==================== design 1
--- config.mk ---
export PLATFORM = sky130hd
export DESIGN_NAME = imem_loader
export DESIGN_NICKNAME = d
export VERILOG_FILES = /design/src/rtl/imem_loader.sv
export SDC_FILE = /design/constraint.sdc
export NUM_CORES = 1
export LEC_CHECK = 0
export CAP_MARGIN = 0
export CORE_ASPECT_RATIO = 0.75
export CORE_MARGIN = 5
export CORE_UTILIZATION = 28
export DETAILED_ROUTE_END_ITERATION = 10
export GPL_ROUTABILITY_DRIVEN = 0
export SYNTH_ARGS = -nofsm -noshare
export SYNTH_HDL_FRONTEND = slang
export SYNTH_SLANG_ARGS = --single-unit
--- constraint.sdc ---
create_clock -name clk -period 4.3 [get_ports clk]
set_input_delay 0.43 -clock clk [delete_from_list [all_inputs] [get_ports clk]]
set_output_delay 0.43 -clock clk [all_outputs]
set_load 0.005 [all_outputs]
--- src/rtl/imem_loader.sv ---
// Boot-time instruction memory loader: turns a counted, XOR-checksummed byte stream
// into big-endian 16-bit words written at even byte addresses, holding the CPU in reset until verified.
module imem_loader #(
  parameter int unsigned ADDR_W = 8
) (
  input  logic        clk,
  input  logic        reset,
  input  logic        start,
  input  logic        in_valid,
  input  logic [7:0]  in_data,
  output logic        in_ready,
  output logic        im_we,
  output logic [15:0] im_addr,
  output logic [15:0] im_wdata,
  output logic        cpu_reset_n,
  output logic        busy,
  output logic        done,
  output logic        err
);

  typedef enum logic [3:0] {
    S_IDLE   = 4'd0,
    S_CNT_HI = 4'd1,
    S_CNT_LO = 4'd2,
    S_DAT_HI = 4'd3,
    S_DAT_LO = 4'd4,
    S_WRITE  = 4'd5,
    S_CHK    = 4'd6,
    S_DONE   = 4'd7,
    S_ERR    = 4'd8
  } state_t;

  localparam logic [16:0] DEPTH = 17'd1 << ADDR_W;

  state_t          state_q, state_d;
  logic [15:0]     count_q, count_d;
  logic [ADDR_W:0] index_q, index_d, index_inc_s;
  logic [7:0]      xor_q, xor_d;
  logic [7:0]      hi_q, hi_d;
  logic [15:0]     addr_q, addr_d;
  logic [15:0]     wdata_q, wdata_d;
  logic            we_q, we_d;
  logic            in_ready_q, busy_q, done_q, err_q, cpu_rst_n_q;
  logic            accept_s;
  logic [15:0]     n_s;

  assign accept_s    = in_valid & in_ready_q;
  assign n_s         = {count_q[15:8], in_data};
  assign index_inc_s = index_q + {{ADDR_W{1'b0}}, 1'b1};

  // Next-state and datapath decode for the stream parser.
  always_comb begin
    state_d = state_q;
    count_d = count_q;
    index_d = index_q;
    xor_d   = xor_q;
    hi_d    = hi_q;
    addr_d  = addr_q;
    wdata_d = wdata_q;
    we_d    = 1'b0;
    case (state_q)
      S_IDLE, S_DONE, S_ERR: begin
        if (start) begin
          state_d = S_CNT_HI;
          count_d = 16'd0;
          index_d = '0;
          xor_d   = 8'd0;
        end else begin
          state_d = state_q;
        end
      end
      S_CNT_HI: begin
        if (accept_s) begin
          count_d = {in_data, 8'd0};
          xor_d   = xor_q ^ in_data;
          state_d = S_CNT_LO;
        end else begin
          state_d = S_CNT_HI;
        end
      end
      S_CNT_LO: begin
        if (accept_s) begin
          count_d = n_s;
          xor_d   = xor_q ^ in_data;
          index_d = '0;
          if ({1'b0, n_s} > DEPTH) begin
            state_d = S_ERR;
          end else if (n_s == 16'd0) begin
            state_d = S_CHK;
          end else begin
            state_d = S_DAT_HI;
          end
        end else begin
          state_d = S_CNT_LO;
        end
      end
      S_DAT_HI: begin
        if (accept_s) begin
          hi_d    = in_data;
          xor_d   = xor_q ^ in_data;
          state_d = S_DAT_LO;
        end else begin
          state_d = S_DAT_HI;
        end
      end
      S_DAT_LO: begin
        if (accept_s) begin
          xor_d   = xor_q ^ in_data;
          we_d    = 1'b1;
          addr_d  = 16'({index_q, 1'b0});
          wdata_d = {hi_q, in_data};
          state_d = S_WRITE;
        end else begin
          state_d = S_DAT_LO;
        end
      end
      S_WRITE: begin
        index_d = index_inc_s;
        if (16'(index_inc_s) == count_q) begin
          state_d = S_CHK;
        end else begin
          state_d = S_DAT_HI;
        end
      end
      S_CHK: begin
        if (accept_s) begin
          if (in_data == xor_q) begin
            state_d = S_DONE;
          end else begin
            state_d = S_ERR;
          end
        end else begin
          state_d = S_CHK;
        end
      end
      default: begin
        state_d = S_IDLE;
      end
    endcase
  end

  // State, datapath and registered outputs; flags are decoded from the next state.
  always_ff @(posedge clk) begin
    if (!reset) begin
      state_q     <= S_IDLE;
      count_q     <= 16'd0;
      index_q     <= '0;
      xor_q       <= 8'd0;
      hi_q        <= 8'd0;
      addr_q      <= 16'd0;
      wdata_q     <= 16'd0;
      we_q        <= 1'b0;
      in_ready_q  <= 1'b0;
      busy_q      <= 1'b0;
      done_q      <= 1'b0;
      err_q       <= 1'b0;
      cpu_rst_n_q <= 1'b0;
    end else begin
      state_q     <= state_d;
      count_q     <= count_d;
      index_q     <= index_d;
      xor_q       <= xor_d;
      hi_q        <= hi_d;
      addr_q      <= addr_d;
      wdata_q     <= wdata_d;
      we_q        <= we_d;
      in_ready_q  <= (state_d == S_CNT_HI) || (state_d == S_CNT_LO) ||
                     (state_d == S_DAT_HI) || (state_d == S_DAT_LO) ||
                     (state_d == S_CHK);
      busy_q      <= (state_d != S_IDLE) && (state_d != S_DONE) && (state_d != S_ERR);
      done_q      <= (state_d == S_DONE);
      err_q       <= (state_d == S_ERR);
      cpu_rst_n_q <= (state_d == S_DONE);
    end
  end

  assign in_ready    = in_ready_q;
  assign im_we       = we_q;
  assign im_addr     = addr_q;
  assign im_wdata    = wdata_q;
  assign cpu_reset_n = cpu_rst_n_q;
  assign busy        = busy_q;
  assign done        = done_q;
  assign err         = err_q;

endmodule

==================== design 2
--- src/rtl/aes_pkg.sv ---
// AES shared constants: S-box and Rcon tables, key-schedule state encoding, and byte/word types.
// No ports. Imported by the forward and inverse key schedules.
package aes_pkg;

  typedef logic [7:0]  byte_t;
  typedef logic [31:0] word_t;

  localparam logic [1:0] ST_IDLE = 2'd0;
  localparam logic [1:0] ST_HOLD = 2'd1;
  localparam logic [1:0] ST_SUB  = 2'd2;
  localparam logic [1:0] ST_PRE  = 2'd3;

  localparam byte_t SBOX [256] = '{
    8'h63, 8'h7c, 8'h77, 8'h7b, 8'hf2, 8'h6b, 8'h6f, 8'hc5,
    8'h30, 8'h01, 8'h67, 8'h2b, 8'hfe, 8'hd7, 8'hab, 8'h76,
    8'hca, 8'h82, 8'hc9, 8'h7d, 8'hfa, 8'h59, 8'h47, 8'hf0,
    8'had, 8'hd4, 8'ha2, 8'haf, 8'h9c, 8'ha4, 8'h72, 8'hc0,
    8'hb7, 8'hfd, 8'h93, 8'h26, 8'h36, 8'h3f, 8'hf7, 8'hcc,
    8'h34, 8'ha5, 8'he5, 8'hf1, 8'h71, 8'hd8, 8'h31, 8'h15,
    8'h04, 8'hc7, 8'h23, 8'hc3, 8'h18, 8'h96, 8'h05, 8'h9a,
    8'h07, 8'h12, 8'h80, 8'he2, 8'heb, 8'h27, 8'hb2, 8'h75,
    8'h09, 8'h83, 8'h2c, 8'h1a, 8'h1b, 8'h6e, 8'h5a, 8'ha0,
    8'h52, 8'h3b, 8'hd6, 8'hb3, 8'h29, 8'he3, 8'h2f, 8'h84,
    8'h53, 8'hd1, 8'h00, 8'hed, 8'h20, 8'hfc, 8'hb1, 8'h5b,
    8'h6a, 8'hcb, 8'hbe, 8'h39, 8'h4a, 8'h4c, 8'h58, 8'hcf,
    8'hd0, 8'hef, 8'haa, 8'hfb, 8'h43, 8'h4d, 8'h33, 8'h85,
    8'h45, 8'hf9, 8'h02, 8'h7f, 8'h50, 8'h3c, 8'h9f, 8'ha8,
    8'h51, 8'ha3, 8'h40, 8'h8f, 8'h92, 8'h9d, 8'h38, 8'hf5,
    8'hbc, 8'hb6, 8'hda, 8'h21, 8'h10, 8'hff, 8'hf3, 8'hd2,
    8'hcd, 8'h0c, 8'h13, 8'hec, 8'h5f, 8'h97, 8'h44, 8'h17,
    8'hc4, 8'ha7, 8'h7e, 8'h3d, 8'h64, 8'h5d, 8'h19, 8'h73,
    8'h60, 8'h81, 8'h4f, 8'hdc, 8'h22, 8'h2a, 8'h90, 8'h88,
    8'h46, 8'hee, 8'hb8, 8'h14, 8'hde, 8'h5e, 8'h0b, 8'hdb,
    8'he0, 8'h32, 8'h3a, 8'h0a, 8'h49, 8'h06, 8'h24, 8'h5c,
    8'hc2, 8'hd3, 8'hac, 8'h62, 8'h91, 8'h95, 8'he4, 8'h79,
    8'he7, 8'hc8, 8'h37, 8'h6d, 8'h8d, 8'hd5, 8'h4e, 8'ha9,
    8'h6c, 8'h56, 8'hf4, 8'hea, 8'h65, 8'h7a, 8'hae, 8'h08,
    8'hba, 8'h78, 8'h25, 8'h2e, 8'h1c, 8'ha6, 8'hb4, 8'hc6,
    8'he8, 8'hdd, 8'h74, 8'h1f, 8'h4b, 8'hbd, 8'h8b, 8'h8a,
    8'h70, 8'h3e, 8'hb5, 8'h66, 8'h48, 8'h03, 8'hf6, 8'h0e,
    8'h61, 8'h35, 8'h57, 8'hb9, 8'h86, 8'hc1, 8'h1d, 8'h9e,
    8'he1, 8'hf8, 8'h98, 8'h11, 8'h69, 8'hd9, 8'h8e, 8'h94,
    8'h9b, 8'h1e, 8'h87, 8'he9, 8'hce, 8'h55, 8'h28, 8'hdf,
    8'h8c, 8'ha1, 8'h89, 8'h0d, 8'hbf, 8'he6, 8'h42, 8'h68,
    8'h41, 8'h99, 8'h2d, 8'h0f, 8'hb0, 8'h54, 8'hbb, 8'h16
  };

  localparam byte_t RCON [10] = '{
    8'h01, 8'h02, 8'h04, 8'h08, 8'h10,
    8'h20, 8'h40, 8'h80, 8'h1b, 8'h36
  };

  // Out-of-range indices only occur on idle paths; return 0 there.
  function automatic byte_t rcon_at(input logic [3:0] i);
    rcon_at = 8'h00;
    if (i < 4'd10) rcon_at = RCON[i];
  endfunction

  function automatic word_t rot_word(input word_t w);
    rot_word = {w[23:0], w[31:24]};
  endfunction

endpackage

--- src/rtl/aes_sbox.sv ---
// AES forward S-box, purely combinational.
// Ports: a (8-bit input byte), y (8-bit substituted byte).
module aes_sbox
  import aes_pkg::*;
(
  input  logic [7:0] a,
  output logic [7:0] y
);

  assign y = SBOX[a];

endmodule

--- src/rtl/aes_inv_key_schedule.sv ---
// AES-128 decrypt-side round-key source: walks the key expansion backwards one key per step.
// Ports: Clk, Rst (async high), Load/KeyIn start a sequence, Next advances,
// Key/Round/Valid/Ry present the current key, Busy flags a step or preload.
// Optional macro AES_FWD_PRELOAD_EN: KeyIn is the cipher key, expanded forward first.
module aes_inv_key_schedule
  import aes_pkg::*;
#(
  parameter int NR = 10
) (
  input  logic         Clk,
  input  logic         Rst,
  input  logic         Load,
  input  logic [127:0] KeyIn,
  input  logic         Next,
  output logic [127:0] Key,
  output logic [3:0]   Round,
  output logic         Valid,
  output logic         Ry,
  output logic         Busy
);

  if (NR != 10) begin : g_bad_nr
    $error("aes_inv_key_schedule supports NR=10 only");
  end

  logic [1:0]  st;
  logic [1:0]  cnt;
  logic [23:0] sw;

  word_t w0, w1, w2, w3, p3;
  word_t sel_w, rw, subw;
  byte_t sb_in, sb_out;
  logic [127:0] inv_key;

  assign w0 = Key[127:96];
  assign w1 = Key[95:64];
  assign w2 = Key[63:32];
  assign w3 = Key[31:0];
  assign p3 = w3 ^ w2;

`ifdef AES_FWD_PRELOAD_EN
  word_t n0, n1, n2, n3;
  assign sel_w = (st == ST_PRE) ? w3 : p3;
  assign n0 = w0 ^ subw ^ {rcon_at(Round), 24'h0};
  assign n1 = w1 ^ n0;
  assign n2 = w2 ^ n1;
  assign n3 = w3 ^ n2;
`else
  assign sel_w = p3;
`endif

  assign rw = rot_word(sel_w);
  // cnt 0 selects the MS byte: bit offset is 8*(3-cnt).
  assign sb_in = rw[{~cnt, 3'b000} +: 8];

  aes_sbox u_sbox (
    .a (sb_in),
    .y (sb_out)
  );

  // Bytes 0..2 are buffered in sw; byte 3 comes live on the last cycle.
  assign subw = {sw, sb_out};

  assign inv_key = {
    w0 ^ subw ^ {rcon_at(Round - 4'd1), 24'h0},
    w1 ^ w0,
    w2 ^ w1,
    p3
  };

  assign Ry = Valid & (Round == 4'd0);

  always_ff @(posedge Clk or posedge Rst) begin
    if (Rst) begin
      Key   <= '0;
      Round <= '0;
      Valid <= 1'b0;
      Busy  <= 1'b0;
      st    <= ST_IDLE;
      cnt   <= '0;
      sw    <= '0;
    end else if (Load) begin
      Key <= KeyIn;
      cnt <= '0;
      sw  <= '0;
`ifdef AES_FWD_PRELOAD_EN
      Round <= 4'd0;
      Valid <= 1'b0;
      Busy  <= 1'b1;
      st    <= ST_PRE;
`else
      Round <= 4'(NR);
      Valid <= 1'b1;
      Busy  <= 1'b0;
      st    <= ST_HOLD;
`endif
    end else begin
      case (st)
        ST_IDLE: ;
        ST_HOLD: begin
          if (Next) begin
            Valid <= 1'b0;
            if (Round != 4'd0) begin
              Busy <= 1'b1;
              cnt  <= '0;
              st   <= ST_SUB;
            end else begin
              st <= ST_IDLE;
            end
          end
        end
        ST_SUB: begin
          sw  <= {sw[15:0], sb_out};
          cnt <= cnt + 2'd1;
          if (cnt == 2'd3) begin
            Key   <= inv_key;
            Round <= Round - 4'd1;
            Valid <= 1'b1;
            Busy  <= 1'b0;
            st    <= ST_HOLD;
          end
        end
`ifdef AES_FWD_PRELOAD_EN
        ST_PRE: begin
          sw  <= {sw[15:0], sb_out};
          cnt <= cnt + 2'd1;
          if (cnt == 2'd3) begin
            Key   <= {n0, n1, n2, n3};
            Round <= Round + 4'd1;
            if (Round == 4'(NR - 1)) begin
              Valid <= 1'b1;
              Busy  <= 1'b0;
              st    <= ST_HOLD;
            end
          end
        end
`endif
        default: st <= ST_IDLE;
      endcase
    end
  end

endmodule
--- config.mk ---
export PLATFORM = sky130hd
export DESIGN_NAME = aes_inv_key_schedule
export DESIGN_NICKNAME = d
export VERILOG_FILES = /design/src/rtl/aes_pkg.sv /design/src/rtl/aes_sbox.sv /design/src/rtl/aes_inv_key_schedule.sv
export SDC_FILE = /design/constraint.sdc
export NUM_CORES = 1
export LEC_CHECK = 0
export CAP_MARGIN = 5
export CELL_PAD_IN_SITES_DETAIL_PLACEMENT = 0
export CELL_PAD_IN_SITES_GLOBAL_PLACEMENT = 2
export CORE_ASPECT_RATIO = 1.75
export CORE_UTILIZATION = 32
export CTS_CLUSTER_SIZE = 25
export DETAILED_ROUTE_END_ITERATION = 6
export HOLD_SLACK_MARGIN = 0.12
export MAX_ROUTING_LAYER = met4
export PLACE_DENSITY_LB_ADDON = 0.15
export SLEW_MARGIN = 40
export SYNTH_ARGS = -nofsm -noshare
export SYNTH_HDL_FRONTEND = slang
export SYNTH_SLANG_ARGS = --single-unit
--- constraint.sdc ---
create_clock -name Clk -period 14.49 [get_ports Clk]
set_clock_uncertainty 0.2 [all_clocks]
set_input_delay 1.449 -clock Clk [delete_from_list [all_inputs] [get_ports Clk]]
set_output_delay 1.449 -clock Clk [all_outputs]
set_load 0.03 [all_outputs]

## Gallery

Clock wires, drivers and flops.
Scale bar: 50 µm.
image #1
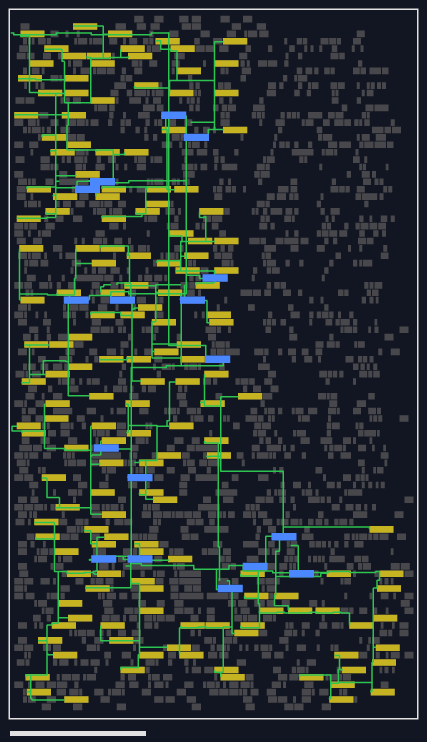
image #2
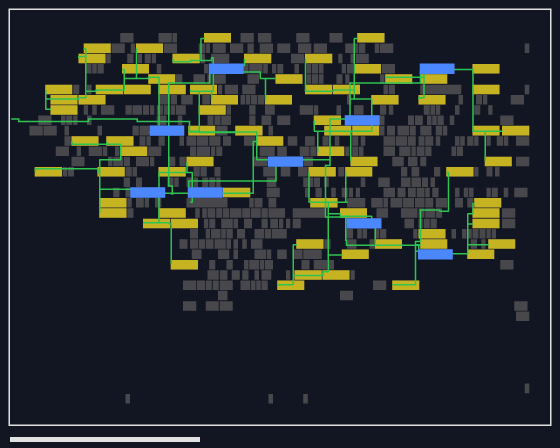
design 1 -> image #2
design 2 -> image #1
The one with the most sequential cells is image #1.
The one with the largest die is image #1.

Key to image #2:
Green marks clock wires, length 929 µm. Blue marks clock drivers, count 9. Yellow marks flip-flops, count 75.
There are 10 routed clock nets.

**Design 2: clock wiring as the flow saved it**

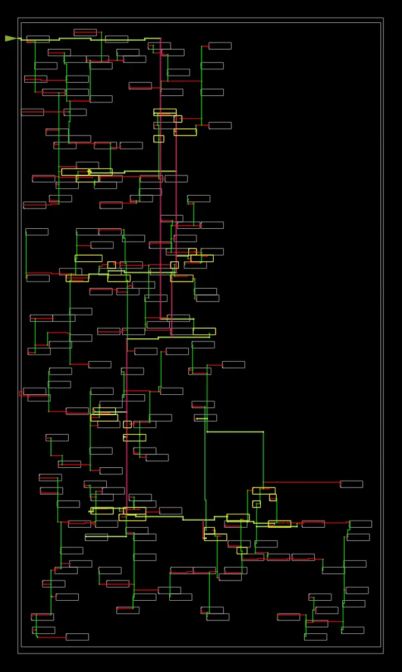
Clk. pwr: 0.518 mW
clk_buf instances: 17
Skew-Pair Late Insertion Delay: 0.46 ns

==> out/results.txt, design 2 <==
Non-filler cells, final -> 2192
Max-cap violations -> 0
Hold Path Stages -> 2
Non-clock buffers -> 297
Total Neg Setup Slack -> 0 ns
Registers with the most flip-flops -> Key: 128 flops, sw: 24 flops, Round: 4 flops
Pins Over Slew Limit -> 0
Compound-Gate Fraction of Synth Area -> 0.217
MI comb area -> 7510 µm²
Inverters excl. clock -> 18
Crit path launch -> cnt[1]$_DFFE_PP0P_
Status -> finished clean
GR Layer Usage met1 -> 0.358
Core Region -> 37600 µm²
Slowest CP cell -> dfrtp_1
WL final -> 64.7 mm
Vias in the first global route -> 13000
Sequential cell count -> 162
Post-Syn Instances -> 1507
Final Instance Area -> 15800 µm²
Worst setup EP type -> register
Final WS setup -> 9.02 ns
Hold Crit Start -> st[0]$_DFFE_PP0P_
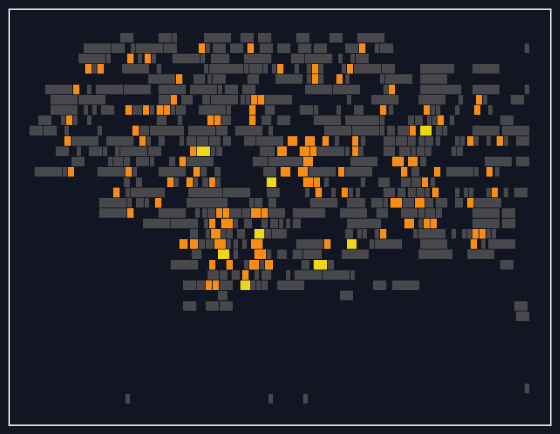
**Above:** design 1 (logic cells by family).
Orange marks aoi and oai cells, cells 103, most used a21oi_1. Yellow marks non-inverting ao/oa cells, cells 8, most used o21a_1, where middle.

==> out/results.txt, design 1 <==
Synth warnings -> 0
Register area share after synthesis -> 0.407
Ant. Diodes -> 0
Hold Path End -> im_wdata[1]$_SDFFE_PN0P_
Hold Crit Start -> im_wdata[1]$_SDFFE_PN0P_
Worst setup EP type -> register
P_comb -> 0.132 mW
IO Pins -> 50
Crit path launch -> state_q[2]$_SDFF_PN0_
Top comb family, area -> simple AND/OR/NAND/NOR gates
Num rows -> 36
Max Used Layer -> met4
Combinational power share -> 0.079
Status -> finished clean
WP data required -> 4.49 ns
Vias in the first global route -> 2890
Metal-1 WL -> 4.50 mm
FP Util -> 0.285
Crit path cell chain -> nor2b_1 -> nand3_1 -> nand2_1 -> a21oi_1
Net count, final -> 499
Clk slew on worst S/H paths -> 0.06 ns
Top_reg_cell synth -> dfxtp_1
Switching share of total power -> 0.225
Skew-Pair Late Insertion Delay -> 0.33 ns
Postcts setup bufs -> 0
Max FO, Critical Path -> 26
First-pass GRT wire length -> 14.9 mm
Data buffer area share -> 0.0963

==================== design 3
`src/rtl/simon_game_fsm.sv`:
```
// Simon game controller: fills the sequence RAM from the LFSR, plays a growing prefix, checks presses.
// Optional: define SIMON_ERR_REPLAY_EN to replay the kept sequence after an error instead of refilling.
module simon_game_fsm #(
  parameter int N          = 4,
  parameter int SHOW_TICKS = 6,
  parameter int GAP_TICKS  = 2,
  parameter int ERR_TICKS  = 4
) (
  input  logic       clk_tick,
  input  logic       reset,
  input  logic [1:0] lfsr_val,
  input  logic [1:0] seq_val,
  input  logic       btn_valid,
  input  logic [1:0] btn_val,
  output logic       write_en,
  output logic [3:0] wr_addr,
  output logic [1:0] wr_data,
  output logic [3:0] rd_addr,
  output logic       lfsr_enable,
  output logic [3:0] led,
  output logic       error_led,
  output logic [2:0] state,
  output logic [3:0] init_cnt
);

  typedef enum logic [2:0] {
    S_INIT  = 3'd0,
    S_PLAY  = 3'd1,
    S_WAIT  = 3'd2,
    S_CHECK = 3'd3,
    S_ERROR = 3'd4
  } state_e;

  localparam logic [3:0] LAST_ADDR = 4'(N - 1);
  localparam logic [4:0] MAX_ROUND = 5'(N);
  localparam logic [7:0] SHOW_LAST = 8'(SHOW_TICKS - 1);
  localparam logic [7:0] GAP_LAST  = 8'(GAP_TICKS - 1);
  localparam logic [7:0] ERR_LAST  = 8'(ERR_TICKS - 1);

  state_e     state_q;
  logic [3:0] init_cnt_q;
  logic [3:0] pidx_q;
  logic [3:0] iidx_q;
  logic [4:0] round_q;
  logic [7:0] tcnt_q;
  logic       gap_q;
  logic       btn_prev_q;
  logic [1:0] btn_q;

  logic       btn_rise_d;
  logic [3:0] round_last_d;

  function automatic logic [3:0] onehot(input logic [1:0] v);
    return 4'b0001 << v;
  endfunction

  assign btn_rise_d   = btn_valid & ~btn_prev_q;
  assign round_last_d = 4'(round_q - 5'd1);

  always_ff @(posedge clk_tick or posedge reset) begin
    if (reset) begin
      state_q    <= S_INIT;
      init_cnt_q <= 4'd0;
      pidx_q     <= 4'd0;
      iidx_q     <= 4'd0;
      round_q    <= 5'd1;
      tcnt_q     <= 8'd0;
      gap_q      <= 1'b0;
      btn_prev_q <= 1'b0;
      btn_q      <= 2'd0;
    end else begin
      // btn_valid history is tracked everywhere so a button held into WAIT produces no edge
      btn_prev_q <= btn_valid;
      case (state_q)
        S_INIT: begin
          if (init_cnt_q == LAST_ADDR) begin
            state_q <= S_PLAY;
            round_q <= 5'd1;
            pidx_q  <= 4'd0;
            gap_q   <= 1'b0;
            tcnt_q  <= 8'd0;
          end else begin
            init_cnt_q <= init_cnt_q + 4'd1;
          end
        end
        S_PLAY: begin
          if (!gap_q) begin
            if (tcnt_q == SHOW_LAST) begin
              gap_q  <= 1'b1;
              tcnt_q <= 8'd0;
            end else begin
              tcnt_q <= tcnt_q + 8'd1;
            end
          end else if (tcnt_q == GAP_LAST) begin
            tcnt_q <= 8'd0;
            gap_q  <= 1'b0;
            if (pidx_q == round_last_d) begin
              state_q <= S_WAIT;
              iidx_q  <= 4'd0;
            end else begin
              pidx_q <= pidx_q + 4'd1;
            end
          end else begin
            tcnt_q <= tcnt_q + 8'd1;
          end
        end
        S_WAIT: begin
          if (btn_rise_d) begin
            btn_q   <= btn_val;
            state_q <= S_CHECK;
          end
        end
        S_CHECK: begin
          if (btn_q != seq_val) begin
            state_q <= S_ERROR;
            tcnt_q  <= 8'd0;
          end else if (iidx_q != round_last_d) begin
            iidx_q  <= iidx_q + 4'd1;
            state_q <= S_WAIT;
          end else if (round_q < MAX_ROUND) begin
            round_q <= round_q + 5'd1;
            pidx_q  <= 4'd0;
            gap_q   <= 1'b0;
            tcnt_q  <= 8'd0;
            state_q <= S_PLAY;
          end else begin
            init_cnt_q <= 4'd0;
            state_q    <= S_INIT;
          end
        end
        S_ERROR: begin
          if (tcnt_q == ERR_LAST) begin
            tcnt_q  <= 8'd0;
            round_q <= 5'd1;
`ifdef SIMON_ERR_REPLAY_EN
            pidx_q  <= 4'd0;
            gap_q   <= 1'b0;
            state_q <= S_PLAY;
`else
            init_cnt_q <= 4'd0;
            state_q    <= S_INIT;
`endif
          end else begin
            tcnt_q <= tcnt_q + 8'd1;
          end
        end
        default: begin
          init_cnt_q <= 4'd0;
          state_q    <= S_INIT;
        end
      endcase
    end
  end

  // Outputs decode from state; reset forces them dark even though INIT would drive the write port
  always_comb begin
    write_en    = 1'b0;
    wr_addr     = 4'd0;
    wr_data     = 2'd0;
    rd_addr     = 4'd0;
    lfsr_enable = 1'b0;
    led         = 4'd0;
    error_led   = 1'b0;
    if (!reset) begin
      case (state_q)
        S_INIT: begin
          write_en    = 1'b1;
          lfsr_enable = 1'b1;
          wr_addr     = init_cnt_q;
          wr_data     = lfsr_val;
        end
        S_PLAY: begin
          rd_addr = pidx_q;
          if (!gap_q) led = onehot(seq_val);
        end
        S_WAIT: begin
          rd_addr = iidx_q;
          if (btn_valid) led = onehot(btn_val);
        end
        S_CHECK: rd_addr = iidx_q;
        S_ERROR: error_led = 1'b1;
        default: ;
      endcase
    end
  end

  assign state    = state_q;
  assign init_cnt = init_cnt_q;

endmodule

```
`config.mk`:
```
export PLATFORM = sky130hd
export DESIGN_NAME = simon_game_fsm
export DESIGN_NICKNAME = d
export VERILOG_FILES = /design/src/rtl/simon_game_fsm.sv
export SDC_FILE = /design/constraint.sdc
export NUM_CORES = 1
export LEC_CHECK = 0
export ABC_CLOCK_PERIOD_IN_PS = 2820
export CAP_MARGIN = 10
export CORE_MARGIN = 2
export CORE_UTILIZATION = 54
export DETAILED_ROUTE_END_ITERATION = 10
export PLACE_DENSITY = 0.79
export SETUP_SLACK_MARGIN = 0.1
export SYNTH_ARGS = -nofsm -noshare
export SYNTH_HDL_FRONTEND = slang
export SYNTH_SLANG_ARGS = --single-unit
```
`constraint.sdc`:
```
create_clock -name clk_tick -period 2.82 [get_ports clk_tick]
set_clock_uncertainty 0.05 [all_clocks]
set_input_delay 0.423 -clock clk_tick [delete_from_list [all_inputs] [get_ports clk_tick]]
set_output_delay 0.423 -clock clk_tick [all_outputs]
set_load 0.01 [all_outputs]
```
==================== design 4
[src/rtl/rca_seq_pkg.sv]
// rtl/rca_seq_pkg.sv - shared constants and FSM state type for the sequential ripple-carry adder
package rca_seq_pkg;

  // Width of one slice handled by the shared adder per cycle
  localparam int NIBBLE_W = 4;

  typedef enum logic [1:0] {
    IDLE = 2'd0,
    RUN  = 2'd1,
    DONE = 2'd2
  } state_t;

endpackage

[src/rtl/RCAdder_4bit.sv]
// rtl/RCAdder_4bit.sv - 4-bit ripple-carry adder used as the shared datapath slice
module RCAdder_4bit (
  input  logic [3:0] x,
  input  logic [3:0] y,
  input  logic       cin,
  output logic [3:0] sum,
  output logic       cout
);

  logic c;

  // Ripple the carry through four full-adder bits, LSB first
  always_comb begin
    sum = '0;
    c   = cin;
    for (int i = 0; i < 4; i++) begin
      sum[i] = x[i] ^ y[i] ^ c;
      c      = (x[i] & y[i]) | (c & (x[i] ^ y[i]));
    end
    cout = c;
  end

endmodule

[src/rtl/rca_seq_adder.sv]
// rtl/rca_seq_adder.sv - nibble-serial wide adder controller; RCA_SEQ_SUB_EN adds op_sub subtraction
module rca_seq_adder
  import rca_seq_pkg::*;
#(
  parameter  int NIBBLES = 4,
  localparam int W       = NIBBLE_W * NIBBLES
) (
  input  logic         clk,
  input  logic         rst,
  input  logic         start,
  input  logic [W-1:0] a,
  input  logic [W-1:0] b,
  input  logic         cin,
`ifdef RCA_SEQ_SUB_EN
  input  logic         op_sub,
`endif
  output logic         busy,
  output logic         done,
  output logic [W-1:0] sum,
  output logic         cout
);

  localparam int IDX_W = $clog2(NIBBLES);
  localparam logic [IDX_W-1:0] LAST_IDX = IDX_W'(NIBBLES - 1);

  state_t state;
  state_t state_nx;

  logic [IDX_W-1:0]                   idx;
  logic                               carry_q;
  logic [NIBBLES-1:0][NIBBLE_W-1:0]   a_q;
  logic [NIBBLES-1:0][NIBBLE_W-1:0]   b_q;
  logic [NIBBLES-1:0][NIBBLE_W-1:0]   acc;
  logic [NIBBLES-1:0][NIBBLE_W-1:0]   acc_nx;
  logic [NIBBLES-1:0][NIBBLE_W-1:0]   sum_q;
  logic                               cout_q;
  logic                               last;

  logic [NIBBLE_W-1:0] add_x;
  logic [NIBBLE_W-1:0] add_y;
  logic [NIBBLE_W-1:0] add_sum;
  logic                add_cout;

`ifdef RCA_SEQ_SUB_EN
  logic sub_q;
`endif

  assign last = (idx == LAST_IDX);

  // Select the current operand slices for the shared adder
  always_comb begin
    add_x = a_q[idx];
`ifdef RCA_SEQ_SUB_EN
    add_y = sub_q ? ~b_q[idx] : b_q[idx];
`else
    add_y = b_q[idx];
`endif
  end

  RCAdder_4bit u_adder (
    .x    (add_x),
    .y    (add_y),
    .cin  (carry_q),
    .sum  (add_sum),
    .cout (add_cout)
  );

  // Accumulator with the current slice merged in; also the final result image
  always_comb begin
    acc_nx      = acc;
    acc_nx[idx] = add_sum;
  end

  // State register
  always_ff @(posedge clk or posedge rst) begin
    if (rst) state <= IDLE;
    else     state <= state_nx;
  end

  // Next-state logic: accept only from IDLE, DONE always lasts one cycle
  always_comb begin
    state_nx = state;
    case (state)
      IDLE:    if (start) state_nx = RUN;
      RUN:     if (last)  state_nx = DONE;
      DONE:    state_nx = IDLE;
      default: state_nx = IDLE;
    endcase
  end

  // Operand latches, slice counter, carry chain register and result registers
  always_ff @(posedge clk or posedge rst) begin
    if (rst) begin
      idx     <= '0;
      carry_q <= 1'b0;
      a_q     <= '0;
      b_q     <= '0;
      acc     <= '0;
      sum_q   <= '0;
      cout_q  <= 1'b0;
`ifdef RCA_SEQ_SUB_EN
      sub_q   <= 1'b0;
`endif
    end else begin
      case (state)
        IDLE: begin
          if (start) begin
            a_q     <= a;
            b_q     <= b;
            idx     <= '0;
`ifdef RCA_SEQ_SUB_EN
            // Two's complement subtract: invert b slices and inject a carry of one
            sub_q   <= op_sub;
            carry_q <= op_sub | cin;
`else
            carry_q <= cin;
`endif
          end
        end
        RUN: begin
          acc     <= acc_nx;
          carry_q <= add_cout;
          if (last) begin
            idx    <= '0;
            sum_q  <= acc_nx;
            cout_q <= add_cout;
          end else begin
            idx    <= idx + 1'b1;
          end
        end
        default: ;
      endcase
    end
  end

  assign busy = (state != IDLE);
  assign done = (state == DONE);
  assign sum  = sum_q;
  assign cout = cout_q;

endmodule

[config.mk]
export PLATFORM = sky130hd
export DESIGN_NAME = rca_seq_adder
export DESIGN_NICKNAME = d
export VERILOG_FILES = /design/src/rtl/rca_seq_pkg.sv /design/src/rtl/RCAdder_4bit.sv /design/src/rtl/rca_seq_adder.sv
export SDC_FILE = /design/constraint.sdc
export NUM_CORES = 1
export LEC_CHECK = 0
export ABC_CLOCK_PERIOD_IN_PS = 3770
export CAP_MARGIN = 30
export CORE_ASPECT_RATIO = 1.2
export CORE_UTILIZATION = 45
export DETAILED_ROUTE_END_ITERATION = 10
export PLACE_DENSITY_LB_ADDON = 0.08
export SYNTH_ARGS = -nofsm -noshare
export SYNTH_HDL_FRONTEND = slang
export SYNTH_SLANG_ARGS = --single-unit
[constraint.sdc]
create_clock -name clk -period 3.77 [get_ports clk]
set_input_delay 0.377 -clock clk [delete_from_list [all_inputs] [get_ports clk]]
set_output_delay 0.377 -clock clk [all_outputs]
set_load 0.01 [all_outputs]
**Design 3: I/O nets highlighted**

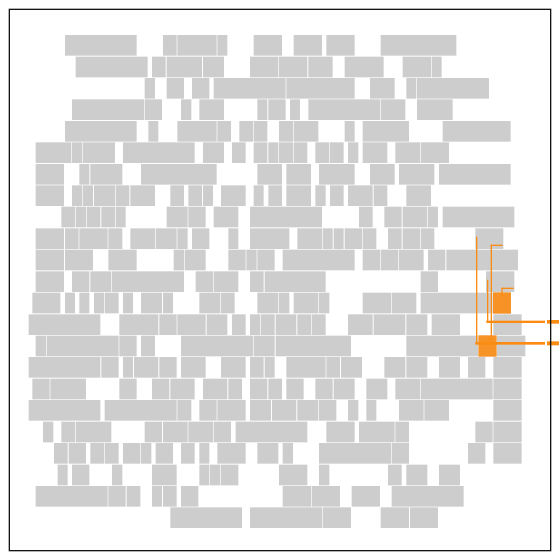
Orange marks lfsr_val, bits 2, direction input, end cells 2, buffers 2, wire 50.5 µm.

==> out/results.txt, design 3 <==
Gpl congestion -> 0.870
Status -> finished clean
Vias in the first global route -> 1721
Levels on crit path -> 5
Synth warnings -> 0
Worst slew margin -> 0.629
CTS tree -> built
Crit path cell chain -> buf_4 -> or2_2 -> nand2b_2 -> a21oi_1 -> clkdlybuf4s50_1
MI comb area -> 1350 µm²
Dpl cell area -> 2630 µm²
N_taps -> 50
Combinational power share -> 0.592
Resized cells post-CTS -> 1
Pin count of the biggest net entering global routing -> 26
Critical Path End -> led[3]
Die X-Extent -> 68.4 µm
DP HPWL -> 3.87 mm
Total Neg Setup Slack -> 0 ns
Synth flops -> 32
Cell accounting for the most synthesized area -> dfrtp_1
M2 GR Usage -> 0.389
Via density -> 5.94
# fillers -> 351
Flop area -> 805 µm²
Top_reg_cell synth -> dfrtp_1
MI comb cells -> 199
Synth cell types -> 55
Clk_buf instances -> 8
Slew at the pin with the worst max-slew slack -> 0.556 ns
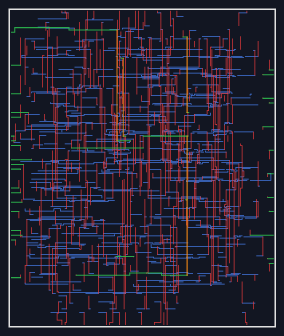
**Above:** design 4 (signal wires by layer).
Orange marks metal 4, wire length 116 µm. Blue marks metal 1, wire length 2420 µm. Red marks metal 2, wire length 2650 µm. Green marks metal 3, wire length 185 µm.

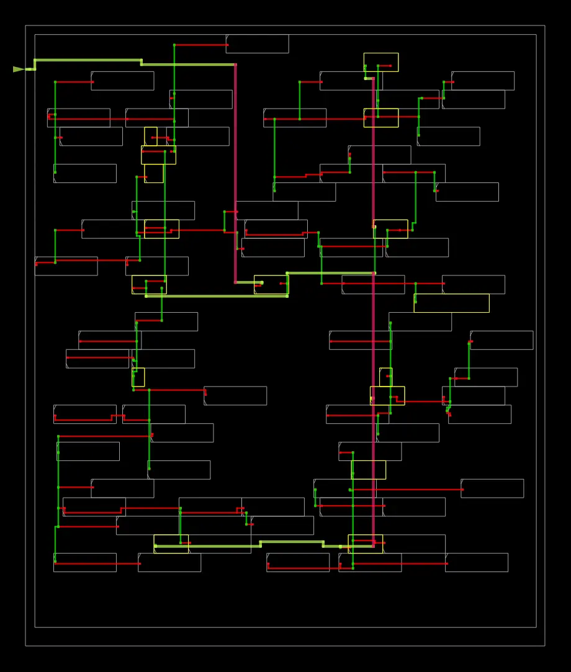
**Above:** design 4 (clock wiring as the flow saved it).
Clk. pwr: 0.600 mW
clock sink total: 66

==> out/results.txt, design 4 <==
Period utilization -> 0.812
Final WS setup -> 0.708 ns
Status -> finished clean
P_comb -> 1.83 mW
Resized cells post-CTS -> 0
Synth flops -> 66
Hold Path Stages -> 2
Post-synth area hogs -> dfrtp_1 (55%), mux2_2 (14%), mux4_2 (6.1%)
Simple share -> 0.0664
MI comb cells -> 135
PortBufs -> 54
Yosys adder share -> 0.0437
Max Freq -> 327 MHz
GRT busiest layer -> met2
DR WL met3 -> 184 µm
Crit path cell chain -> mux4_2 -> fa_1 -> inv_1 -> fa_1 -> inv_1 -> fa_1 -> inv_1 -> fa_1 -> nand2_1 -> o21ai_0 -> o21ai_0
CTS Root Buffer Type -> clkbuf_8
Postcts setup bufs -> 0
Placed Cells -> 359
Non-filler cells, final -> 375
Initial antenna violation count -> 0
Yosys stat chip area -> 2980 µm²
Seq pwr share -> 0.345
Capture point of the worst reg-to-reg path -> sum[3]$_DFFE_PP0P_
Flop area -> 1650 µm²

==================== design 5
$ cat src/rtl/switch_box_config_loader.sv
// Bit-serial configuration loader for a row of switch_box_element_two instances.
// Bits assemble MSB-first in a shadow register and reach cfg_out only on a valid commit.
module switch_box_config_loader #(
  parameter int NUM_ELEMS = 4,
  parameter int CFG_W     = 12,
  localparam int TOTAL    = NUM_ELEMS * CFG_W,
  localparam int CNT_W    = $clog2(TOTAL + 1)
) (
  input  logic             clk,
  input  logic             rst_n,
  input  logic             cfg_in,
  input  logic             cfg_valid,
  output logic             cfg_ready,
  input  logic             commit,
  input  logic             clear,
  output logic [TOTAL-1:0] cfg_out,
  output logic             cfg_done,
  output logic             err,
  output logic             busy,
  output logic             shift_out
);

  localparam logic [1:0] S_IDLE  = 2'd0;
  localparam logic [1:0] S_SHIFT = 2'd1;
  localparam logic [1:0] S_ERR   = 2'd2;

  localparam logic [CNT_W-1:0] CNT_FULL = CNT_W'(TOTAL);

  logic [1:0]       r_state;
  logic [1:0]       w_state_next;
  logic [TOTAL-1:0] r_shadow;
  logic [TOTAL-1:0] w_shadow_next;
  logic [TOTAL-1:0] w_shifted;
  logic [CNT_W-1:0] r_cnt;
  logic [CNT_W-1:0] w_cnt_next;
  logic [CNT_W-1:0] w_cnt_inc;
  logic             r_err;
  logic             w_err_next;
  logic             r_done;
  logic             w_done_next;
  logic             w_accept;
  logic             w_overflow;
  logic             w_commit_ok;
  logic             w_load;
  logic [CFG_W-1:0] r_cfg_elem [NUM_ELEMS];

  assign cfg_ready = (r_state != S_ERR);
  assign busy      = (r_state == S_SHIFT);
  assign err       = r_err;
  assign cfg_done  = r_done;
  assign shift_out = r_shadow[TOTAL-1];

  assign w_accept    = cfg_valid && cfg_ready;
  assign w_shifted   = {r_shadow[TOTAL-2:0], cfg_in};
  assign w_cnt_inc   = w_accept ? (r_cnt + CNT_W'(1)) : r_cnt;
  assign w_commit_ok = commit && (w_cnt_inc == CNT_FULL);
  // Overflow is only policed in SHIFT; IDLE shifting is the cascade path.
  assign w_overflow  = w_accept && (r_state == S_SHIFT) && (r_cnt == CNT_FULL);

  always_comb begin
    w_state_next  = r_state;
    w_shadow_next = r_shadow;
    w_cnt_next    = r_cnt;
    w_err_next    = r_err;
    w_done_next   = 1'b0;
    w_load        = 1'b0;
    if (clear) begin
      w_state_next  = S_IDLE;
      w_shadow_next = '0;
      w_cnt_next    = '0;
      w_err_next    = 1'b0;
    end else begin
      case (r_state)
        S_IDLE, S_SHIFT: begin
          if (w_overflow) begin
            w_err_next   = 1'b1;
            w_state_next = S_ERR;
          end else begin
            if (w_accept) begin
              w_shadow_next = w_shifted;
              w_cnt_next    = w_cnt_inc;
              w_state_next  = S_SHIFT;
            end
            // A same-cycle bit is already folded into w_cnt_inc before judging the commit.
            if (commit) begin
              if (w_commit_ok) begin
                w_load       = 1'b1;
                w_done_next  = 1'b1;
                w_cnt_next   = '0;
                w_state_next = S_IDLE;
              end else begin
                w_err_next   = 1'b1;
                w_state_next = S_ERR;
              end
            end
          end
        end
        S_ERR: begin
          w_state_next = S_ERR;
        end
        default: begin
          w_state_next = S_IDLE;
        end
      endcase
    end
  end

  always_ff @(posedge clk or negedge rst_n) begin
    if (!rst_n) begin
      r_state  <= S_IDLE;
      r_shadow <= '0;
      r_cnt    <= '0;
      r_err    <= 1'b0;
      r_done   <= 1'b0;
    end else begin
      r_state  <= w_state_next;
      r_shadow <= w_shadow_next;
      r_cnt    <= w_cnt_next;
      r_err    <= w_err_next;
      r_done   <= w_done_next;
    end
  end

  always_ff @(posedge clk or negedge rst_n) begin
    if (!rst_n) begin
      for (int i = 0; i < NUM_ELEMS; i++) begin
        r_cfg_elem[i] <= '0;
      end
    end else if (w_load) begin
      for (int i = 0; i < NUM_ELEMS; i++) begin
        r_cfg_elem[i] <= w_shadow_next[i*CFG_W +: CFG_W];
      end
    end
  end

  genvar gi;
  generate
    for (gi = 0; gi < NUM_ELEMS; gi++) begin : g_elem_out
      assign cfg_out[gi*CFG_W +: CFG_W] = r_cfg_elem[gi];
    end
  endgenerate

endmodule

$ cat config.mk
export PLATFORM = sky130hd
export DESIGN_NAME = switch_box_config_loader
export DESIGN_NICKNAME = d
export VERILOG_FILES = /design/src/rtl/switch_box_config_loader.sv
export SDC_FILE = /design/constraint.sdc
export NUM_CORES = 1
export LEC_CHECK = 0
export ABC_AREA = 1
export CORE_MARGIN = 10
export CORE_UTILIZATION = 55
export CTS_CLUSTER_SIZE = 30
export DETAILED_ROUTE_END_ITERATION = 8
export PLACE_DENSITY_LB_ADDON = 0.05
export SLEW_MARGIN = 10
export SYNTH_ARGS = -nofsm -noshare
export SYNTH_HDL_FRONTEND = slang
export SYNTH_SLANG_ARGS = --single-unit
export TNS_END_PERCENT = 50
$ cat constraint.sdc
create_clock -name clk -period 4.7 [get_ports clk]
set_input_delay 0.705 -clock clk [delete_from_list [all_inputs] [get_ports clk]]
set_output_delay 0.705 -clock clk [all_outputs]
set_load 0.02 [all_outputs]
==================== design 6
### config.mk
export PLATFORM = sky130hd
export DESIGN_NAME = drv_segment_scan_flat
export DESIGN_NICKNAME = d
export VERILOG_FILES = /design/src/rtl/drv_segment_scan_if.sv /design/src/rtl/drv_segment_scan.sv /design/src/flat_wrapper.sv
export SDC_FILE = /design/constraint.sdc
export NUM_CORES = 1
export LEC_CHECK = 0
export ABC_AREA = 1
export CAP_MARGIN = 25
export CORE_ASPECT_RATIO = 0.7
export CORE_UTILIZATION = 40
export DETAILED_ROUTE_END_ITERATION = 10
export GPL_ROUTABILITY_DRIVEN = 0
export HOLD_SLACK_MARGIN = 0.06
export SKIP_LAST_GASP = 1
export SLEW_MARGIN = 20
export SYNTH_ARGS = -nofsm -noshare
export SYNTH_HDL_FRONTEND = slang
export SYNTH_SLANG_ARGS = --single-unit
### constraint.sdc
create_clock -name i_clk -period 2.7 [get_ports i_clk]
set_input_delay 0.54 -clock i_clk [delete_from_list [all_inputs] [get_ports i_clk]]
set_output_delay 0.54 -clock i_clk [all_outputs]
set_load 0.02 [all_outputs]
### src/rtl/drv_segment_scan_if.sv
// Frame input and digit-scan outputs of the 7-segment scan controller.
// The master drives the symbol frame; the slave drives the symbol driver and digit selects.
interface drv_segment_scan_if #(
  parameter int unsigned p_digits = 4
);
  logic                  i_en;
  logic [8*p_digits-1:0] i_val;
  logic [7:0]            o_val;
  logic [p_digits-1:0]   o_dig;
  logic                  o_frame;

  modport master (
    output i_en,
    output i_val,
    input  o_val,
    input  o_dig,
    input  o_frame
  );

  modport slave (
    input  i_en,
    input  i_val,
    output o_val,
    output o_dig,
    output o_frame
  );
endinterface

### src/rtl/drv_segment_scan.sv
// Time-multiplexed 7-segment scan controller: buffers one frame of symbol codes and
// walks the digits, opening each slot with a blanking gap to suppress ghosting.
module drv_segment_scan #(
  parameter int unsigned p_digits      = 4,
  parameter int unsigned p_div         = 50000,
  parameter int unsigned p_blank       = 16,
  parameter bit          p_dig_act_low = 1'b1
) (
  input logic              i_clk,
  input logic              i_rst,
  drv_segment_scan_if.slave bus
);

  localparam int unsigned IdxW = (p_digits > 1) ? $clog2(p_digits) : 1;
  localparam int unsigned CntW = (p_div > 1) ? $clog2(p_div) : 1;

  localparam logic [IdxW-1:0]     IdxLast   = IdxW'(p_digits - 1);
  localparam logic [CntW-1:0]     BlankLast = CntW'(p_blank - 1);
  localparam logic [CntW-1:0]     ShowLast  = CntW'(p_div - p_blank - 1);
  localparam logic [p_digits-1:0] DigOff    = p_dig_act_low ? {p_digits{1'b1}} : '0;

  if (p_digits < 1) begin : g_bad_digits
    $error("drv_segment_scan: p_digits must be at least 1");
  end
  if (p_blank < 1) begin : g_bad_blank
    $error("drv_segment_scan: p_blank must be at least 1");
  end
  if (p_div <= p_blank) begin : g_bad_div
    $error("drv_segment_scan: p_div must exceed p_blank");
  end

  typedef enum logic [1:0] {StIdle, StBlank, StShow} state_e;

  state_e                state_q;
  logic [IdxW-1:0]       idx_q;
  logic [CntW-1:0]       cnt_q;
  logic [8*p_digits-1:0] shadow_q;
  logic [7:0]            val_q;
  logic [p_digits-1:0]   dig_q;
  logic                  frame_q;

  logic [IdxW-1:0]     idx_inc;
  logic [7:0]          next_code;
  logic [p_digits-1:0] dig_on;

  always_comb begin
    idx_inc = idx_q + IdxW'(1);
    // Flipping the single selected bit of the inactive pattern gives either polarity.
    dig_on  = DigOff ^ (p_digits'(1) << idx_q);
  end

  // With one digit the shadow is a single byte and the "next digit" path never fires.
  if (p_digits > 1) begin : g_multi
    always_comb begin
      next_code = shadow_q[{idx_inc, 3'b000} +: 8];
    end
  end else begin : g_single
    always_comb begin
      next_code = shadow_q[7:0];
    end
  end

  always_ff @(posedge i_clk) begin
    if (i_rst) begin
      state_q  <= StIdle;
      idx_q    <= '0;
      cnt_q    <= '0;
      shadow_q <= '0;
      val_q    <= '0;
      dig_q    <= DigOff;
      frame_q  <= 1'b0;
    end else begin
      frame_q <= 1'b0;
      unique case (state_q)
        StIdle: begin
          dig_q <= DigOff;
          if (bus.i_en) begin
            state_q  <= StBlank;
            idx_q    <= '0;
            cnt_q    <= '0;
            shadow_q <= bus.i_val;
            val_q    <= bus.i_val[7:0];
            frame_q  <= 1'b1;
          end
        end
        StBlank: begin
          if (!bus.i_en) begin
            state_q <= StIdle;
            idx_q   <= '0;
            cnt_q   <= '0;
            dig_q   <= DigOff;
          end else if (cnt_q == BlankLast) begin
            state_q <= StShow;
            cnt_q   <= '0;
            dig_q   <= dig_on;
          end else begin
            cnt_q <= cnt_q + CntW'(1);
          end
        end
        StShow: begin
          // Disable is checked first so it wins over an end-of-slot on the same edge.
          if (!bus.i_en) begin
            state_q <= StIdle;
            idx_q   <= '0;
            cnt_q   <= '0;
            dig_q   <= DigOff;
          end else if (cnt_q == ShowLast) begin
            state_q <= StBlank;
            cnt_q   <= '0;
            dig_q   <= DigOff;
            if (idx_q == IdxLast) begin
              idx_q    <= '0;
              shadow_q <= bus.i_val;
              val_q    <= bus.i_val[7:0];
              frame_q  <= 1'b1;
            end else begin
              idx_q <= idx_inc;
              val_q <= next_code;
            end
          end else begin
            cnt_q <= cnt_q + CntW'(1);
          end
        end
        default: begin
          state_q <= StIdle;
          idx_q   <= '0;
          cnt_q   <= '0;
          dig_q   <= DigOff;
        end
      endcase
    end
  end

  assign bus.o_val   = val_q;
  assign bus.o_dig   = dig_q;
  assign bus.o_frame = frame_q;

endmodule

### src/flat_wrapper.sv
// flat-port wrapper written by rule: the top's interface ports become plain ports
module drv_segment_scan_flat 
#(
  parameter int unsigned p_digits      = 4,
  parameter int unsigned p_div         = 50000,
  parameter int unsigned p_blank       = 16,
  parameter bit          p_dig_act_low = 1'b1
)
  (i_clk, i_rst, bus_i_en, bus_i_val, bus_o_val, bus_o_dig, bus_o_frame);
  drv_segment_scan_if #(.p_digits(p_digits)) bus_i ();
  input logic i_clk;
  input logic i_rst;
  input wire logic [$bits(bus_i.i_en)-1:0] bus_i_en;
  input wire logic [$bits(bus_i.i_val)-1:0] bus_i_val;
  output wire logic [$bits(bus_i.o_val)-1:0] bus_o_val;
  output wire logic [$bits(bus_i.o_dig)-1:0] bus_o_dig;
  output wire logic [$bits(bus_i.o_frame)-1:0] bus_o_frame;
  assign bus_i.i_en = bus_i_en;
  assign bus_i.i_val = bus_i_val;
  assign bus_o_val = bus_i.o_val;
  assign bus_o_dig = bus_i.o_dig;
  assign bus_o_frame = bus_i.o_frame;
  drv_segment_scan #(.p_digits(p_digits), .p_div(p_div), .p_blank(p_blank), .p_dig_act_low(p_dig_act_low)) u_core (.i_clk(i_clk), .i_rst(i_rst), .bus(bus_i));
endmodule
==================== design 7
### config.mk
export PLATFORM = sky130hd
export DESIGN_NAME = divisor_secuencial
export DESIGN_NICKNAME = d
export VERILOG_FILES = /design/src/rtl/divisor_secuencial.sv
export SDC_FILE = /design/constraint.sdc
export NUM_CORES = 1
export LEC_CHECK = 0
export CAP_MARGIN = 20
export CORE_MARGIN = 5
export CORE_UTILIZATION = 48
export DETAILED_ROUTE_END_ITERATION = 8
export PLACE_DENSITY = 0.72
export SLEW_MARGIN = 10
export SYNTH_ARGS = -nofsm -noshare
export SYNTH_HDL_FRONTEND = slang
export SYNTH_SLANG_ARGS = --single-unit
### constraint.sdc
create_clock -name clk -period 2.31 [get_ports clk]
set_input_delay 0.5775 -clock clk [delete_from_list [all_inputs] [get_ports clk]]
set_output_delay 0.5775 -clock clk [all_outputs]
set_load 0.03 [all_outputs]
### src/rtl/divisor_secuencial.sv
// Restoring divider: one quotient bit per clock with inicio/ocupado/listo handshake.
// Turns a battery-adder sum into quotient and remainder, e.g. an average charge.
module divisor_secuencial #(
  parameter int N_DIVIDENDO = 9,
  parameter int N_DIVISOR   = 8
) (
  input  logic                   clk,
  input  logic                   rst,
  input  logic                   inicio,
  input  logic [N_DIVIDENDO-1:0] dividendo,
  input  logic [N_DIVISOR-1:0]   divisor,
  output logic [N_DIVIDENDO-1:0] cociente,
  output logic [N_DIVISOR-1:0]   residuo,
  output logic                   ocupado,
  output logic                   listo,
  output logic                   div_cero
);

  localparam int CW = $clog2(N_DIVIDENDO + 1);

  typedef enum logic [1:0] {IDLE, CALC, DONE} state_t;

  state_t                 state;
  logic [N_DIVIDENDO-1:0] dvd_r;
  logic [N_DIVIDENDO-1:0] quo_r;
  logic [N_DIVISOR-1:0]   dsr_r;
  logic [N_DIVISOR:0]     rem_r;
  logic [CW-1:0]          cnt;

  logic [N_DIVISOR:0]     shifted;
  logic [N_DIVISOR+1:0]   trial;
  logic                   no_borrow;
  logic [N_DIVISOR:0]     rem_next;
  logic [N_DIVIDENDO-1:0] quo_next;

  // The extra remainder bit keeps the shifted value exact for divisors >= 2^(N_DIVISOR-1);
  // the carry out of remainder + ~divisor + 1 is the "no borrow" flag.
  always_comb begin
    shifted   = {rem_r[N_DIVISOR-1:0], dvd_r[N_DIVIDENDO-1]};
    trial     = {1'b0, shifted} + {1'b0, ~{1'b0, dsr_r}} + {{(N_DIVISOR+1){1'b0}}, 1'b1};
    no_borrow = trial[N_DIVISOR+1];
    rem_next  = no_borrow ? trial[N_DIVISOR:0] : shifted;
    quo_next  = {quo_r[N_DIVIDENDO-2:0], no_borrow};
  end

  always_ff @(posedge clk) begin
    if (rst) begin
      state    <= IDLE;
      dvd_r    <= '0;
      quo_r    <= '0;
      dsr_r    <= '0;
      rem_r    <= '0;
      cnt      <= '0;
      cociente <= '0;
      residuo  <= '0;
      ocupado  <= 1'b0;
      listo    <= 1'b0;
      div_cero <= 1'b0;
    end else begin
      listo <= 1'b0;
      case (state)
        IDLE: begin
          if (inicio) begin
            dvd_r    <= dividendo;
            dsr_r    <= divisor;
            rem_r    <= '0;
            quo_r    <= '0;
            cnt      <= CW'(N_DIVIDENDO);
            div_cero <= 1'b0;
            if (divisor == '0) begin
              div_cero <= 1'b1;
              cociente <= '1;
              residuo  <= '0;
              listo    <= 1'b1;
              state    <= DONE;
            end else begin
              ocupado <= 1'b1;
              state   <= CALC;
            end
          end
        end
        CALC: begin
          rem_r <= rem_next;
          quo_r <= quo_next;
          dvd_r <= dvd_r << 1;
          cnt   <= cnt - 1'b1;
          if (cnt == CW'(1)) begin
            cociente <= quo_next;
            residuo  <= rem_next[N_DIVISOR-1:0];
            ocupado  <= 1'b0;
            listo    <= 1'b1;
            state    <= DONE;
          end
        end
        DONE: begin
          state <= IDLE;
        end
        default: begin
          state <= IDLE;
        end
      endcase
    end
  end

endmodule

==================== design 8
[config.mk]
export PLATFORM = sky130hd
export DESIGN_NAME = stopwatch_lap
export DESIGN_NICKNAME = d
export VERILOG_FILES = /design/src/rtl/stopwatch_lap.sv
export SDC_FILE = /design/constraint.sdc
export NUM_CORES = 1
export LEC_CHECK = 0
export ABC_AREA = 1
export CAP_MARGIN = 15
export CORE_ASPECT_RATIO = 1.4
export CORE_MARGIN = 3
export CORE_UTILIZATION = 40
export CTS_BUF_LIST = sky130_fd_sc_hd__clkbuf_8
export CTS_CLUSTER_DIAMETER = 40
export DETAILED_ROUTE_END_ITERATION = 7
export GPL_ROUTABILITY_DRIVEN = 0
export PLACE_DENSITY_LB_ADDON = 0.12
export SLEW_MARGIN = 0
export SYNTH_ARGS = -nofsm -noshare
export SYNTH_HDL_FRONTEND = slang
export SYNTH_SLANG_ARGS = --single-unit
export TNS_END_PERCENT = 30
[constraint.sdc]
create_clock -name clk0 -period 3.4 [get_ports clk0]
set_input_delay 0.68 -clock clk0 [delete_from_list [all_inputs] [get_ports clk0]]
set_output_delay 0.68 -clock clk0 [all_outputs]
set_load 0.01 [all_outputs]
[src/rtl/stopwatch_lap.sv]
// Tenths-of-second BCD stopwatch with lap freeze, debounced buttons and a scanned 7-segment
// display. Build macro STOPWATCH_BLANK_EN enables leading-zero blanking of digits 2 and up.
module stopwatch_lap #(
    parameter int unsigned TICK_DIV  = 1_000_000,
    parameter int unsigned DIGITS    = 4,
    parameter int unsigned DEB_DIV   = 1_048_576,
    parameter int unsigned SCAN_BITS = 19,
    parameter int unsigned WRAP      = 1
) (
    input  logic              clk0,
    input  logic              reset_sw,
    input  logic              start_sw,
    input  logic              lap_sw,
    output logic [1:0]        led,
    output logic [6:0]        seg,
    output logic [DIGITS-1:0] line,
    output logic              dp
);

    localparam int unsigned PW = $clog2(TICK_DIV);
    localparam int unsigned DW = $clog2(DEB_DIV);
    localparam int unsigned IW = $clog2(DIGITS);

    localparam logic [PW-1:0] TickMax = PW'(TICK_DIV - 1);
    localparam logic [DW-1:0] DebMax  = DW'(DEB_DIV - 1);
    localparam logic [IW-1:0] IdxMax  = IW'(DIGITS - 1);

    typedef enum logic [1:0] {StStop, StRun, StLap} state_e;

    state_e                 state_q, state_d;
    logic [PW-1:0]          presc_q, presc_d;
    logic [DIGITS-1:0][3:0] digits_q, digits_d;
    logic [DIGITS-1:0][3:0] snap_q, snap_d;
    logic                   ovf_q, ovf_d;

    logic [DW-1:0]          deb_q, deb_d;
    logic [4:0]             sh_start_q, sh_start_d;
    logic [4:0]             sh_lap_q, sh_lap_d;
    logic                   clean_start_q, clean_start_d;
    logic                   clean_lap_q, clean_lap_d;
    logic                   press_start_q, press_lap_q;

    logic [SCAN_BITS-1:0]   slot_q, slot_d;
    logic [IW-1:0]          idx_q, idx_d;

    logic [1:0]             led_d;
    logic [6:0]             seg_d;
    logic [DIGITS-1:0]      line_d;
    logic                   dp_d;

    logic                   strobe;
    logic                   running;
    logic                   tick;
    logic                   all_nine;
    logic [DIGITS-1:0][3:0] inc;
    logic [DIGITS-1:0][3:0] src;
`ifdef STOPWATCH_BLANK_EN
    logic [DIGITS-1:0]      blank;
    logic                   upper_zero;
`endif

    function automatic logic [6:0] seg_decode(input logic [3:0] d);
        logic [6:0] s;
        case (d)
            4'd0:    s = 7'b1111110;
            4'd1:    s = 7'b0110000;
            4'd2:    s = 7'b1101101;
            4'd3:    s = 7'b1111001;
            4'd4:    s = 7'b0110011;
            4'd5:    s = 7'b1011011;
            4'd6:    s = 7'b1011111;
            4'd7:    s = 7'b1110000;
            4'd8:    s = 7'b1111111;
            4'd9:    s = 7'b1111011;
            default: s = 7'b0000000;
        endcase
        return s;
    endfunction

    // Both buttons share one sample strobe; clean level holds until five equal samples agree.
    always_comb begin
        strobe        = (deb_q == DebMax);
        deb_d         = strobe ? '0 : deb_q + 1'b1;
        sh_start_d    = strobe ? {sh_start_q[3:0], start_sw} : sh_start_q;
        sh_lap_d      = strobe ? {sh_lap_q[3:0], lap_sw} : sh_lap_q;
        clean_start_d = (&sh_start_d) ? 1'b1 : (~|sh_start_d) ? 1'b0 : clean_start_q;
        clean_lap_d   = (&sh_lap_d) ? 1'b1 : (~|sh_lap_d) ? 1'b0 : clean_lap_q;
    end

    // Ripple BCD increment; carry out of the top digit means the count was all nines.
    always_comb begin
        logic carry;
        carry = 1'b1;
        inc   = digits_q;
        for (int k = 0; k < int'(DIGITS); k++) begin
            if (carry) begin
                if (digits_q[k] == 4'd9) begin
                    inc[k] = 4'd0;
                end else begin
                    inc[k] = digits_q[k] + 4'd1;
                    carry  = 1'b0;
                end
            end
        end
        all_nine = carry;
    end

    always_comb begin
        running  = (state_q != StStop);
        tick     = running && (presc_q == TickMax);
        presc_d  = presc_q;
        if (running) begin
            presc_d = tick ? '0 : presc_q + 1'b1;
        end

        state_d  = state_q;
        digits_d = digits_q;
        snap_d   = snap_q;
        ovf_d    = ovf_q;

        case (state_q)
            StStop: begin
                if (press_start_q) begin
                    state_d = StRun;
                end else if (press_lap_q) begin
                    digits_d = '0;
                    ovf_d    = 1'b0;
                end
            end
            StRun: begin
                if (press_start_q) begin
                    state_d = StStop;
                end else if (press_lap_q) begin
                    state_d = StLap;
                    snap_d  = digits_q;
                end
            end
            StLap: begin
                if (press_start_q) begin
                    state_d = StStop;
                end else if (press_lap_q) begin
                    state_d = StRun;
                end
            end
            default: state_d = StStop;
        endcase

        // Saturation forces STOP even if a button asked for another state this cycle.
        if (tick) begin
            if (!all_nine || WRAP != 0) begin
                digits_d = inc;
            end
            if (all_nine) begin
                ovf_d = 1'b1;
                if (WRAP == 0) begin
                    state_d = StStop;
                end
            end
        end
    end

    always_comb begin
        slot_d = slot_q + 1'b1;
        idx_d  = idx_q;
        if (&slot_q) begin
            idx_d = (idx_q == IdxMax) ? '0 : idx_q + 1'b1;
        end
    end

    // Display is built from next-state values so it switches on the same edge as the FSM.
    always_comb begin
        src    = (state_d == StLap) ? snap_d : digits_d;
        line_d = DIGITS'(1) << idx_d;
        dp_d   = (idx_d == IW'(1));
        led_d  = {ovf_d, state_d != StStop};
        seg_d  = seg_decode(src[idx_d]);
`ifdef STOPWATCH_BLANK_EN
        upper_zero = 1'b1;
        blank      = '0;
        for (int k = int'(DIGITS) - 1; k >= 2; k--) begin
            upper_zero = upper_zero & (src[k] == 4'd0);
            blank[k]   = upper_zero;
        end
        if (blank[idx_d]) begin
            seg_d = 7'b0000000;
        end
`endif
    end

    always_ff @(posedge clk0) begin
        if (reset_sw) begin
            state_q       <= StStop;
            presc_q       <= '0;
            digits_q      <= '0;
            snap_q        <= '0;
            ovf_q         <= 1'b0;
            deb_q         <= '0;
            sh_start_q    <= '0;
            sh_lap_q      <= '0;
            clean_start_q <= 1'b0;
            clean_lap_q   <= 1'b0;
            press_start_q <= 1'b0;
            press_lap_q   <= 1'b0;
            slot_q        <= '0;
            idx_q         <= '0;
            led           <= 2'b00;
            seg           <= 7'b1111110;
            line          <= DIGITS'(1);
            dp            <= 1'b0;
        end else begin
            state_q       <= state_d;
            presc_q       <= presc_d;
            digits_q      <= digits_d;
            snap_q        <= snap_d;
            ovf_q         <= ovf_d;
            deb_q         <= deb_d;
            sh_start_q    <= sh_start_d;
            sh_lap_q      <= sh_lap_d;
            clean_start_q <= clean_start_d;
            clean_lap_q   <= clean_lap_d;
            press_start_q <= clean_start_d & ~clean_start_q;
            press_lap_q   <= clean_lap_d & ~clean_lap_q;
            slot_q        <= slot_d;
            idx_q         <= idx_d;
            led           <= led_d;
            seg           <= seg_d;
            line          <= line_d;
            dp            <= dp_d;
        end
    end

endmodule

==================== design 9
## config.mk

```make
export PLATFORM = sky130hd
export DESIGN_NAME = bcd_subtractor_seq
export DESIGN_NICKNAME = d
export VERILOG_FILES = /design/src/rtl/bcd_subtractor_seq.sv
export SDC_FILE = /design/constraint.sdc
export NUM_CORES = 1
export LEC_CHECK = 0
export ABC_AREA = 0
export CAP_MARGIN = 5
export CORE_MARGIN = 1
export CORE_UTILIZATION = 46
export CTS_CLUSTER_SIZE = 12
export DETAILED_ROUTE_END_ITERATION = 10
export GPL_TIMING_DRIVEN = 0
export PLACE_DENSITY = 0.77
export SYNTH_ARGS = -nofsm -noshare
export SYNTH_HDL_FRONTEND = slang
export SYNTH_SLANG_ARGS = --single-unit
```

## constraint.sdc

```tcl
create_clock -name clk -period 3.25 [get_ports clk]
set_input_delay 0.65 -clock clk [delete_from_list [all_inputs] [get_ports clk]]
set_output_delay 0.65 -clock clk [all_outputs]
set_load 0.03 [all_outputs]
```

## src/rtl/bcd_subtractor_seq.sv

```systemverilog
// Digit-serial N-digit BCD subtractor: D = X - Y in 10's-complement BCD,
// one digit per clock, least-significant digit first, start/busy/done handshake.
// Digit k of every operand occupies bits [4k+3:4k].
// Optional feature: define BCD_SUB_INVALID_DETECT_EN to add the err output,
// which flags operands containing a digit greater than 9.
module bcd_subtractor_seq #(
    parameter int unsigned N = 2
) (
    input  logic           clk,
    input  logic           reset_n,
    input  logic           start,
    input  logic [4*N-1:0] X,
    input  logic [4*N-1:0] Y,
    output logic           busy,
    output logic           done,
    output logic [4*N-1:0] D,
`ifdef BCD_SUB_INVALID_DETECT_EN
    output logic           err,
`endif
    output logic           b_out
);

    localparam int unsigned W    = 4 * N;
    localparam int unsigned CW   = (N > 1) ? $clog2(N) : 1;
    localparam int unsigned LAST = N - 1;

    typedef enum logic {
        IDLE = 1'b0,
        RUN  = 1'b1
    } state_t;

    state_t          state_q, state_d;
    logic [W-1:0]    x_q, x_d;
    logic [W-1:0]    y_q, y_d;
    logic [W-1:0]    work_q, work_d;
    logic [CW-1:0]   cnt_q, cnt_d;
    logic            borrow_q, borrow_d;
    logic            busy_q, busy_d;
    logic            done_q, done_d;
    logic [W-1:0]    d_q, d_d;
    logic            b_out_q, b_out_d;
`ifdef BCD_SUB_INVALID_DETECT_EN
    logic            flag_q, flag_d;
    logic            err_q, err_d;
`endif

    // Per-digit working values for the digit selected by the counter
    logic [3:0]      xk, yk, dig;
    logic [4:0]      t;
    logic [CW+1:0]   shamt;

    // Next-state, datapath and output computation
    always_comb begin
        state_d  = state_q;
        x_d      = x_q;
        y_d      = y_q;
        work_d   = work_q;
        cnt_d    = cnt_q;
        borrow_d = borrow_q;
        busy_d   = busy_q;
        done_d   = 1'b0;
        d_d      = d_q;
        b_out_d  = b_out_q;
`ifdef BCD_SUB_INVALID_DETECT_EN
        flag_d   = flag_q;
        err_d    = err_q;
`endif
        shamt    = {cnt_q, 2'b00};
        xk       = 4'(x_q >> shamt);
        yk       = 4'(y_q >> shamt);
        t        = 5'({1'b0, xk}) - 5'({1'b0, yk}) - 5'(borrow_q);
        dig      = '0;

        case (state_q)
            IDLE: begin
                if (start) begin
                    x_d      = X;
                    y_d      = Y;
                    work_d   = '0;
                    cnt_d    = '0;
                    borrow_d = 1'b0;
                    busy_d   = 1'b1;
`ifdef BCD_SUB_INVALID_DETECT_EN
                    flag_d   = 1'b0;
`endif
                    state_d  = RUN;
                end
            end
            RUN: begin
                // A negative 5-bit result wraps back into 0..9 by adding ten
                if (t[4]) begin
                    dig      = 4'(t + 5'd10);
                    borrow_d = 1'b1;
                end else begin
                    dig      = t[3:0];
                    borrow_d = 1'b0;
                end
                work_d = (work_q & ~(W'(4'hF) << shamt)) | (W'(dig) << shamt);
                cnt_d  = cnt_q + CW'(1);
`ifdef BCD_SUB_INVALID_DETECT_EN
                flag_d = flag_q | (xk > 4'd9) | (yk > 4'd9);
`endif
                if (cnt_q == CW'(LAST)) begin
                    cnt_d   = '0;
                    busy_d  = 1'b0;
                    done_d  = 1'b1;
                    d_d     = work_d;
                    b_out_d = borrow_d;
`ifdef BCD_SUB_INVALID_DETECT_EN
                    err_d   = flag_d;
                    if (flag_d) begin
                        d_d     = '0;
                        b_out_d = 1'b0;
                    end
`endif
                    state_d = IDLE;
                end
            end
            default: state_d = IDLE;
        endcase
    end

    // State and datapath registers with asynchronous clear
    always_ff @(posedge clk or negedge reset_n) begin
        if (!reset_n) begin
            state_q  <= IDLE;
            x_q      <= '0;
            y_q      <= '0;
            work_q   <= '0;
            cnt_q    <= '0;
            borrow_q <= 1'b0;
            busy_q   <= 1'b0;
            done_q   <= 1'b0;
            d_q      <= '0;
            b_out_q  <= 1'b0;
`ifdef BCD_SUB_INVALID_DETECT_EN
            flag_q   <= 1'b0;
            err_q    <= 1'b0;
`endif
        end else begin
            state_q  <= state_d;
            x_q      <= x_d;
            y_q      <= y_d;
            work_q   <= work_d;
            cnt_q    <= cnt_d;
            borrow_q <= borrow_d;
            busy_q   <= busy_d;
            done_q   <= done_d;
            d_q      <= d_d;
            b_out_q  <= b_out_d;
`ifdef BCD_SUB_INVALID_DETECT_EN
            flag_q   <= flag_d;
            err_q    <= err_d;
`endif
        end
    end

    assign busy  = busy_q;
    assign done  = done_q;
    assign D     = d_q;
    assign b_out = b_out_q;
`ifdef BCD_SUB_INVALID_DETECT_EN
    assign err   = err_q;
`endif

endmodule

```

**Design 9: I/O nets highlighted**

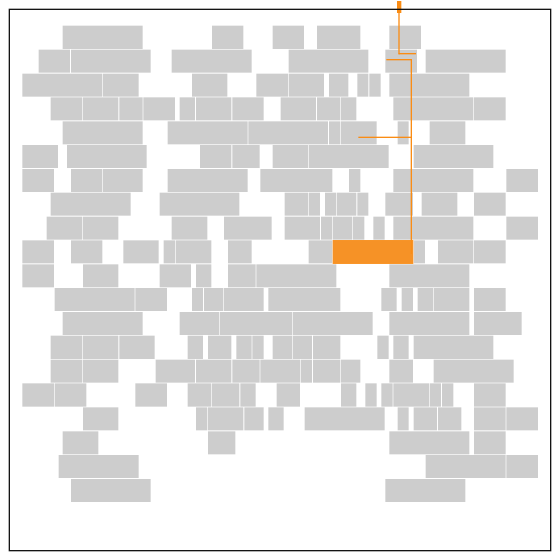
Orange marks b_out, bits 1, direction output, end cells 1, buffers 1, wire 37.4 µm.

==> out/results.txt, design 9 <==
Max Freq -> 322 MHz
Die height -> 61.6 µm
# fillers -> 292
First-pass GRT wire length -> 5.05 mm
Dpl ws -> -0.100 ns
FP Util -> 0.486
CTS tree -> built
CP bufs+invs -> 1
Top comb family, area -> multiplexers
Die X-Extent -> 61.6 µm
Post-synth area hogs -> dfrtp_1 (52%), mux2_2 (17%), ha_1 (3.8%)
Final Hold Fails -> 0
Status -> finished clean
Data buffer area share -> 0.165
Synth flops -> 34
CP arrival -> 3.39 ns
Clk tree area frac -> 0.0289
DR WL met3 -> 160 µm
Crit path cell chain -> buf_6 -> mux2_2 -> fa_2 -> fa_2 -> xor2_1 -> ha_1 -> or3b_1 -> a31o_2 -> o221a_2 -> nor2_1 -> a21o_1
Clk slew on worst S/H paths -> 0.10 ns
Resized cells post-CTS -> 2
Metal-1 WL -> 1.20 mm
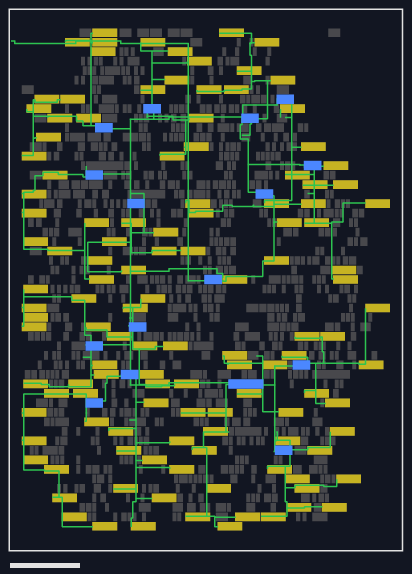
**Above:** design 8 (clock wires, drivers and flops).
Scale bar: 20 µm.
Yellow marks flip-flops, count 123. Blue marks clock drivers, count 17. Green marks clock wires, length 1720 µm.
There are 18 routed clock nets.

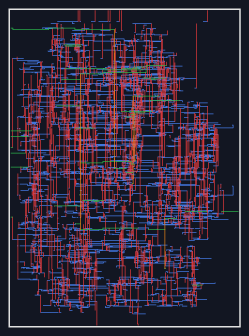
**Above:** design 8 (signal wires by layer).
Green marks metal 3, wire length 433 µm. Red marks metal 2, wire length 6950 µm. Blue marks metal 1, wire length 6470 µm. Orange marks metal 4, wire length 235 µm.

==> out/results.txt, design 8 <==
Final setup fails -> 0
Final WS setup -> 0.620 ns
Core Region -> 15300 µm²
Inverters excl. clock -> 132
Startpoint types -> register
Cell accounting for the most synthesized area -> dfxtp_1
Slowest CP cell -> dfxtp_1
FP Util -> 0.415
Status -> finished clean
Registers with the most flip-flops -> deb_q: 20 flops, presc_q: 20 flops, slot_q: 19 flops
Non-filler cells, final -> 1150
FF-to-FF path depth -> 17
Synth warnings -> 0
Yosys adder share -> 0.0198
DP HPWL -> 10.4 mm
Initial antenna violation count -> 0
Metal-1 WL -> 6.47 mm
CTS tree -> built
Register area share after synthesis -> 0.389
DRC viols -> 0
Top comb family, area -> simple AND/OR/NAND/NOR gates
DR WL met2 -> 6.95 mm
CTS H-tree lvls -> 4
Top_reg_cell synth -> dfxtp_1
Placed Cells -> 1118
Crit path launch -> presc_q[0]$_SDFFE_PP0P_
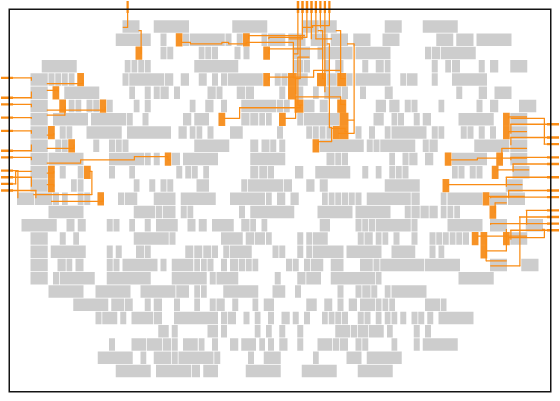
**Above:** design 6 (I/O nets highlighted).
Orange marks bus_i_val, bits 32, direction input, end cells 40, buffers 32, wire 684 µm.

==> out/results.txt, design 6 <==
Max Freq -> 447 MHz
Postcts setup bufs -> 0
Family with the most delay on the worst path -> simple AND/OR/NAND/NOR gates
Status -> finished clean
Top cell type by instance count after synthesis -> nand2_1
CTS Buf Count -> 9
R2R Setup Slk -> 0.46 ns
Post-synth area hogs -> dfxtp_1 (39%), nand2_1 (16%), nor2_1 (12%)
Final WS setup -> 0.465 ns
DR iter-0 viols -> 161
Final Hold Fails -> 0
Combinational share of cell area -> 0.411
Die X-Extent -> 111 µm
Die height -> 78.2 µm
Yosys stat chip area -> 3320 µm²
Crit path cell chain -> inv_1 -> ha_1 -> inv_1 -> nor2_2 -> a21oi_2 -> nand3_4 -> buf_12 -> nand2_1 -> nand2_1 -> nor2_1
GR Overflow Total -> 0
Pin count of the biggest net entering global routing -> 37
Vias in the first global route -> 2678
CTS H-tree lvls -> 3
Capture point of the worst reg-to-reg path -> u_core.shadow_q[1]$_SDFFE_PP0P_
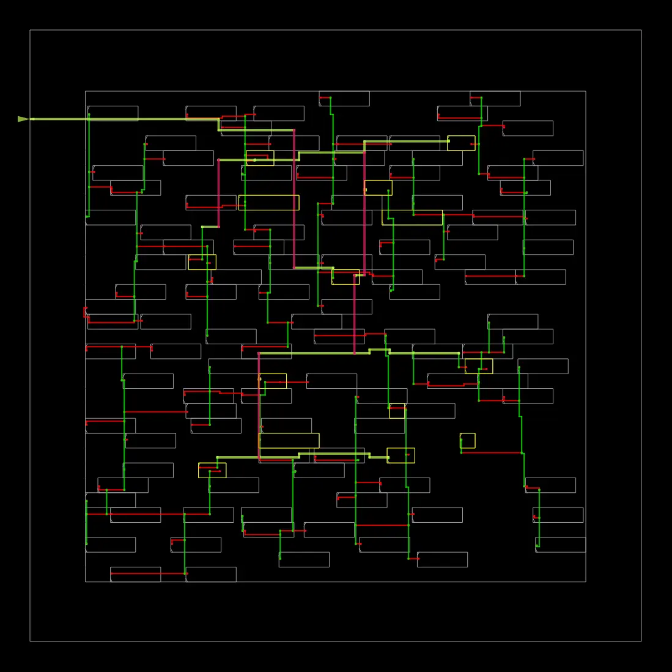
**Above:** design 5 (clock wiring as the flow saved it).
Skew-Pair Late Insertion Delay: 0.37 ns
clk_buf instances: 9
Layout Skew: 0.00923 ns
CTS Buf Count: 9

==> out/results.txt, design 5 <==
Status -> finished clean
Most frequent logic cell in the layout -> nand2_1
Max-area cell share -> 0.572
Yosys adder share -> 0.00540
Synth warnings -> 0
FP Util -> 0.564
Commonest cells post-synth -> nand2_1 (270), dfrtp_1 (106), nor2_1 (102), inv_1 (59), clkbuf_1 (11)
CTS tree -> built
Final Util -> 0.667
Synth cell types -> 26
Final Instance Area -> 5480 µm²
DR vias -> 3592
Synth Cell Area -> 4640 µm²
Asr flop ratio synth -> 1.00
Dpl cell area -> 5250 µm²
Dpl ws -> 1.55 ns
Inverters excl. clock -> 63
Final WS setup -> 1.93 ns
First-pass GRT wire length -> 16.2 mm
Final setup fails -> 0
Slowest CP cell -> inv_2
GR Overflow Total -> 0
Top_reg_cell synth -> dfrtp_1
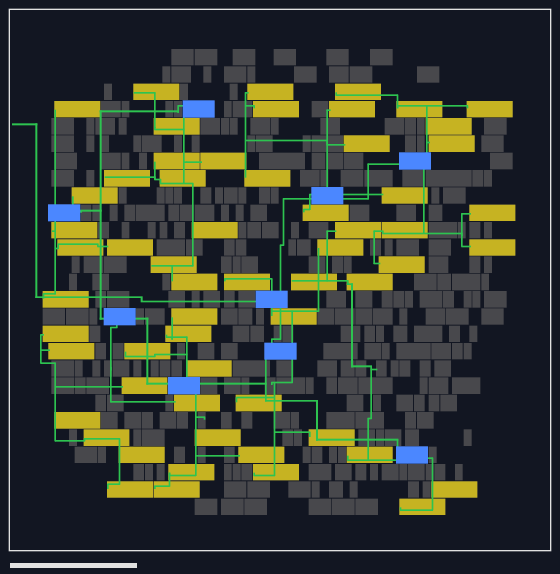
**Above:** design 7 (clock wires, drivers and flops).
Scale bar: 20 µm.
Blue marks clock drivers, count 9. Yellow marks flip-flops, count 59. Green marks clock wires, length 793 µm.
Position of the flops: spread over the die.

==> out/results.txt, design 7 <==
Registers with the most flip-flops -> cociente: 9 flops, dvd_r: 9 flops
DP HPWL -> 4.63 mm
Slowest CP cell -> fa_1
Fraction of layout cells with a size suffix above 1 -> 0.105
WL final -> 6.38 mm
Status -> finished clean
# fillers -> 492
Inverters excl. clock -> 14
Hold_ws -> 0.455 ns
Gpl congestion -> 0.845
IO Pins -> 40
Hold Path End -> dsr_r[2]$_SDFFE_PP0P_
Warning total across the stage logs -> 27
Resized cells post-CTS -> 0
WP data required -> 2.56 ns
Pins Over Slew Limit -> 0
Clk tree area frac -> 0.0471
Synth flops -> 59
CP bufs+invs -> 2
Number of synthesized flops with an enable pin -> 0
Die height -> 85.0 µm
Non-filler cells, final -> 445

==> notes/layouts.md <==
Pictures saved along the way, in no particular order.

Logic cells by family.
(a)
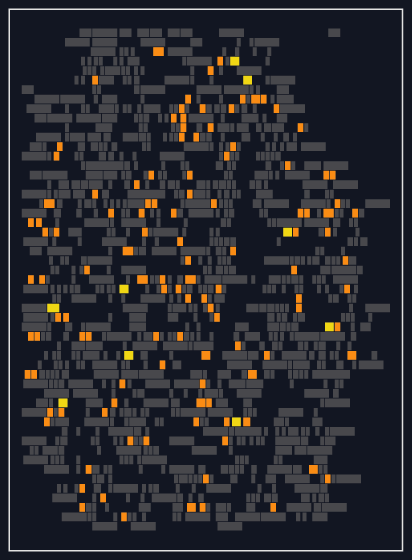
(b)
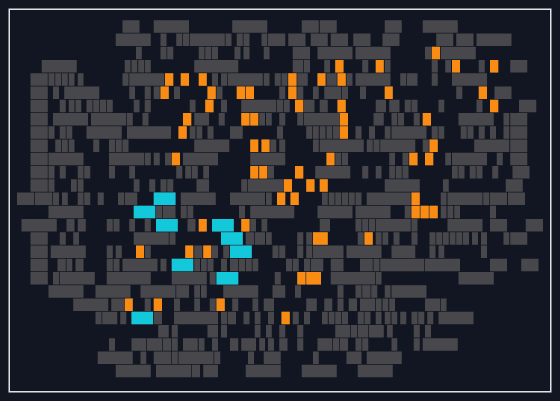
(c)
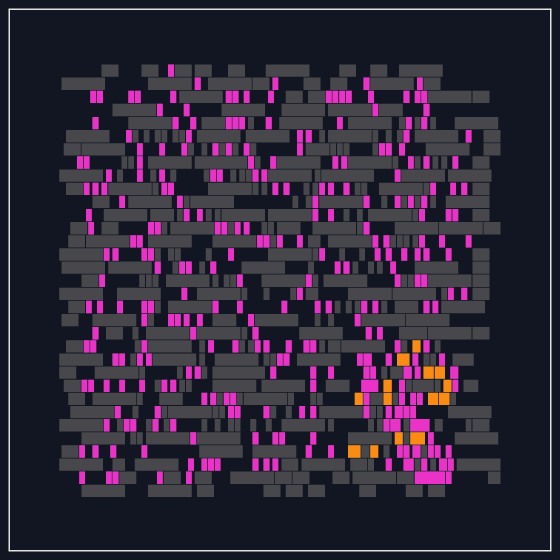
(d)
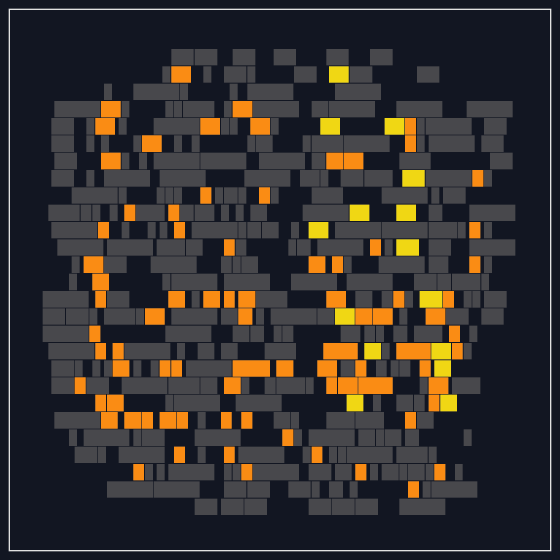
(e)
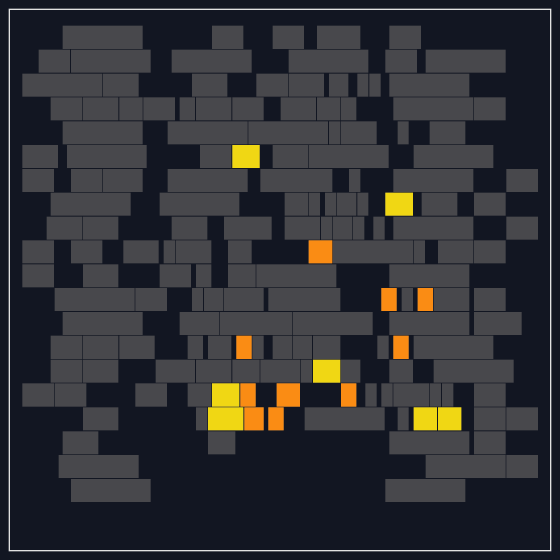
(b) is design 6.
(e) is design 9.
(c) is design 5.
(a) is design 8.
(d) is design 7.
Of these, most cells: (a)
Of these, fewest cells: (e)

Key to (b):
Cyan marks fa/ha/maj cells, cells 9, most used ha_1. Orange marks aoi and oai cells, cells 61, most used a21oi_1.


==================== design 10
**Design 10: I/O nets highlighted**

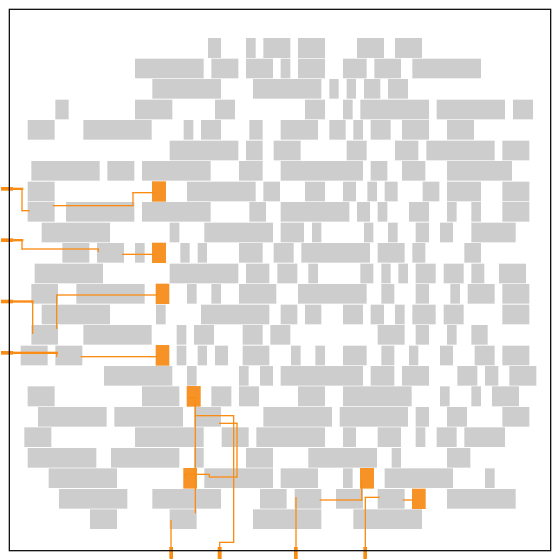

<file path="src/rtl/ext_irq_arbiter.sv">
// ext_irq_arbiter
// Front end of the machine controller's external-interrupt path. Each raw
// IRQ line passes through its own synchroniser and is latched as pending,
// either on a rising edge or while the level is high. The enabled pending
// sources are arbitrated by fixed priority, where the lowest index wins.
// The winner is presented to the controller as a registered meip/vecto_no
// pair. A claim/complete handshake tracks the interrupt under service:
// trap entry claims the request and mret completes it.
//
// Ports
//   i_clk         clock
//   i_rst_n       asynchronous active-low reset
//   i_irq_src     raw asynchronous interrupt lines, active-high
//   i_irq_en      per-source enable mask (affects arbitration only)
//   i_level_mode  1 = level-sensitive, 0 = rising-edge, per source
//   i_claim       one-cycle pulse: trap taken for the external interrupt
//   i_complete    one-cycle pulse: handler returned (mret)
//   o_meip        external interrupt request (high exactly in REQUEST)
//   o_vecto_no    winning source ID 1..N_SRC, 0 = none
//   o_in_service  a claimed interrupt is being serviced
//   o_isr_id      ID latched at claim, 0 when not in service
//   o_pending     raw pending bits for debug/CSR readback
module ext_irq_arbiter #(
    parameter int N_SRC       = 8,
    parameter int SYNC_STAGES = 2
) (
    input  logic             i_clk,
    input  logic             i_rst_n,
    input  logic [N_SRC-1:0] i_irq_src,
    input  logic [N_SRC-1:0] i_irq_en,
    input  logic [N_SRC-1:0] i_level_mode,
    input  logic             i_claim,
    input  logic             i_complete,
    output logic             o_meip,
    output logic [3:0]       o_vecto_no,
    output logic             o_in_service,
    output logic [3:0]       o_isr_id,
    output logic [N_SRC-1:0] o_pending
);

    typedef enum logic [1:0] {
        ST_IDLE    = 2'd0,
        ST_REQUEST = 2'd1,
        ST_SERVICE = 2'd2
    } state_t;

    // Return the ID of the lowest-index set bit (index k gives ID k+1),
    // or 0 when no bit is set.
    function automatic logic [3:0] pick_winner(input logic [N_SRC-1:0] cand);
        logic [3:0] id;
        id = 4'd0;
        for (int k = N_SRC - 1; k >= 0; k--) begin
            if (cand[k]) begin
                id = 4'(k + 1);
            end else begin
                id = id;
            end
        end
        return id;
    endfunction

    // Decode a source ID (1..N_SRC) into a one-hot source mask. ID 0 gives
    // an empty mask.
    function automatic logic [N_SRC-1:0] id_to_mask(input logic [3:0] id);
        logic [N_SRC-1:0] m;
        m = '0;
        for (int k = 0; k < N_SRC; k++) begin
            m[k] = (id == 4'(k + 1));
        end
        return m;
    endfunction

    logic [N_SRC-1:0] sync_r [SYNC_STAGES];
    logic [N_SRC-1:0] prev_r;
    logic [N_SRC-1:0] pending_r;
    state_t           state_r;
    logic             meip_r;
    logic [3:0]       vecto_r;
    logic             in_service_r;
    logic [3:0]       isr_id_r;

    logic [N_SRC-1:0] sync_s;
    logic [N_SRC-1:0] set_s;
    logic [N_SRC-1:0] clr_s;
    logic [N_SRC-1:0] excl_s;
    logic [N_SRC-1:0] cand_s;
    logic [N_SRC-1:0] pending_nxt_s;
    logic [3:0]       win_s;
    logic             claim_ok_s;
    state_t           state_nxt_s;
    logic             meip_nxt_s;
    logic [3:0]       vecto_nxt_s;
    logic             in_service_nxt_s;
    logic [3:0]       isr_id_nxt_s;

    // Per-source synchroniser chain. Only the last stage is used downstream.
    always_ff @(posedge i_clk or negedge i_rst_n) begin
        if (!i_rst_n) begin
            for (int i = 0; i < SYNC_STAGES; i++) begin
                sync_r[i] <= '0;
            end
        end else begin
            sync_r[0] <= i_irq_src;
            for (int i = 1; i < SYNC_STAGES; i++) begin
                sync_r[i] <= sync_r[i-1];
            end
        end
    end

    // Pending set/clear, candidate masking and fixed-priority winner.
    always_comb begin
        sync_s     = sync_r[SYNC_STAGES-1];
        set_s      = (i_level_mode & sync_s) | (~i_level_mode & sync_s & ~prev_r);
        claim_ok_s = (state_r == ST_REQUEST) && i_claim;
        if (claim_ok_s) begin
            clr_s = id_to_mask(vecto_r);
        end else begin
            clr_s = '0;
        end
        // A set wins over a clear, so an edge that arrives with its own
        // claim is retained.
        pending_nxt_s = (pending_r & ~clr_s) | set_s;
        if (state_r == ST_SERVICE) begin
            excl_s = id_to_mask(isr_id_r);
        end else begin
            excl_s = '0;
        end
        cand_s = pending_r & i_irq_en & ~excl_s;
        win_s  = pick_winner(cand_s);
    end

    // Next-state logic and next values of the registered outputs.
    always_comb begin
        state_nxt_s      = state_r;
        meip_nxt_s       = 1'b0;
        vecto_nxt_s      = 4'd0;
        in_service_nxt_s = in_service_r;
        isr_id_nxt_s     = isr_id_r;
        case (state_r)
            ST_IDLE: begin
                in_service_nxt_s = 1'b0;
                isr_id_nxt_s     = 4'd0;
                if (cand_s != '0) begin
                    state_nxt_s = ST_REQUEST;
                    meip_nxt_s  = 1'b1;
                    vecto_nxt_s = win_s;
                end else begin
                    state_nxt_s = ST_IDLE;
                end
            end
            ST_REQUEST: begin
                // A claim wins even if the candidates vanished this cycle.
                // The registered vector is the one the controller acted on.
                if (i_claim) begin
                    state_nxt_s      = ST_SERVICE;
                    vecto_nxt_s      = vecto_r;
                    in_service_nxt_s = 1'b1;
                    isr_id_nxt_s     = vecto_r;
                end else if (cand_s != '0) begin
                    state_nxt_s = ST_REQUEST;
                    meip_nxt_s  = 1'b1;
                    vecto_nxt_s = win_s;
                end else begin
                    state_nxt_s = ST_IDLE;
                end
            end
            ST_SERVICE: begin
                if (i_complete) begin
                    state_nxt_s      = ST_IDLE;
                    in_service_nxt_s = 1'b0;
                    isr_id_nxt_s     = 4'd0;
                end else begin
                    state_nxt_s = ST_SERVICE;
                    vecto_nxt_s = vecto_r;
                end
            end
            default: begin
                state_nxt_s      = ST_IDLE;
                in_service_nxt_s = 1'b0;
                isr_id_nxt_s     = 4'd0;
            end
        endcase
    end

    // State, edge history, pending bits and registered outputs.
    always_ff @(posedge i_clk or negedge i_rst_n) begin
        if (!i_rst_n) begin
            state_r      <= ST_IDLE;
            prev_r       <= '0;
            pending_r    <= '0;
            meip_r       <= 1'b0;
            vecto_r      <= 4'd0;
            in_service_r <= 1'b0;
            isr_id_r     <= 4'd0;
        end else begin
            state_r      <= state_nxt_s;
            prev_r       <= sync_s;
            pending_r    <= pending_nxt_s;
            meip_r       <= meip_nxt_s;
            vecto_r      <= vecto_nxt_s;
            in_service_r <= in_service_nxt_s;
            isr_id_r     <= isr_id_nxt_s;
        end
    end

    assign o_meip       = meip_r;
    assign o_vecto_no   = vecto_r;
    assign o_in_service = in_service_r;
    assign o_isr_id     = isr_id_r;
    assign o_pending    = pending_r;

endmodule

</file>
<file path="config.mk">
export PLATFORM = sky130hd
export DESIGN_NAME = ext_irq_arbiter
export DESIGN_NICKNAME = d
export VERILOG_FILES = /design/src/rtl/ext_irq_arbiter.sv
export SDC_FILE = /design/constraint.sdc
export NUM_CORES = 1
export LEC_CHECK = 0
export CAP_MARGIN = 20
export CELL_PAD_IN_SITES_DETAIL_PLACEMENT = 1
export CELL_PAD_IN_SITES_GLOBAL_PLACEMENT = 1
export CORE_UTILIZATION = 37
export DETAILED_ROUTE_END_ITERATION = 8
export PLACE_DENSITY = 0.85
export SYNTH_ARGS = -nofsm -noshare
export SYNTH_HDL_FRONTEND = slang
export SYNTH_SLANG_ARGS = --single-unit
</file>
<file path="constraint.sdc">
create_clock -name i_clk -period 2.6 [get_ports i_clk]
set_clock_uncertainty 0.2 [all_clocks]
set_input_delay 0.78 -clock i_clk [delete_from_list [all_inputs] [get_ports i_clk]]
set_output_delay 0.78 -clock i_clk [all_outputs]
set_load 0.02 [all_outputs]
</file>
==================== design 11
<file path="config.mk">
export PLATFORM = sky130hd
export DESIGN_NAME = uart_prog_loader
export DESIGN_NICKNAME = d
export VERILOG_FILES = /design/src/rtl/uart_prog_loader.sv
export SDC_FILE = /design/constraint.sdc
export NUM_CORES = 1
export LEC_CHECK = 0
export CORE_MARGIN = 3
export CORE_UTILIZATION = 48
export DETAILED_ROUTE_END_ITERATION = 8
export GPL_TIMING_DRIVEN = 0
export PLACE_DENSITY = 0.74
export SETUP_SLACK_MARGIN = 0.15
export SYNTH_ARGS = -nofsm -noshare
export SYNTH_HDL_FRONTEND = slang
export SYNTH_SLANG_ARGS = --single-unit
</file>
<file path="constraint.sdc">
create_clock -name clock -period 1.7 [get_ports clock]
set_input_delay 0.255 -clock clock [delete_from_list [all_inputs] [get_ports clock]]
set_output_delay 0.255 -clock clock [all_outputs]
set_load 0.02 [all_outputs]
</file>
<file path="src/rtl/uart_prog_loader.sv">
// Boot loader: packs UART bytes into little-endian 32-bit words and writes them to
// consecutive instruction-memory addresses, holding the core in reset until END_WORD arrives.
module uart_prog_loader #(
  parameter int          ADDR_W   = 13,
  parameter logic [31:0] END_WORD = 32'h0000_0FFF
) (
  input  logic              clock,
  input  logic              reset,
  input  logic              rx_valid_i,
  input  logic [7:0]        rx_byte_i,
  output logic              imem_we_o,
  output logic [ADDR_W-1:0] imem_addr_o,
  output logic [31:0]       imem_wdata_o,
  output logic              core_rst_o,
  output logic              done_o,
  output logic              err_o,
  output logic [ADDR_W:0]   word_cnt_o
);

  typedef enum logic [1:0] {LOAD, WRITE, DONE} state_t;

  localparam logic [ADDR_W:0] CAPACITY = {1'b1, {ADDR_W{1'b0}}};

  state_t            state, state_nxt;
  logic [1:0]        idx;
  logic [23:0]       asm_q;
  logic [ADDR_W-1:0] addr_q;
  logic [ADDR_W:0]   cnt_q;
  logic              err_q;

  logic              take;
  logic              complete;
  logic [31:0]       word;
  logic              is_end;
  logic              is_full;

  // Only the lower three lanes need storage; the top lane is the byte arriving with the completing strobe.
  assign take     = rx_valid_i && (state != DONE);
  assign complete = take && (idx == 2'd3);
  assign word     = {rx_byte_i, asm_q};
  assign is_end   = (word == END_WORD);
  assign is_full  = (cnt_q == CAPACITY);

  always_comb begin
    state_nxt = state;
    case (state)
      LOAD, WRITE: begin
        if (complete) begin
          if (is_end || is_full) state_nxt = DONE;
          else                   state_nxt = WRITE;
        end else if (state == WRITE) begin
          state_nxt = LOAD;
        end
      end
      DONE:    state_nxt = DONE;
      default: state_nxt = LOAD;
    endcase
  end

  always_ff @(posedge clock) begin
    if (reset) begin
      state        <= LOAD;
      idx          <= 2'd0;
      asm_q        <= 24'd0;
      addr_q       <= '0;
      cnt_q        <= '0;
      err_q        <= 1'b0;
      imem_addr_o  <= '0;
      imem_wdata_o <= 32'd0;
    end else begin
      state <= state_nxt;
      if (take) begin
        idx <= idx + 2'd1;
        if (idx != 2'd3) asm_q[{idx, 3'b000} +: 8] <= rx_byte_i;
      end
      if (complete && !is_end) begin
        if (is_full) begin
          err_q <= 1'b1;
        end else begin
          imem_wdata_o <= word;
          imem_addr_o  <= addr_q;
        end
      end
      if (state == WRITE) begin
        addr_q <= addr_q + ADDR_W'(1);
        cnt_q  <= cnt_q + (ADDR_W + 1)'(1);
      end
    end
  end

  assign imem_we_o  = (state == WRITE);
  assign done_o     = (state == DONE) && !err_q;
  assign err_o      = err_q;
  assign core_rst_o = !done_o;
  assign word_cnt_o = cnt_q;

endmodule

</file>

## Gallery

Clock wiring as the flow saved it.
picture 1
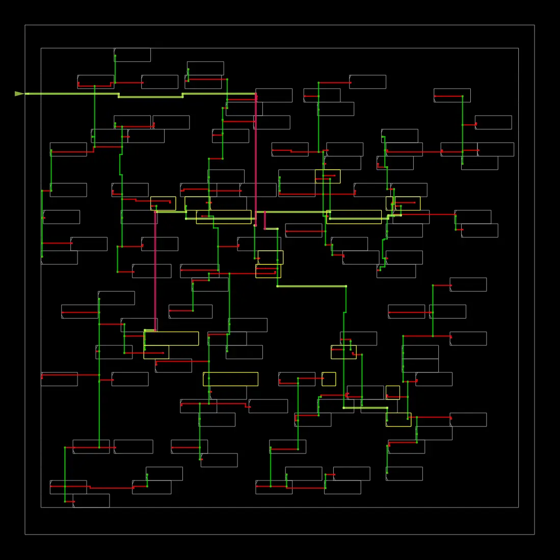
picture 2
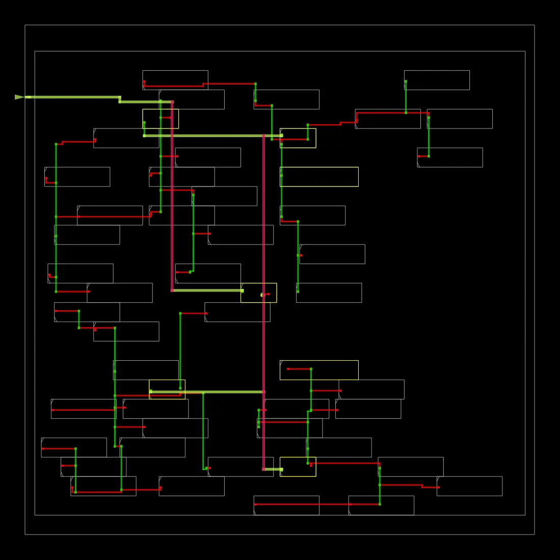
Picture 2 comes from design 10.
Picture 1 comes from design 11.

**Design 10: clock wires, drivers and flops**

Scale bar: 20 µm.
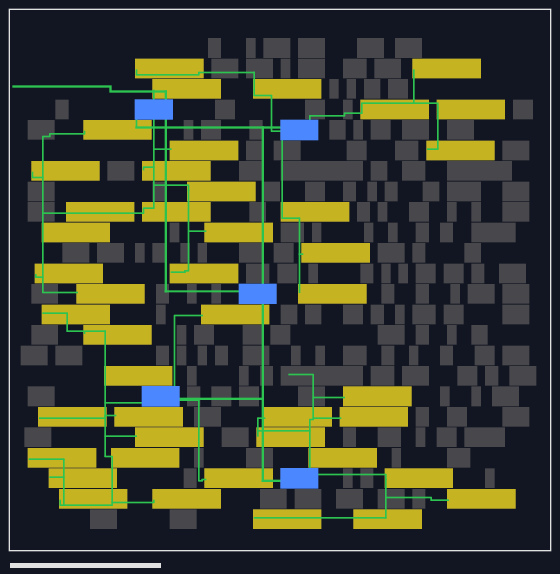
Yellow marks flip-flops, count 44. Green marks clock wires, length 518 µm. Blue marks clock drivers, count 5.
There are 6 routed clock nets. Position of the flops: spread over the die.

About 'I/O nets highlighted' of design 10:
Orange marks i_level_mode, bits 8, direction input, end cells 8, buffers 8, wire 164 µm.

==> out/results.txt, design 10 <==
Status -> finished clean
Post-synth area hogs -> dfrtp_1 (61%), nand2_1 (4.8%), o21ai_0 (3.9%)
Synthesized area per cell -> 11.1 µm²
Startpoint types -> register
Hold Path Stages -> 0
GR Layer Usage met1 -> 0.251
Commonest cells post-synth -> dfrtp_1 (44), nand2_1 (23), inv_1 (15), o21ai_0 (14), a21oi_1 (7)
Clk tree area frac -> 0.0514
Ant. Diodes -> 0
PortBufs -> 45
IO Pins -> 46
Combinational power share -> 0.324
DR vias -> 1521
MI comb cells -> 100
Initial antenna violation count -> 0
DR WL met3 -> 201 µm
Simple share -> 0.146
Launch point of the worst reg-to-reg path -> o_isr_id[3]$_DFFE_PN0P_
MI comb area -> 626 µm²
Worst slew margin -> 0.683
CTS tree -> built
Core Region -> 4500 µm²
Synth Cell Area -> 1800 µm²
Largest class -> sequential cells
N_taps -> 52
First-pass GRT wire length -> 8.07 mm
Worst setup EP type -> output port
Gpl congestion -> 0.834
Resized cells post-CTS -> 0
Non-clock buffers -> 56
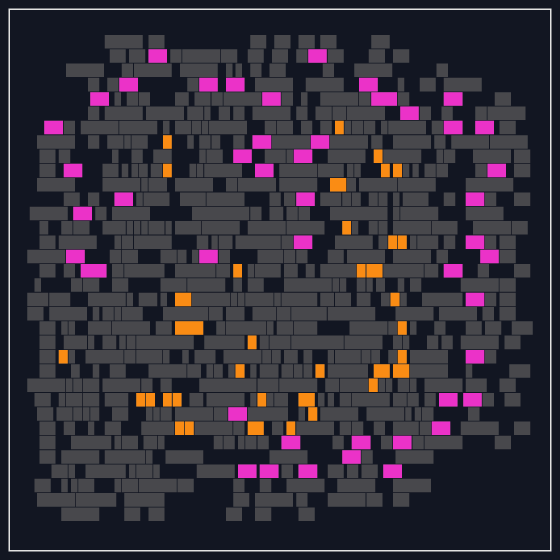
**Above:** design 11 (logic cells by family).
Orange marks aoi and oai cells, cells 36, most used a21oi_1. Magenta marks mux cells, cells 46, most used mux2i_1, where spread over the die.

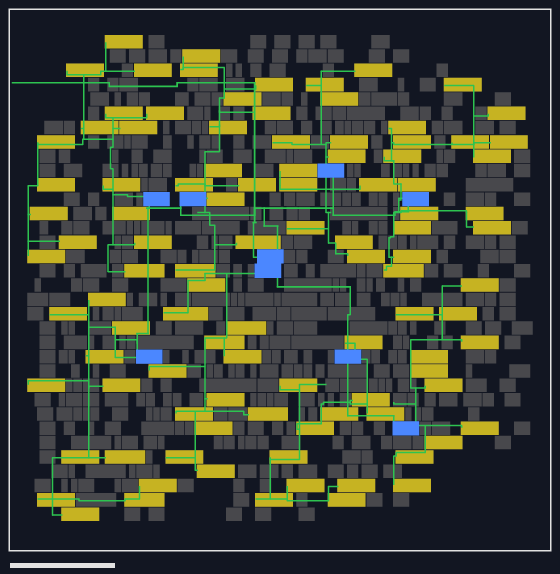
**Above:** design 11 (clock wires, drivers and flops).
Scale bar: 20 µm.
Green marks clock wires, length 1090 µm. Yellow marks flip-flops, count 101. Blue marks clock drivers, count 9.
Position of the flops: spread over the die. There are 10 routed clock nets.

==> out/results.txt, design 11 <==
Status -> complete, but fails checks
Failing checks -> setup timing
Slowest CP cell -> or4_4
Kind of critical path -> reg -> reg
Final setup fails -> 48
Final WS setup -> -0.297 ns
CTS H-tree lvls -> 3
Skew-Pair Late Insertion Delay -> 0.36 ns
Clock share of power -> 0.412
Drt pass-1 iters -> 4
Max FO, Critical Path -> 10
Net switching power -> 1.03 mW
Met3 usage -> 0.0460
Yosys adder share -> 0.0224
First-pass GRT wire length -> 16.9 mm
Vias in the first global route -> 3578
Die X-Extent -> 103 µm

==================== design 12
$ cat config.mk
export PLATFORM = sky130hd
export DESIGN_NAME = mips_bus_master
export DESIGN_NICKNAME = d
export VERILOG_FILES = /design/src/rtl/mips_bus_master.sv
export SDC_FILE = /design/constraint.sdc
export NUM_CORES = 1
export LEC_CHECK = 0
export ABC_AREA = 1
export CORE_ASPECT_RATIO = 0.75
export CORE_MARGIN = 5
export CORE_UTILIZATION = 44
export DETAILED_ROUTE_END_ITERATION = 10
export MAX_ROUTING_LAYER = met4
export PLACE_DENSITY = 0.87
export SLEW_MARGIN = 20
export SYNTH_ARGS = -nofsm -noshare
export SYNTH_HDL_FRONTEND = slang
export SYNTH_SLANG_ARGS = --single-unit
$ cat constraint.sdc
create_clock -name clk -period 3.9 [get_ports clk]
set_input_delay 0.78 -clock clk [delete_from_list [all_inputs] [get_ports clk]]
set_output_delay 0.78 -clock clk [all_outputs]
set_load 0.02 [all_outputs]
$ cat src/rtl/mips_bus_master.sv
// Avalon-MM master front-end for the multicycle MIPS core: arbitrates fetch and load/store onto one bus.
// Optional: define MIPS_BUS_ALIGN_CHECK_EN to abort misaligned data accesses with data_err instead of ignoring low bits.
module mips_bus_master #(
    parameter int ADDR_WIDTH = 32,
    parameter int TIMEOUT    = 0,
    parameter int CNT_WIDTH  = 8
) (
    input  logic                  clk,
    input  logic                  reset,
    input  logic                  fetch_req,
    input  logic [ADDR_WIDTH-1:0] fetch_addr,
    output logic                  fetch_ack,
    output logic [31:0]           fetch_data,
    output logic                  fetch_err,
    input  logic                  data_req,
    input  logic                  data_we,
    input  logic [1:0]            data_size,
    input  logic                  data_signed,
    input  logic [ADDR_WIDTH-1:0] data_addr,
    input  logic [31:0]           data_wdata,
    output logic                  data_ack,
    output logic [31:0]           data_rdata,
    output logic                  data_err,
    output logic                  busy,
    output logic [ADDR_WIDTH-1:0] address,
    output logic                  read,
    output logic                  write,
    input  logic                  waitrequest,
    output logic [31:0]           writedata,
    output logic [3:0]            byteenable,
    input  logic [31:0]           readdata
);
    typedef enum logic [1:0] {IDLE, READ, WRITE, DONE} state_t;

    state_t                state_q, state_d;
    logic [CNT_WIDTH-1:0]  cnt_q, cnt_d;
    logic [ADDR_WIDTH-1:0] addr_q, addr_d;
    logic [3:0]            be_q, be_d;
    logic [31:0]           wdata_q, wdata_d;
    logic [1:0]            size_q, size_d;
    logic                  sgn_q, sgn_d;
    logic [1:0]            off_q, off_d;
    logic                  own_data_q, own_data_d;
    logic [31:0]           result_q, result_d;
    logic                  err_q, err_d;

    logic [1:0]            req_size;
    logic [1:0]            req_off;
    logic [3:0]            req_be;
    logic [31:0]           req_wdata;
    logic                  misalign_abort;
    logic [7:0]            rd_byte;
    logic [15:0]           rd_half;
    logic [31:0]           load_val;
    logic [CNT_WIDTH-1:0]  cnt_inc;
    logic                  unused_fetch_lsb;

    assign unused_fetch_lsb = ^fetch_addr[1:0];

    // Size is normalised to 0=byte, 1=half, 2=word; the offset already has ignored low bits cleared.
    always_comb begin
        req_size  = data_size[1] ? 2'd2 : data_size;
        req_off   = '0;
        req_be    = '1;
        req_wdata = data_wdata;
        case (req_size)
            2'd0: begin
                req_off   = data_addr[1:0];
                req_be    = 4'b0001 << data_addr[1:0];
                req_wdata = {4{data_wdata[7:0]}};
            end
            2'd1: begin
                req_off   = {data_addr[1], 1'b0};
                req_be    = data_addr[1] ? 4'b1100 : 4'b0011;
                req_wdata = {2{data_wdata[15:0]}};
            end
            default: ;
        endcase
    end

`ifdef MIPS_BUS_ALIGN_CHECK_EN
    assign misalign_abort = ((data_size == 2'b01) && data_addr[0]) ||
                            (data_size[1] && (data_addr[1:0] != 2'b00));
`else
    assign misalign_abort = 1'b0;
`endif

    always_comb begin
        rd_byte = 8'(readdata >> {off_q, 3'b000});
        rd_half = off_q[1] ? readdata[31:16] : readdata[15:0];
        case (size_q)
            2'd0:    load_val = sgn_q ? {{24{rd_byte[7]}}, rd_byte} : {24'd0, rd_byte};
            2'd1:    load_val = sgn_q ? {{16{rd_half[15]}}, rd_half} : {16'd0, rd_half};
            default: load_val = readdata;
        endcase
    end

    assign cnt_inc = cnt_q + 1'b1;

    always_comb begin
        state_d    = state_q;
        cnt_d      = cnt_q;
        addr_d     = addr_q;
        be_d       = be_q;
        wdata_d    = wdata_q;
        size_d     = size_q;
        sgn_d      = sgn_q;
        off_d      = off_q;
        own_data_d = own_data_q;
        result_d   = result_q;
        err_d      = err_q;
        case (state_q)
            IDLE: begin
                cnt_d    = '0;
                err_d    = 1'b0;
                result_d = '0;
                if (data_req) begin
                    own_data_d = 1'b1;
                    addr_d     = {data_addr[ADDR_WIDTH-1:2], 2'b00};
                    be_d       = req_be;
                    wdata_d    = req_wdata;
                    size_d     = req_size;
                    sgn_d      = data_signed;
                    off_d      = req_off;
                    if (misalign_abort) begin
                        state_d = DONE;
                        err_d   = 1'b1;
                    end else begin
                        state_d = data_we ? WRITE : READ;
                    end
                end else if (fetch_req) begin
                    own_data_d = 1'b0;
                    addr_d     = {fetch_addr[ADDR_WIDTH-1:2], 2'b00};
                    be_d       = '1;
                    wdata_d    = '0;
                    size_d     = 2'd2;
                    sgn_d      = 1'b0;
                    off_d      = '0;
                    state_d    = READ;
                end
            end
            READ, WRITE: begin
                if (!waitrequest) begin
                    state_d  = DONE;
                    err_d    = 1'b0;
                    result_d = (state_q == READ) ? load_val : '0;
                end else begin
                    // Counter holds the number of stalled edges seen; abort once it reaches TIMEOUT.
                    cnt_d = cnt_inc;
                    if ((TIMEOUT != 0) && (cnt_inc == CNT_WIDTH'(TIMEOUT))) begin
                        state_d  = DONE;
                        err_d    = 1'b1;
                        result_d = '0;
                    end
                end
            end
            default: state_d = IDLE;
        endcase
    end

    always_ff @(posedge clk) begin
        if (reset) begin
            state_q    <= IDLE;
            cnt_q      <= '0;
            addr_q     <= '0;
            be_q       <= '0;
            wdata_q    <= '0;
            size_q     <= '0;
            sgn_q      <= 1'b0;
            off_q      <= '0;
            own_data_q <= 1'b0;
            result_q   <= '0;
            err_q      <= 1'b0;
        end else begin
            state_q    <= state_d;
            cnt_q      <= cnt_d;
            addr_q     <= addr_d;
            be_q       <= be_d;
            wdata_q    <= wdata_d;
            size_q     <= size_d;
            sgn_q      <= sgn_d;
            off_q      <= off_d;
            own_data_q <= own_data_d;
            result_q   <= result_d;
            err_q      <= err_d;
        end
    end

    assign busy       = (state_q != IDLE);
    assign read       = (state_q == READ);
    assign write      = (state_q == WRITE);
    assign address    = addr_q;
    assign byteenable = be_q;
    assign writedata  = wdata_q;
    assign fetch_ack  = (state_q == DONE) && !own_data_q;
    assign data_ack   = (state_q == DONE) && own_data_q;
    assign fetch_err  = fetch_ack & err_q;
    assign data_err   = data_ack & err_q;
    assign fetch_data = fetch_ack ? result_q : '0;
    assign data_rdata = data_ack ? result_q : '0;
endmodule

==================== design 13
[src/rtl/rat_reduce.sv]
// rtl/rat_reduce.sv - sequential reducer of a signed rational to lowest terms
//
// Binary (Stein) GCD of |num| and |den|, then two parallel restoring
// dividers produce |num|/g and |den|/g. Sign is reapplied to the numerator,
// so the denominator is always non-negative.
//
// Optional feature macro: RAT_REDUCE_ZERO_CHECK_EN
//   defined   : in_den==0 gives 0/0 with out_err=1
//   undefined : out_err tied 0, x/0 reduces to +-1/0
//
// Ports:
//   clk, rst_n            clock, asynchronous active-low reset
//   in_valid/in_ready     input handshake, in_num/in_den signed operands
//   out_valid/out_ready   output handshake, held until accepted
//   out_num/out_den       reduced result, out_den positive
//   out_err               zero-denominator flag (feature macro only)
module rat_reduce #(
    parameter int WIDTH = 32
) (
    input  logic             clk,
    input  logic             rst_n,
    input  logic             in_valid,
    output logic             in_ready,
    input  logic [WIDTH-1:0] in_num,
    input  logic [WIDTH-1:0] in_den,
    output logic             out_valid,
    input  logic             out_ready,
    output logic [WIDTH-1:0] out_num,
    output logic [WIDTH-1:0] out_den,
    output logic             out_err
);
    localparam int KW = $clog2(WIDTH);
    localparam logic [KW-1:0] LAST = KW'(WIDTH - 1);

    typedef enum logic [2:0] {IDLE, STRIP, GCD, DIV, DONE} state_t;

    state_t           state;
    logic [WIDTH-1:0] a, b;      // GCD working pair
    logic [WIDTH-1:0] an, ad;    // |num|, |den| kept for the divide step
    logic [WIDTH-1:0] g;         // final gcd, divisor for both dividers
    logic [WIDTH-1:0] qn, qd;    // dividend shifts out / quotient shifts in
    logic [WIDTH-1:0] rn, rd;    // partial remainders (always < g)
    logic [KW-1:0]    k;         // common power of two stripped
    logic [KW-1:0]    cnt;       // divide step counter
    logic             sgn;

    // Magnitudes; the most-negative value maps to 2^(W-1) as unsigned.
    logic [WIDTH-1:0] abs_num, abs_den;
    assign abs_num = in_num[WIDTH-1] ? (WIDTH'(0) - in_num) : in_num;
    assign abs_den = in_den[WIDTH-1] ? (WIDTH'(0) - in_den) : in_den;

    // One restoring-division step for each divider. The shifted remainder
    // can reach 2g-1, hence the extra bit.
    logic [WIDTH:0]   sn, sd, gx;
    logic             ge_n, ge_d;
    logic [WIDTH-1:0] rn_nxt, rd_nxt, qn_nxt, qd_nxt;
    logic [WIDTH:0]   sn_sub, sd_sub;
    assign gx     = {1'b0, g};
    assign sn     = {rn, qn[WIDTH-1]};
    assign sd     = {rd, qd[WIDTH-1]};
    assign ge_n   = (sn >= gx);
    assign ge_d   = (sd >= gx);
    assign sn_sub = sn - gx;
    assign sd_sub = sd - gx;
    assign rn_nxt = ge_n ? sn_sub[WIDTH-1:0] : sn[WIDTH-1:0];
    assign rd_nxt = ge_d ? sd_sub[WIDTH-1:0] : sd[WIDTH-1:0];
    assign qn_nxt = {qn[WIDTH-2:0], ge_n};
    assign qd_nxt = {qd[WIDTH-2:0], ge_d};

`ifdef RAT_REDUCE_ZERO_CHECK_EN
    logic err_q;
    assign out_err = err_q;
`else
    assign out_err = 1'b0;
`endif

    always_ff @(posedge clk or negedge rst_n) begin
        if (!rst_n) begin
            state     <= IDLE;
            in_ready  <= 1'b1;
            out_valid <= 1'b0;
            out_num   <= '0;
            out_den   <= '0;
            a         <= '0;
            b         <= '0;
            an        <= '0;
            ad        <= '0;
            g         <= '0;
            qn        <= '0;
            qd        <= '0;
            rn        <= '0;
            rd        <= '0;
            k         <= '0;
            cnt       <= '0;
            sgn       <= 1'b0;
`ifdef RAT_REDUCE_ZERO_CHECK_EN
            err_q     <= 1'b0;
`endif
        end else begin
            case (state)
                IDLE: begin
                    if (in_valid) begin
                        in_ready <= 1'b0;
                        a        <= abs_num;
                        b        <= abs_den;
                        an       <= abs_num;
                        ad       <= abs_den;
                        sgn      <= in_num[WIDTH-1] ^ in_den[WIDTH-1];
                        k        <= '0;
                        if (in_num == '0) begin
                            // Zero numerator wins over a zero denominator.
                            out_num   <= '0;
                            out_den   <= WIDTH'(1);
                            out_valid <= 1'b1;
`ifdef RAT_REDUCE_ZERO_CHECK_EN
                            err_q     <= 1'b0;
`endif
                            state     <= DONE;
`ifdef RAT_REDUCE_ZERO_CHECK_EN
                        end else if (in_den == '0) begin
                            out_num   <= '0;
                            out_den   <= '0;
                            out_valid <= 1'b1;
                            err_q     <= 1'b1;
                            state     <= DONE;
`endif
                        end else begin
                            state <= STRIP;
                        end
                    end
                end
                STRIP: begin
                    if (!a[0] && !b[0]) begin
                        a <= a >> 1;
                        b <= b >> 1;
                        k <= k + 1'b1;
                    end else begin
                        state <= GCD;
                    end
                end
                GCD: begin
                    // Entering DIV also loads both dividers.
                    if (a == '0 || b == '0) begin
                        g     <= (a == '0) ? (b << k) : (a << k);
                        qn    <= an;
                        qd    <= ad;
                        rn    <= '0;
                        rd    <= '0;
                        cnt   <= '0;
                        state <= DIV;
                    end else if (!a[0]) begin
                        a <= a >> 1;
                    end else if (!b[0]) begin
                        b <= b >> 1;
                    end else if (a >= b) begin
                        a <= a - b;
                    end else begin
                        b <= b - a;
                    end
                end
                DIV: begin
                    qn  <= qn_nxt;
                    qd  <= qd_nxt;
                    rn  <= rn_nxt;
                    rd  <= rd_nxt;
                    cnt <= cnt + 1'b1;
                    if (cnt == LAST) begin
                        out_num   <= sgn ? (WIDTH'(0) - qn_nxt) : qn_nxt;
                        out_den   <= qd_nxt;
                        out_valid <= 1'b1;
`ifdef RAT_REDUCE_ZERO_CHECK_EN
                        err_q     <= 1'b0;
`endif
                        state     <= DONE;
                    end
                end
                DONE: begin
                    if (out_ready) begin
                        out_valid <= 1'b0;
                        in_ready  <= 1'b1;
                        state     <= IDLE;
                    end
                end
                default: state <= IDLE;
            endcase
        end
    end
endmodule

[config.mk]
export PLATFORM = sky130hd
export DESIGN_NAME = rat_reduce
export DESIGN_NICKNAME = d
export VERILOG_FILES = /design/src/rtl/rat_reduce.sv
export SDC_FILE = /design/constraint.sdc
export NUM_CORES = 1
export LEC_CHECK = 0
export CAP_MARGIN = 20
export CORE_MARGIN = 2
export CORE_UTILIZATION = 40
export DETAILED_ROUTE_END_ITERATION = 6
export PLACE_DENSITY = 0.6
export SYNTH_ARGS = -nofsm -noshare
export SYNTH_HDL_FRONTEND = slang
export SYNTH_SLANG_ARGS = --single-unit
[constraint.sdc]
create_clock -name clk -period 4.3 [get_ports clk]
set_clock_uncertainty 0.05 [all_clocks]
set_input_delay 1.075 -clock clk [delete_from_list [all_inputs] [get_ports clk]]
set_output_delay 1.075 -clock clk [all_outputs]
set_load 0.03 [all_outputs]

==> notes/layouts.md <==
Pictures saved along the way, in no particular order.

Logic cells by family.
panel A
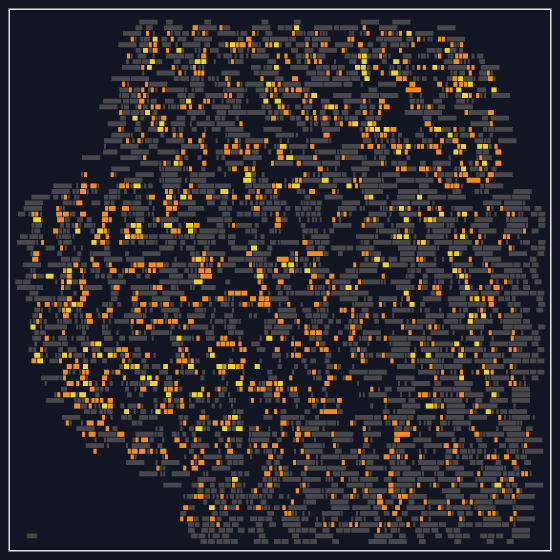
panel B
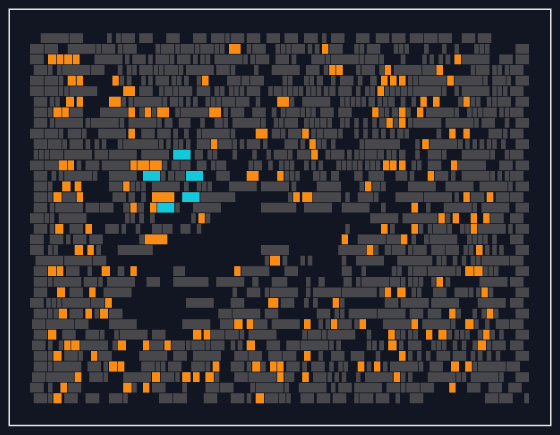
panel B: design 12
panel A: design 13
The one with the most cells is panel A.

Key to panel A:
Yellow marks non-inverting ao/oa cells, cells 163, most used a21o_1, where spread over the die. Orange marks aoi and oai cells, cells 862, most used o21ai_0, where spread over the die.

**Design 13: clock wiring as the flow saved it**

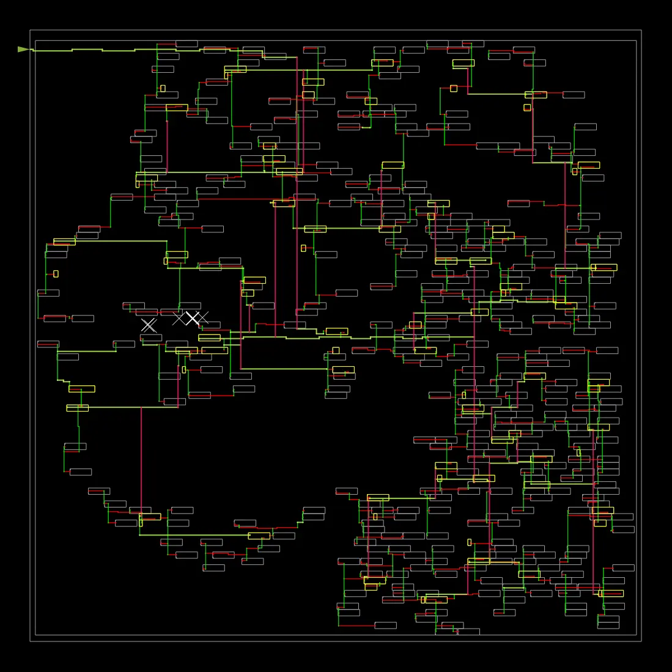
clock sink total: 368
clk_buf instances: 68
Skew-Pair Late Insertion Delay: 0.61 ns

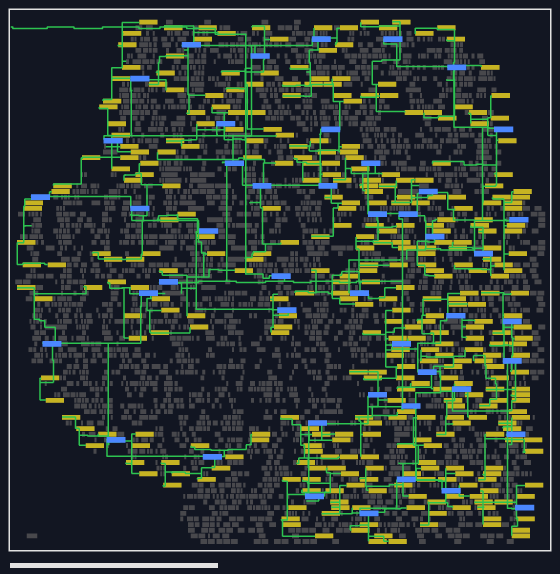
**Above:** design 13 (clock wires, drivers and flops).
Scale bar: 100 µm.
Green marks clock wires, length 5810 µm. Yellow marks flip-flops, count 368. Blue marks clock drivers, count 46.
Position of the flops: spread over the die.

==> out/results.txt, design 13 <==
DR WL met3 -> 8.72 mm
Status -> complete, but fails checks
Failing checks -> DRC
Net count, final -> 3520
MI comb cells -> 2476
Drt pass-1 iters -> 7
IO Pins -> 135
N_taps -> 855
DRC viols -> 11
DR WL met2 -> 40.7 mm
Levels on crit path -> 14
R2R Setup Slk -> 0.19 ns
Synth flops -> 368
Synth cell types -> 84
Hold crit path type -> in -> async
CP arrival -> 4.56 ns
CTS Buf Count -> 46
Crit path cell chain -> inv_1 -> ha_1 -> o21ai_0 -> o21ai_0 -> a31oi_1 -> a21boi_0 -> o211ai_1 -> buf_4 -> buf_4 -> a31o_2 -> a21oi_4 -> buf_4 -> nor2_1 -> a21oi_1
Resized cells post-CTS -> 0
Num rows -> 93
Yosys xor share -> 0.0644
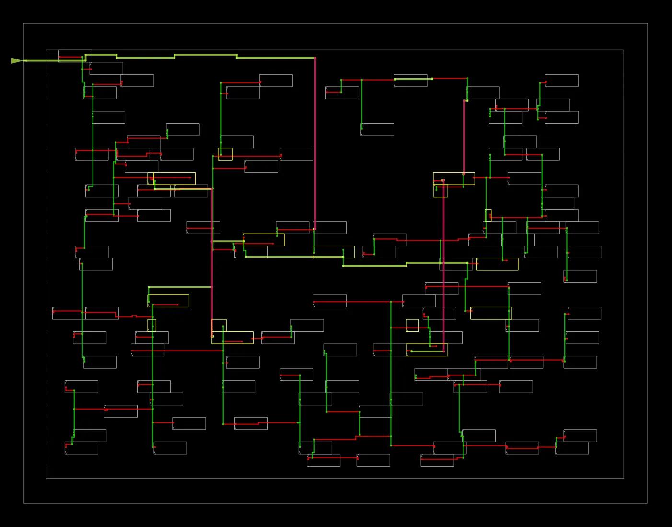
**Above:** design 12 (clock wiring as the flow saved it).
CTS Buf Count: 9
sequential cell count: 106
Layout Skew: 0.0114 ns
clock sink total: 106
clk_buf instances: 11

==> out/results.txt, design 12 <==
CTS Root Buffer Type -> clkbuf_16
Yosys xor share -> 0
Largest power group -> combinational cells
Launch point of the worst reg-to-reg path -> size_q[1]$_SDFFE_PP0P_
Chip area -> 14800 µm²
Capture point of the worst reg-to-reg path -> result_q[26]$_SDFFE_PP0P_
WP data required -> 3.12 ns
Gpl congestion -> 0.919
Switching share of total power -> 0.398
Status -> finished clean
Num rows -> 35
Clock Tree Buf Depth -> 2
DR iter-0 viols -> 429
PortBufs -> 269
Flop area -> 2120 µm²
Total Neg Setup Slack -> 0 ns
R2R Setup Slk -> 1.56 ns
Synth warnings -> 0
DP HPWL -> 13.8 mm


==> layout pictures side by side <==
I/O nets highlighted.
shot_01.png
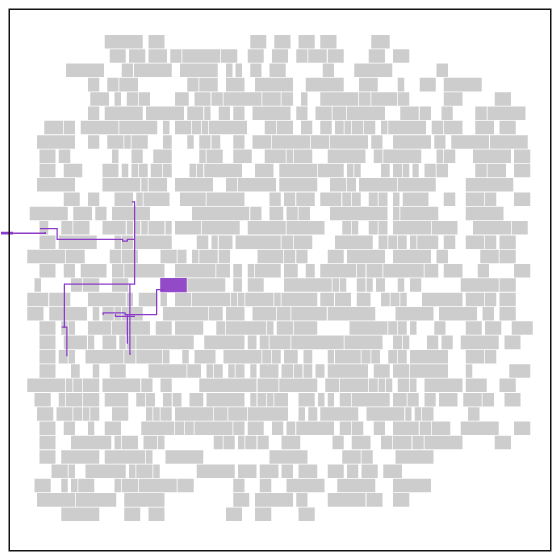
shot_02.png
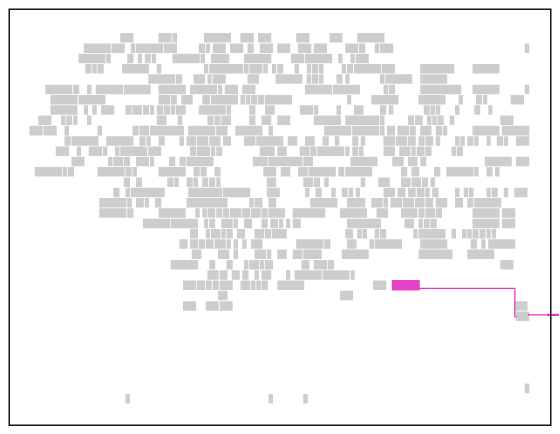
shot_03.png
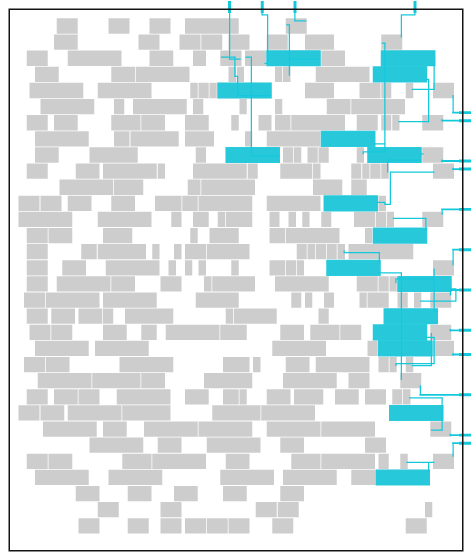
shot_04.png
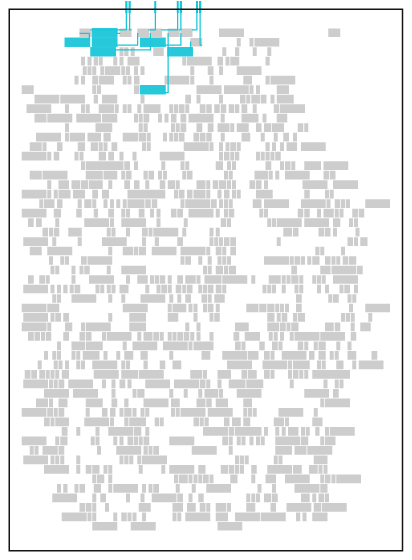
shot_05.png
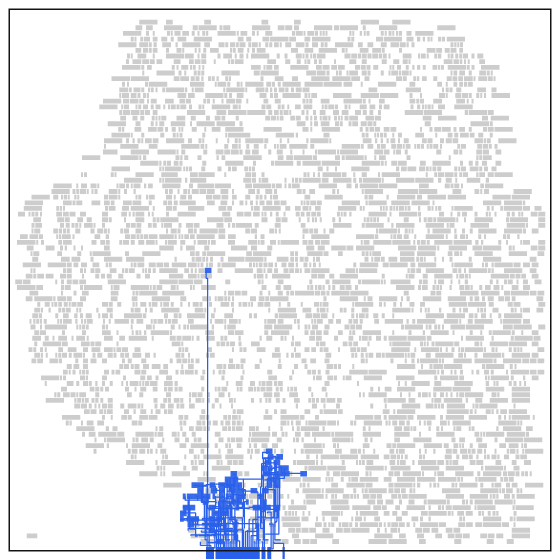
shot_06.png
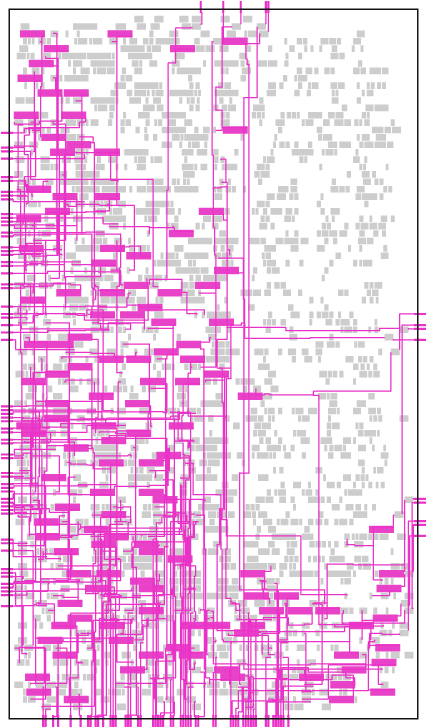
shot_03.png -> design 4
shot_05.png -> design 13
shot_06.png -> design 2
shot_01.png -> design 11
shot_04.png -> design 8
shot_02.png -> design 1
The one with the most cells is shot_05.png.
The one with the fewest cells is shot_03.png.

Key to shot_06.png:
Magenta marks Key, bits 128, direction output, end cells 128, buffers 128, wire 11800 µm.


==> notes/layouts.md <==
Pictures saved along the way, in no particular order.

I/O nets highlighted.
Plate I
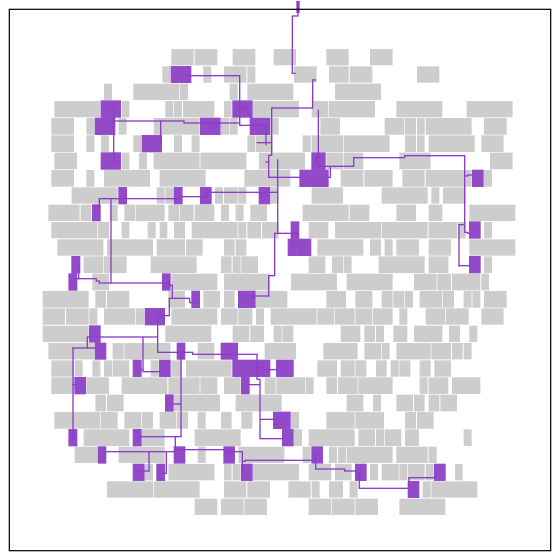
Plate II
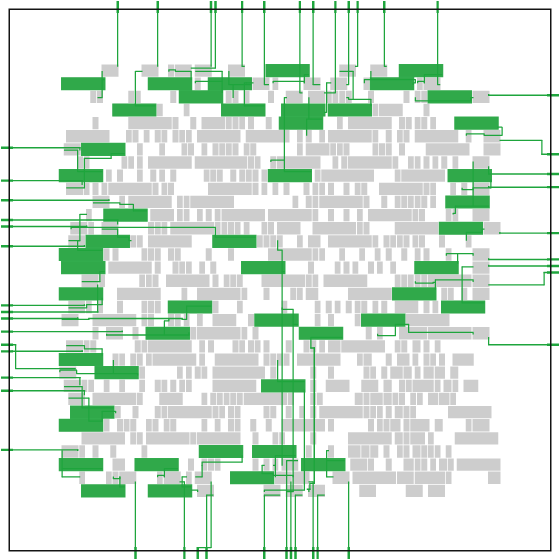
Plate III
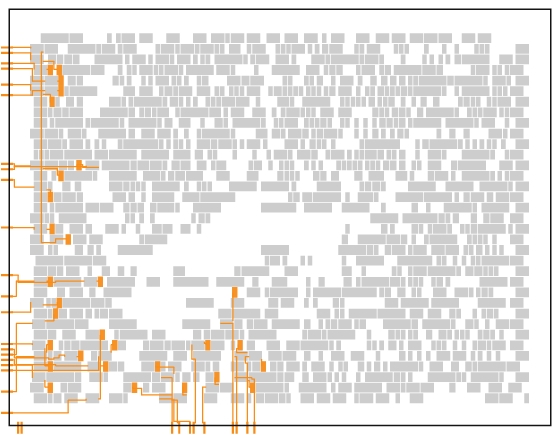
Of these, most cells: Plate III
Of these, fewest cells: Plate I
design 12: Plate III
design 7: Plate I
design 5: Plate II

Power is estimated from default activity; no workload was simulated.
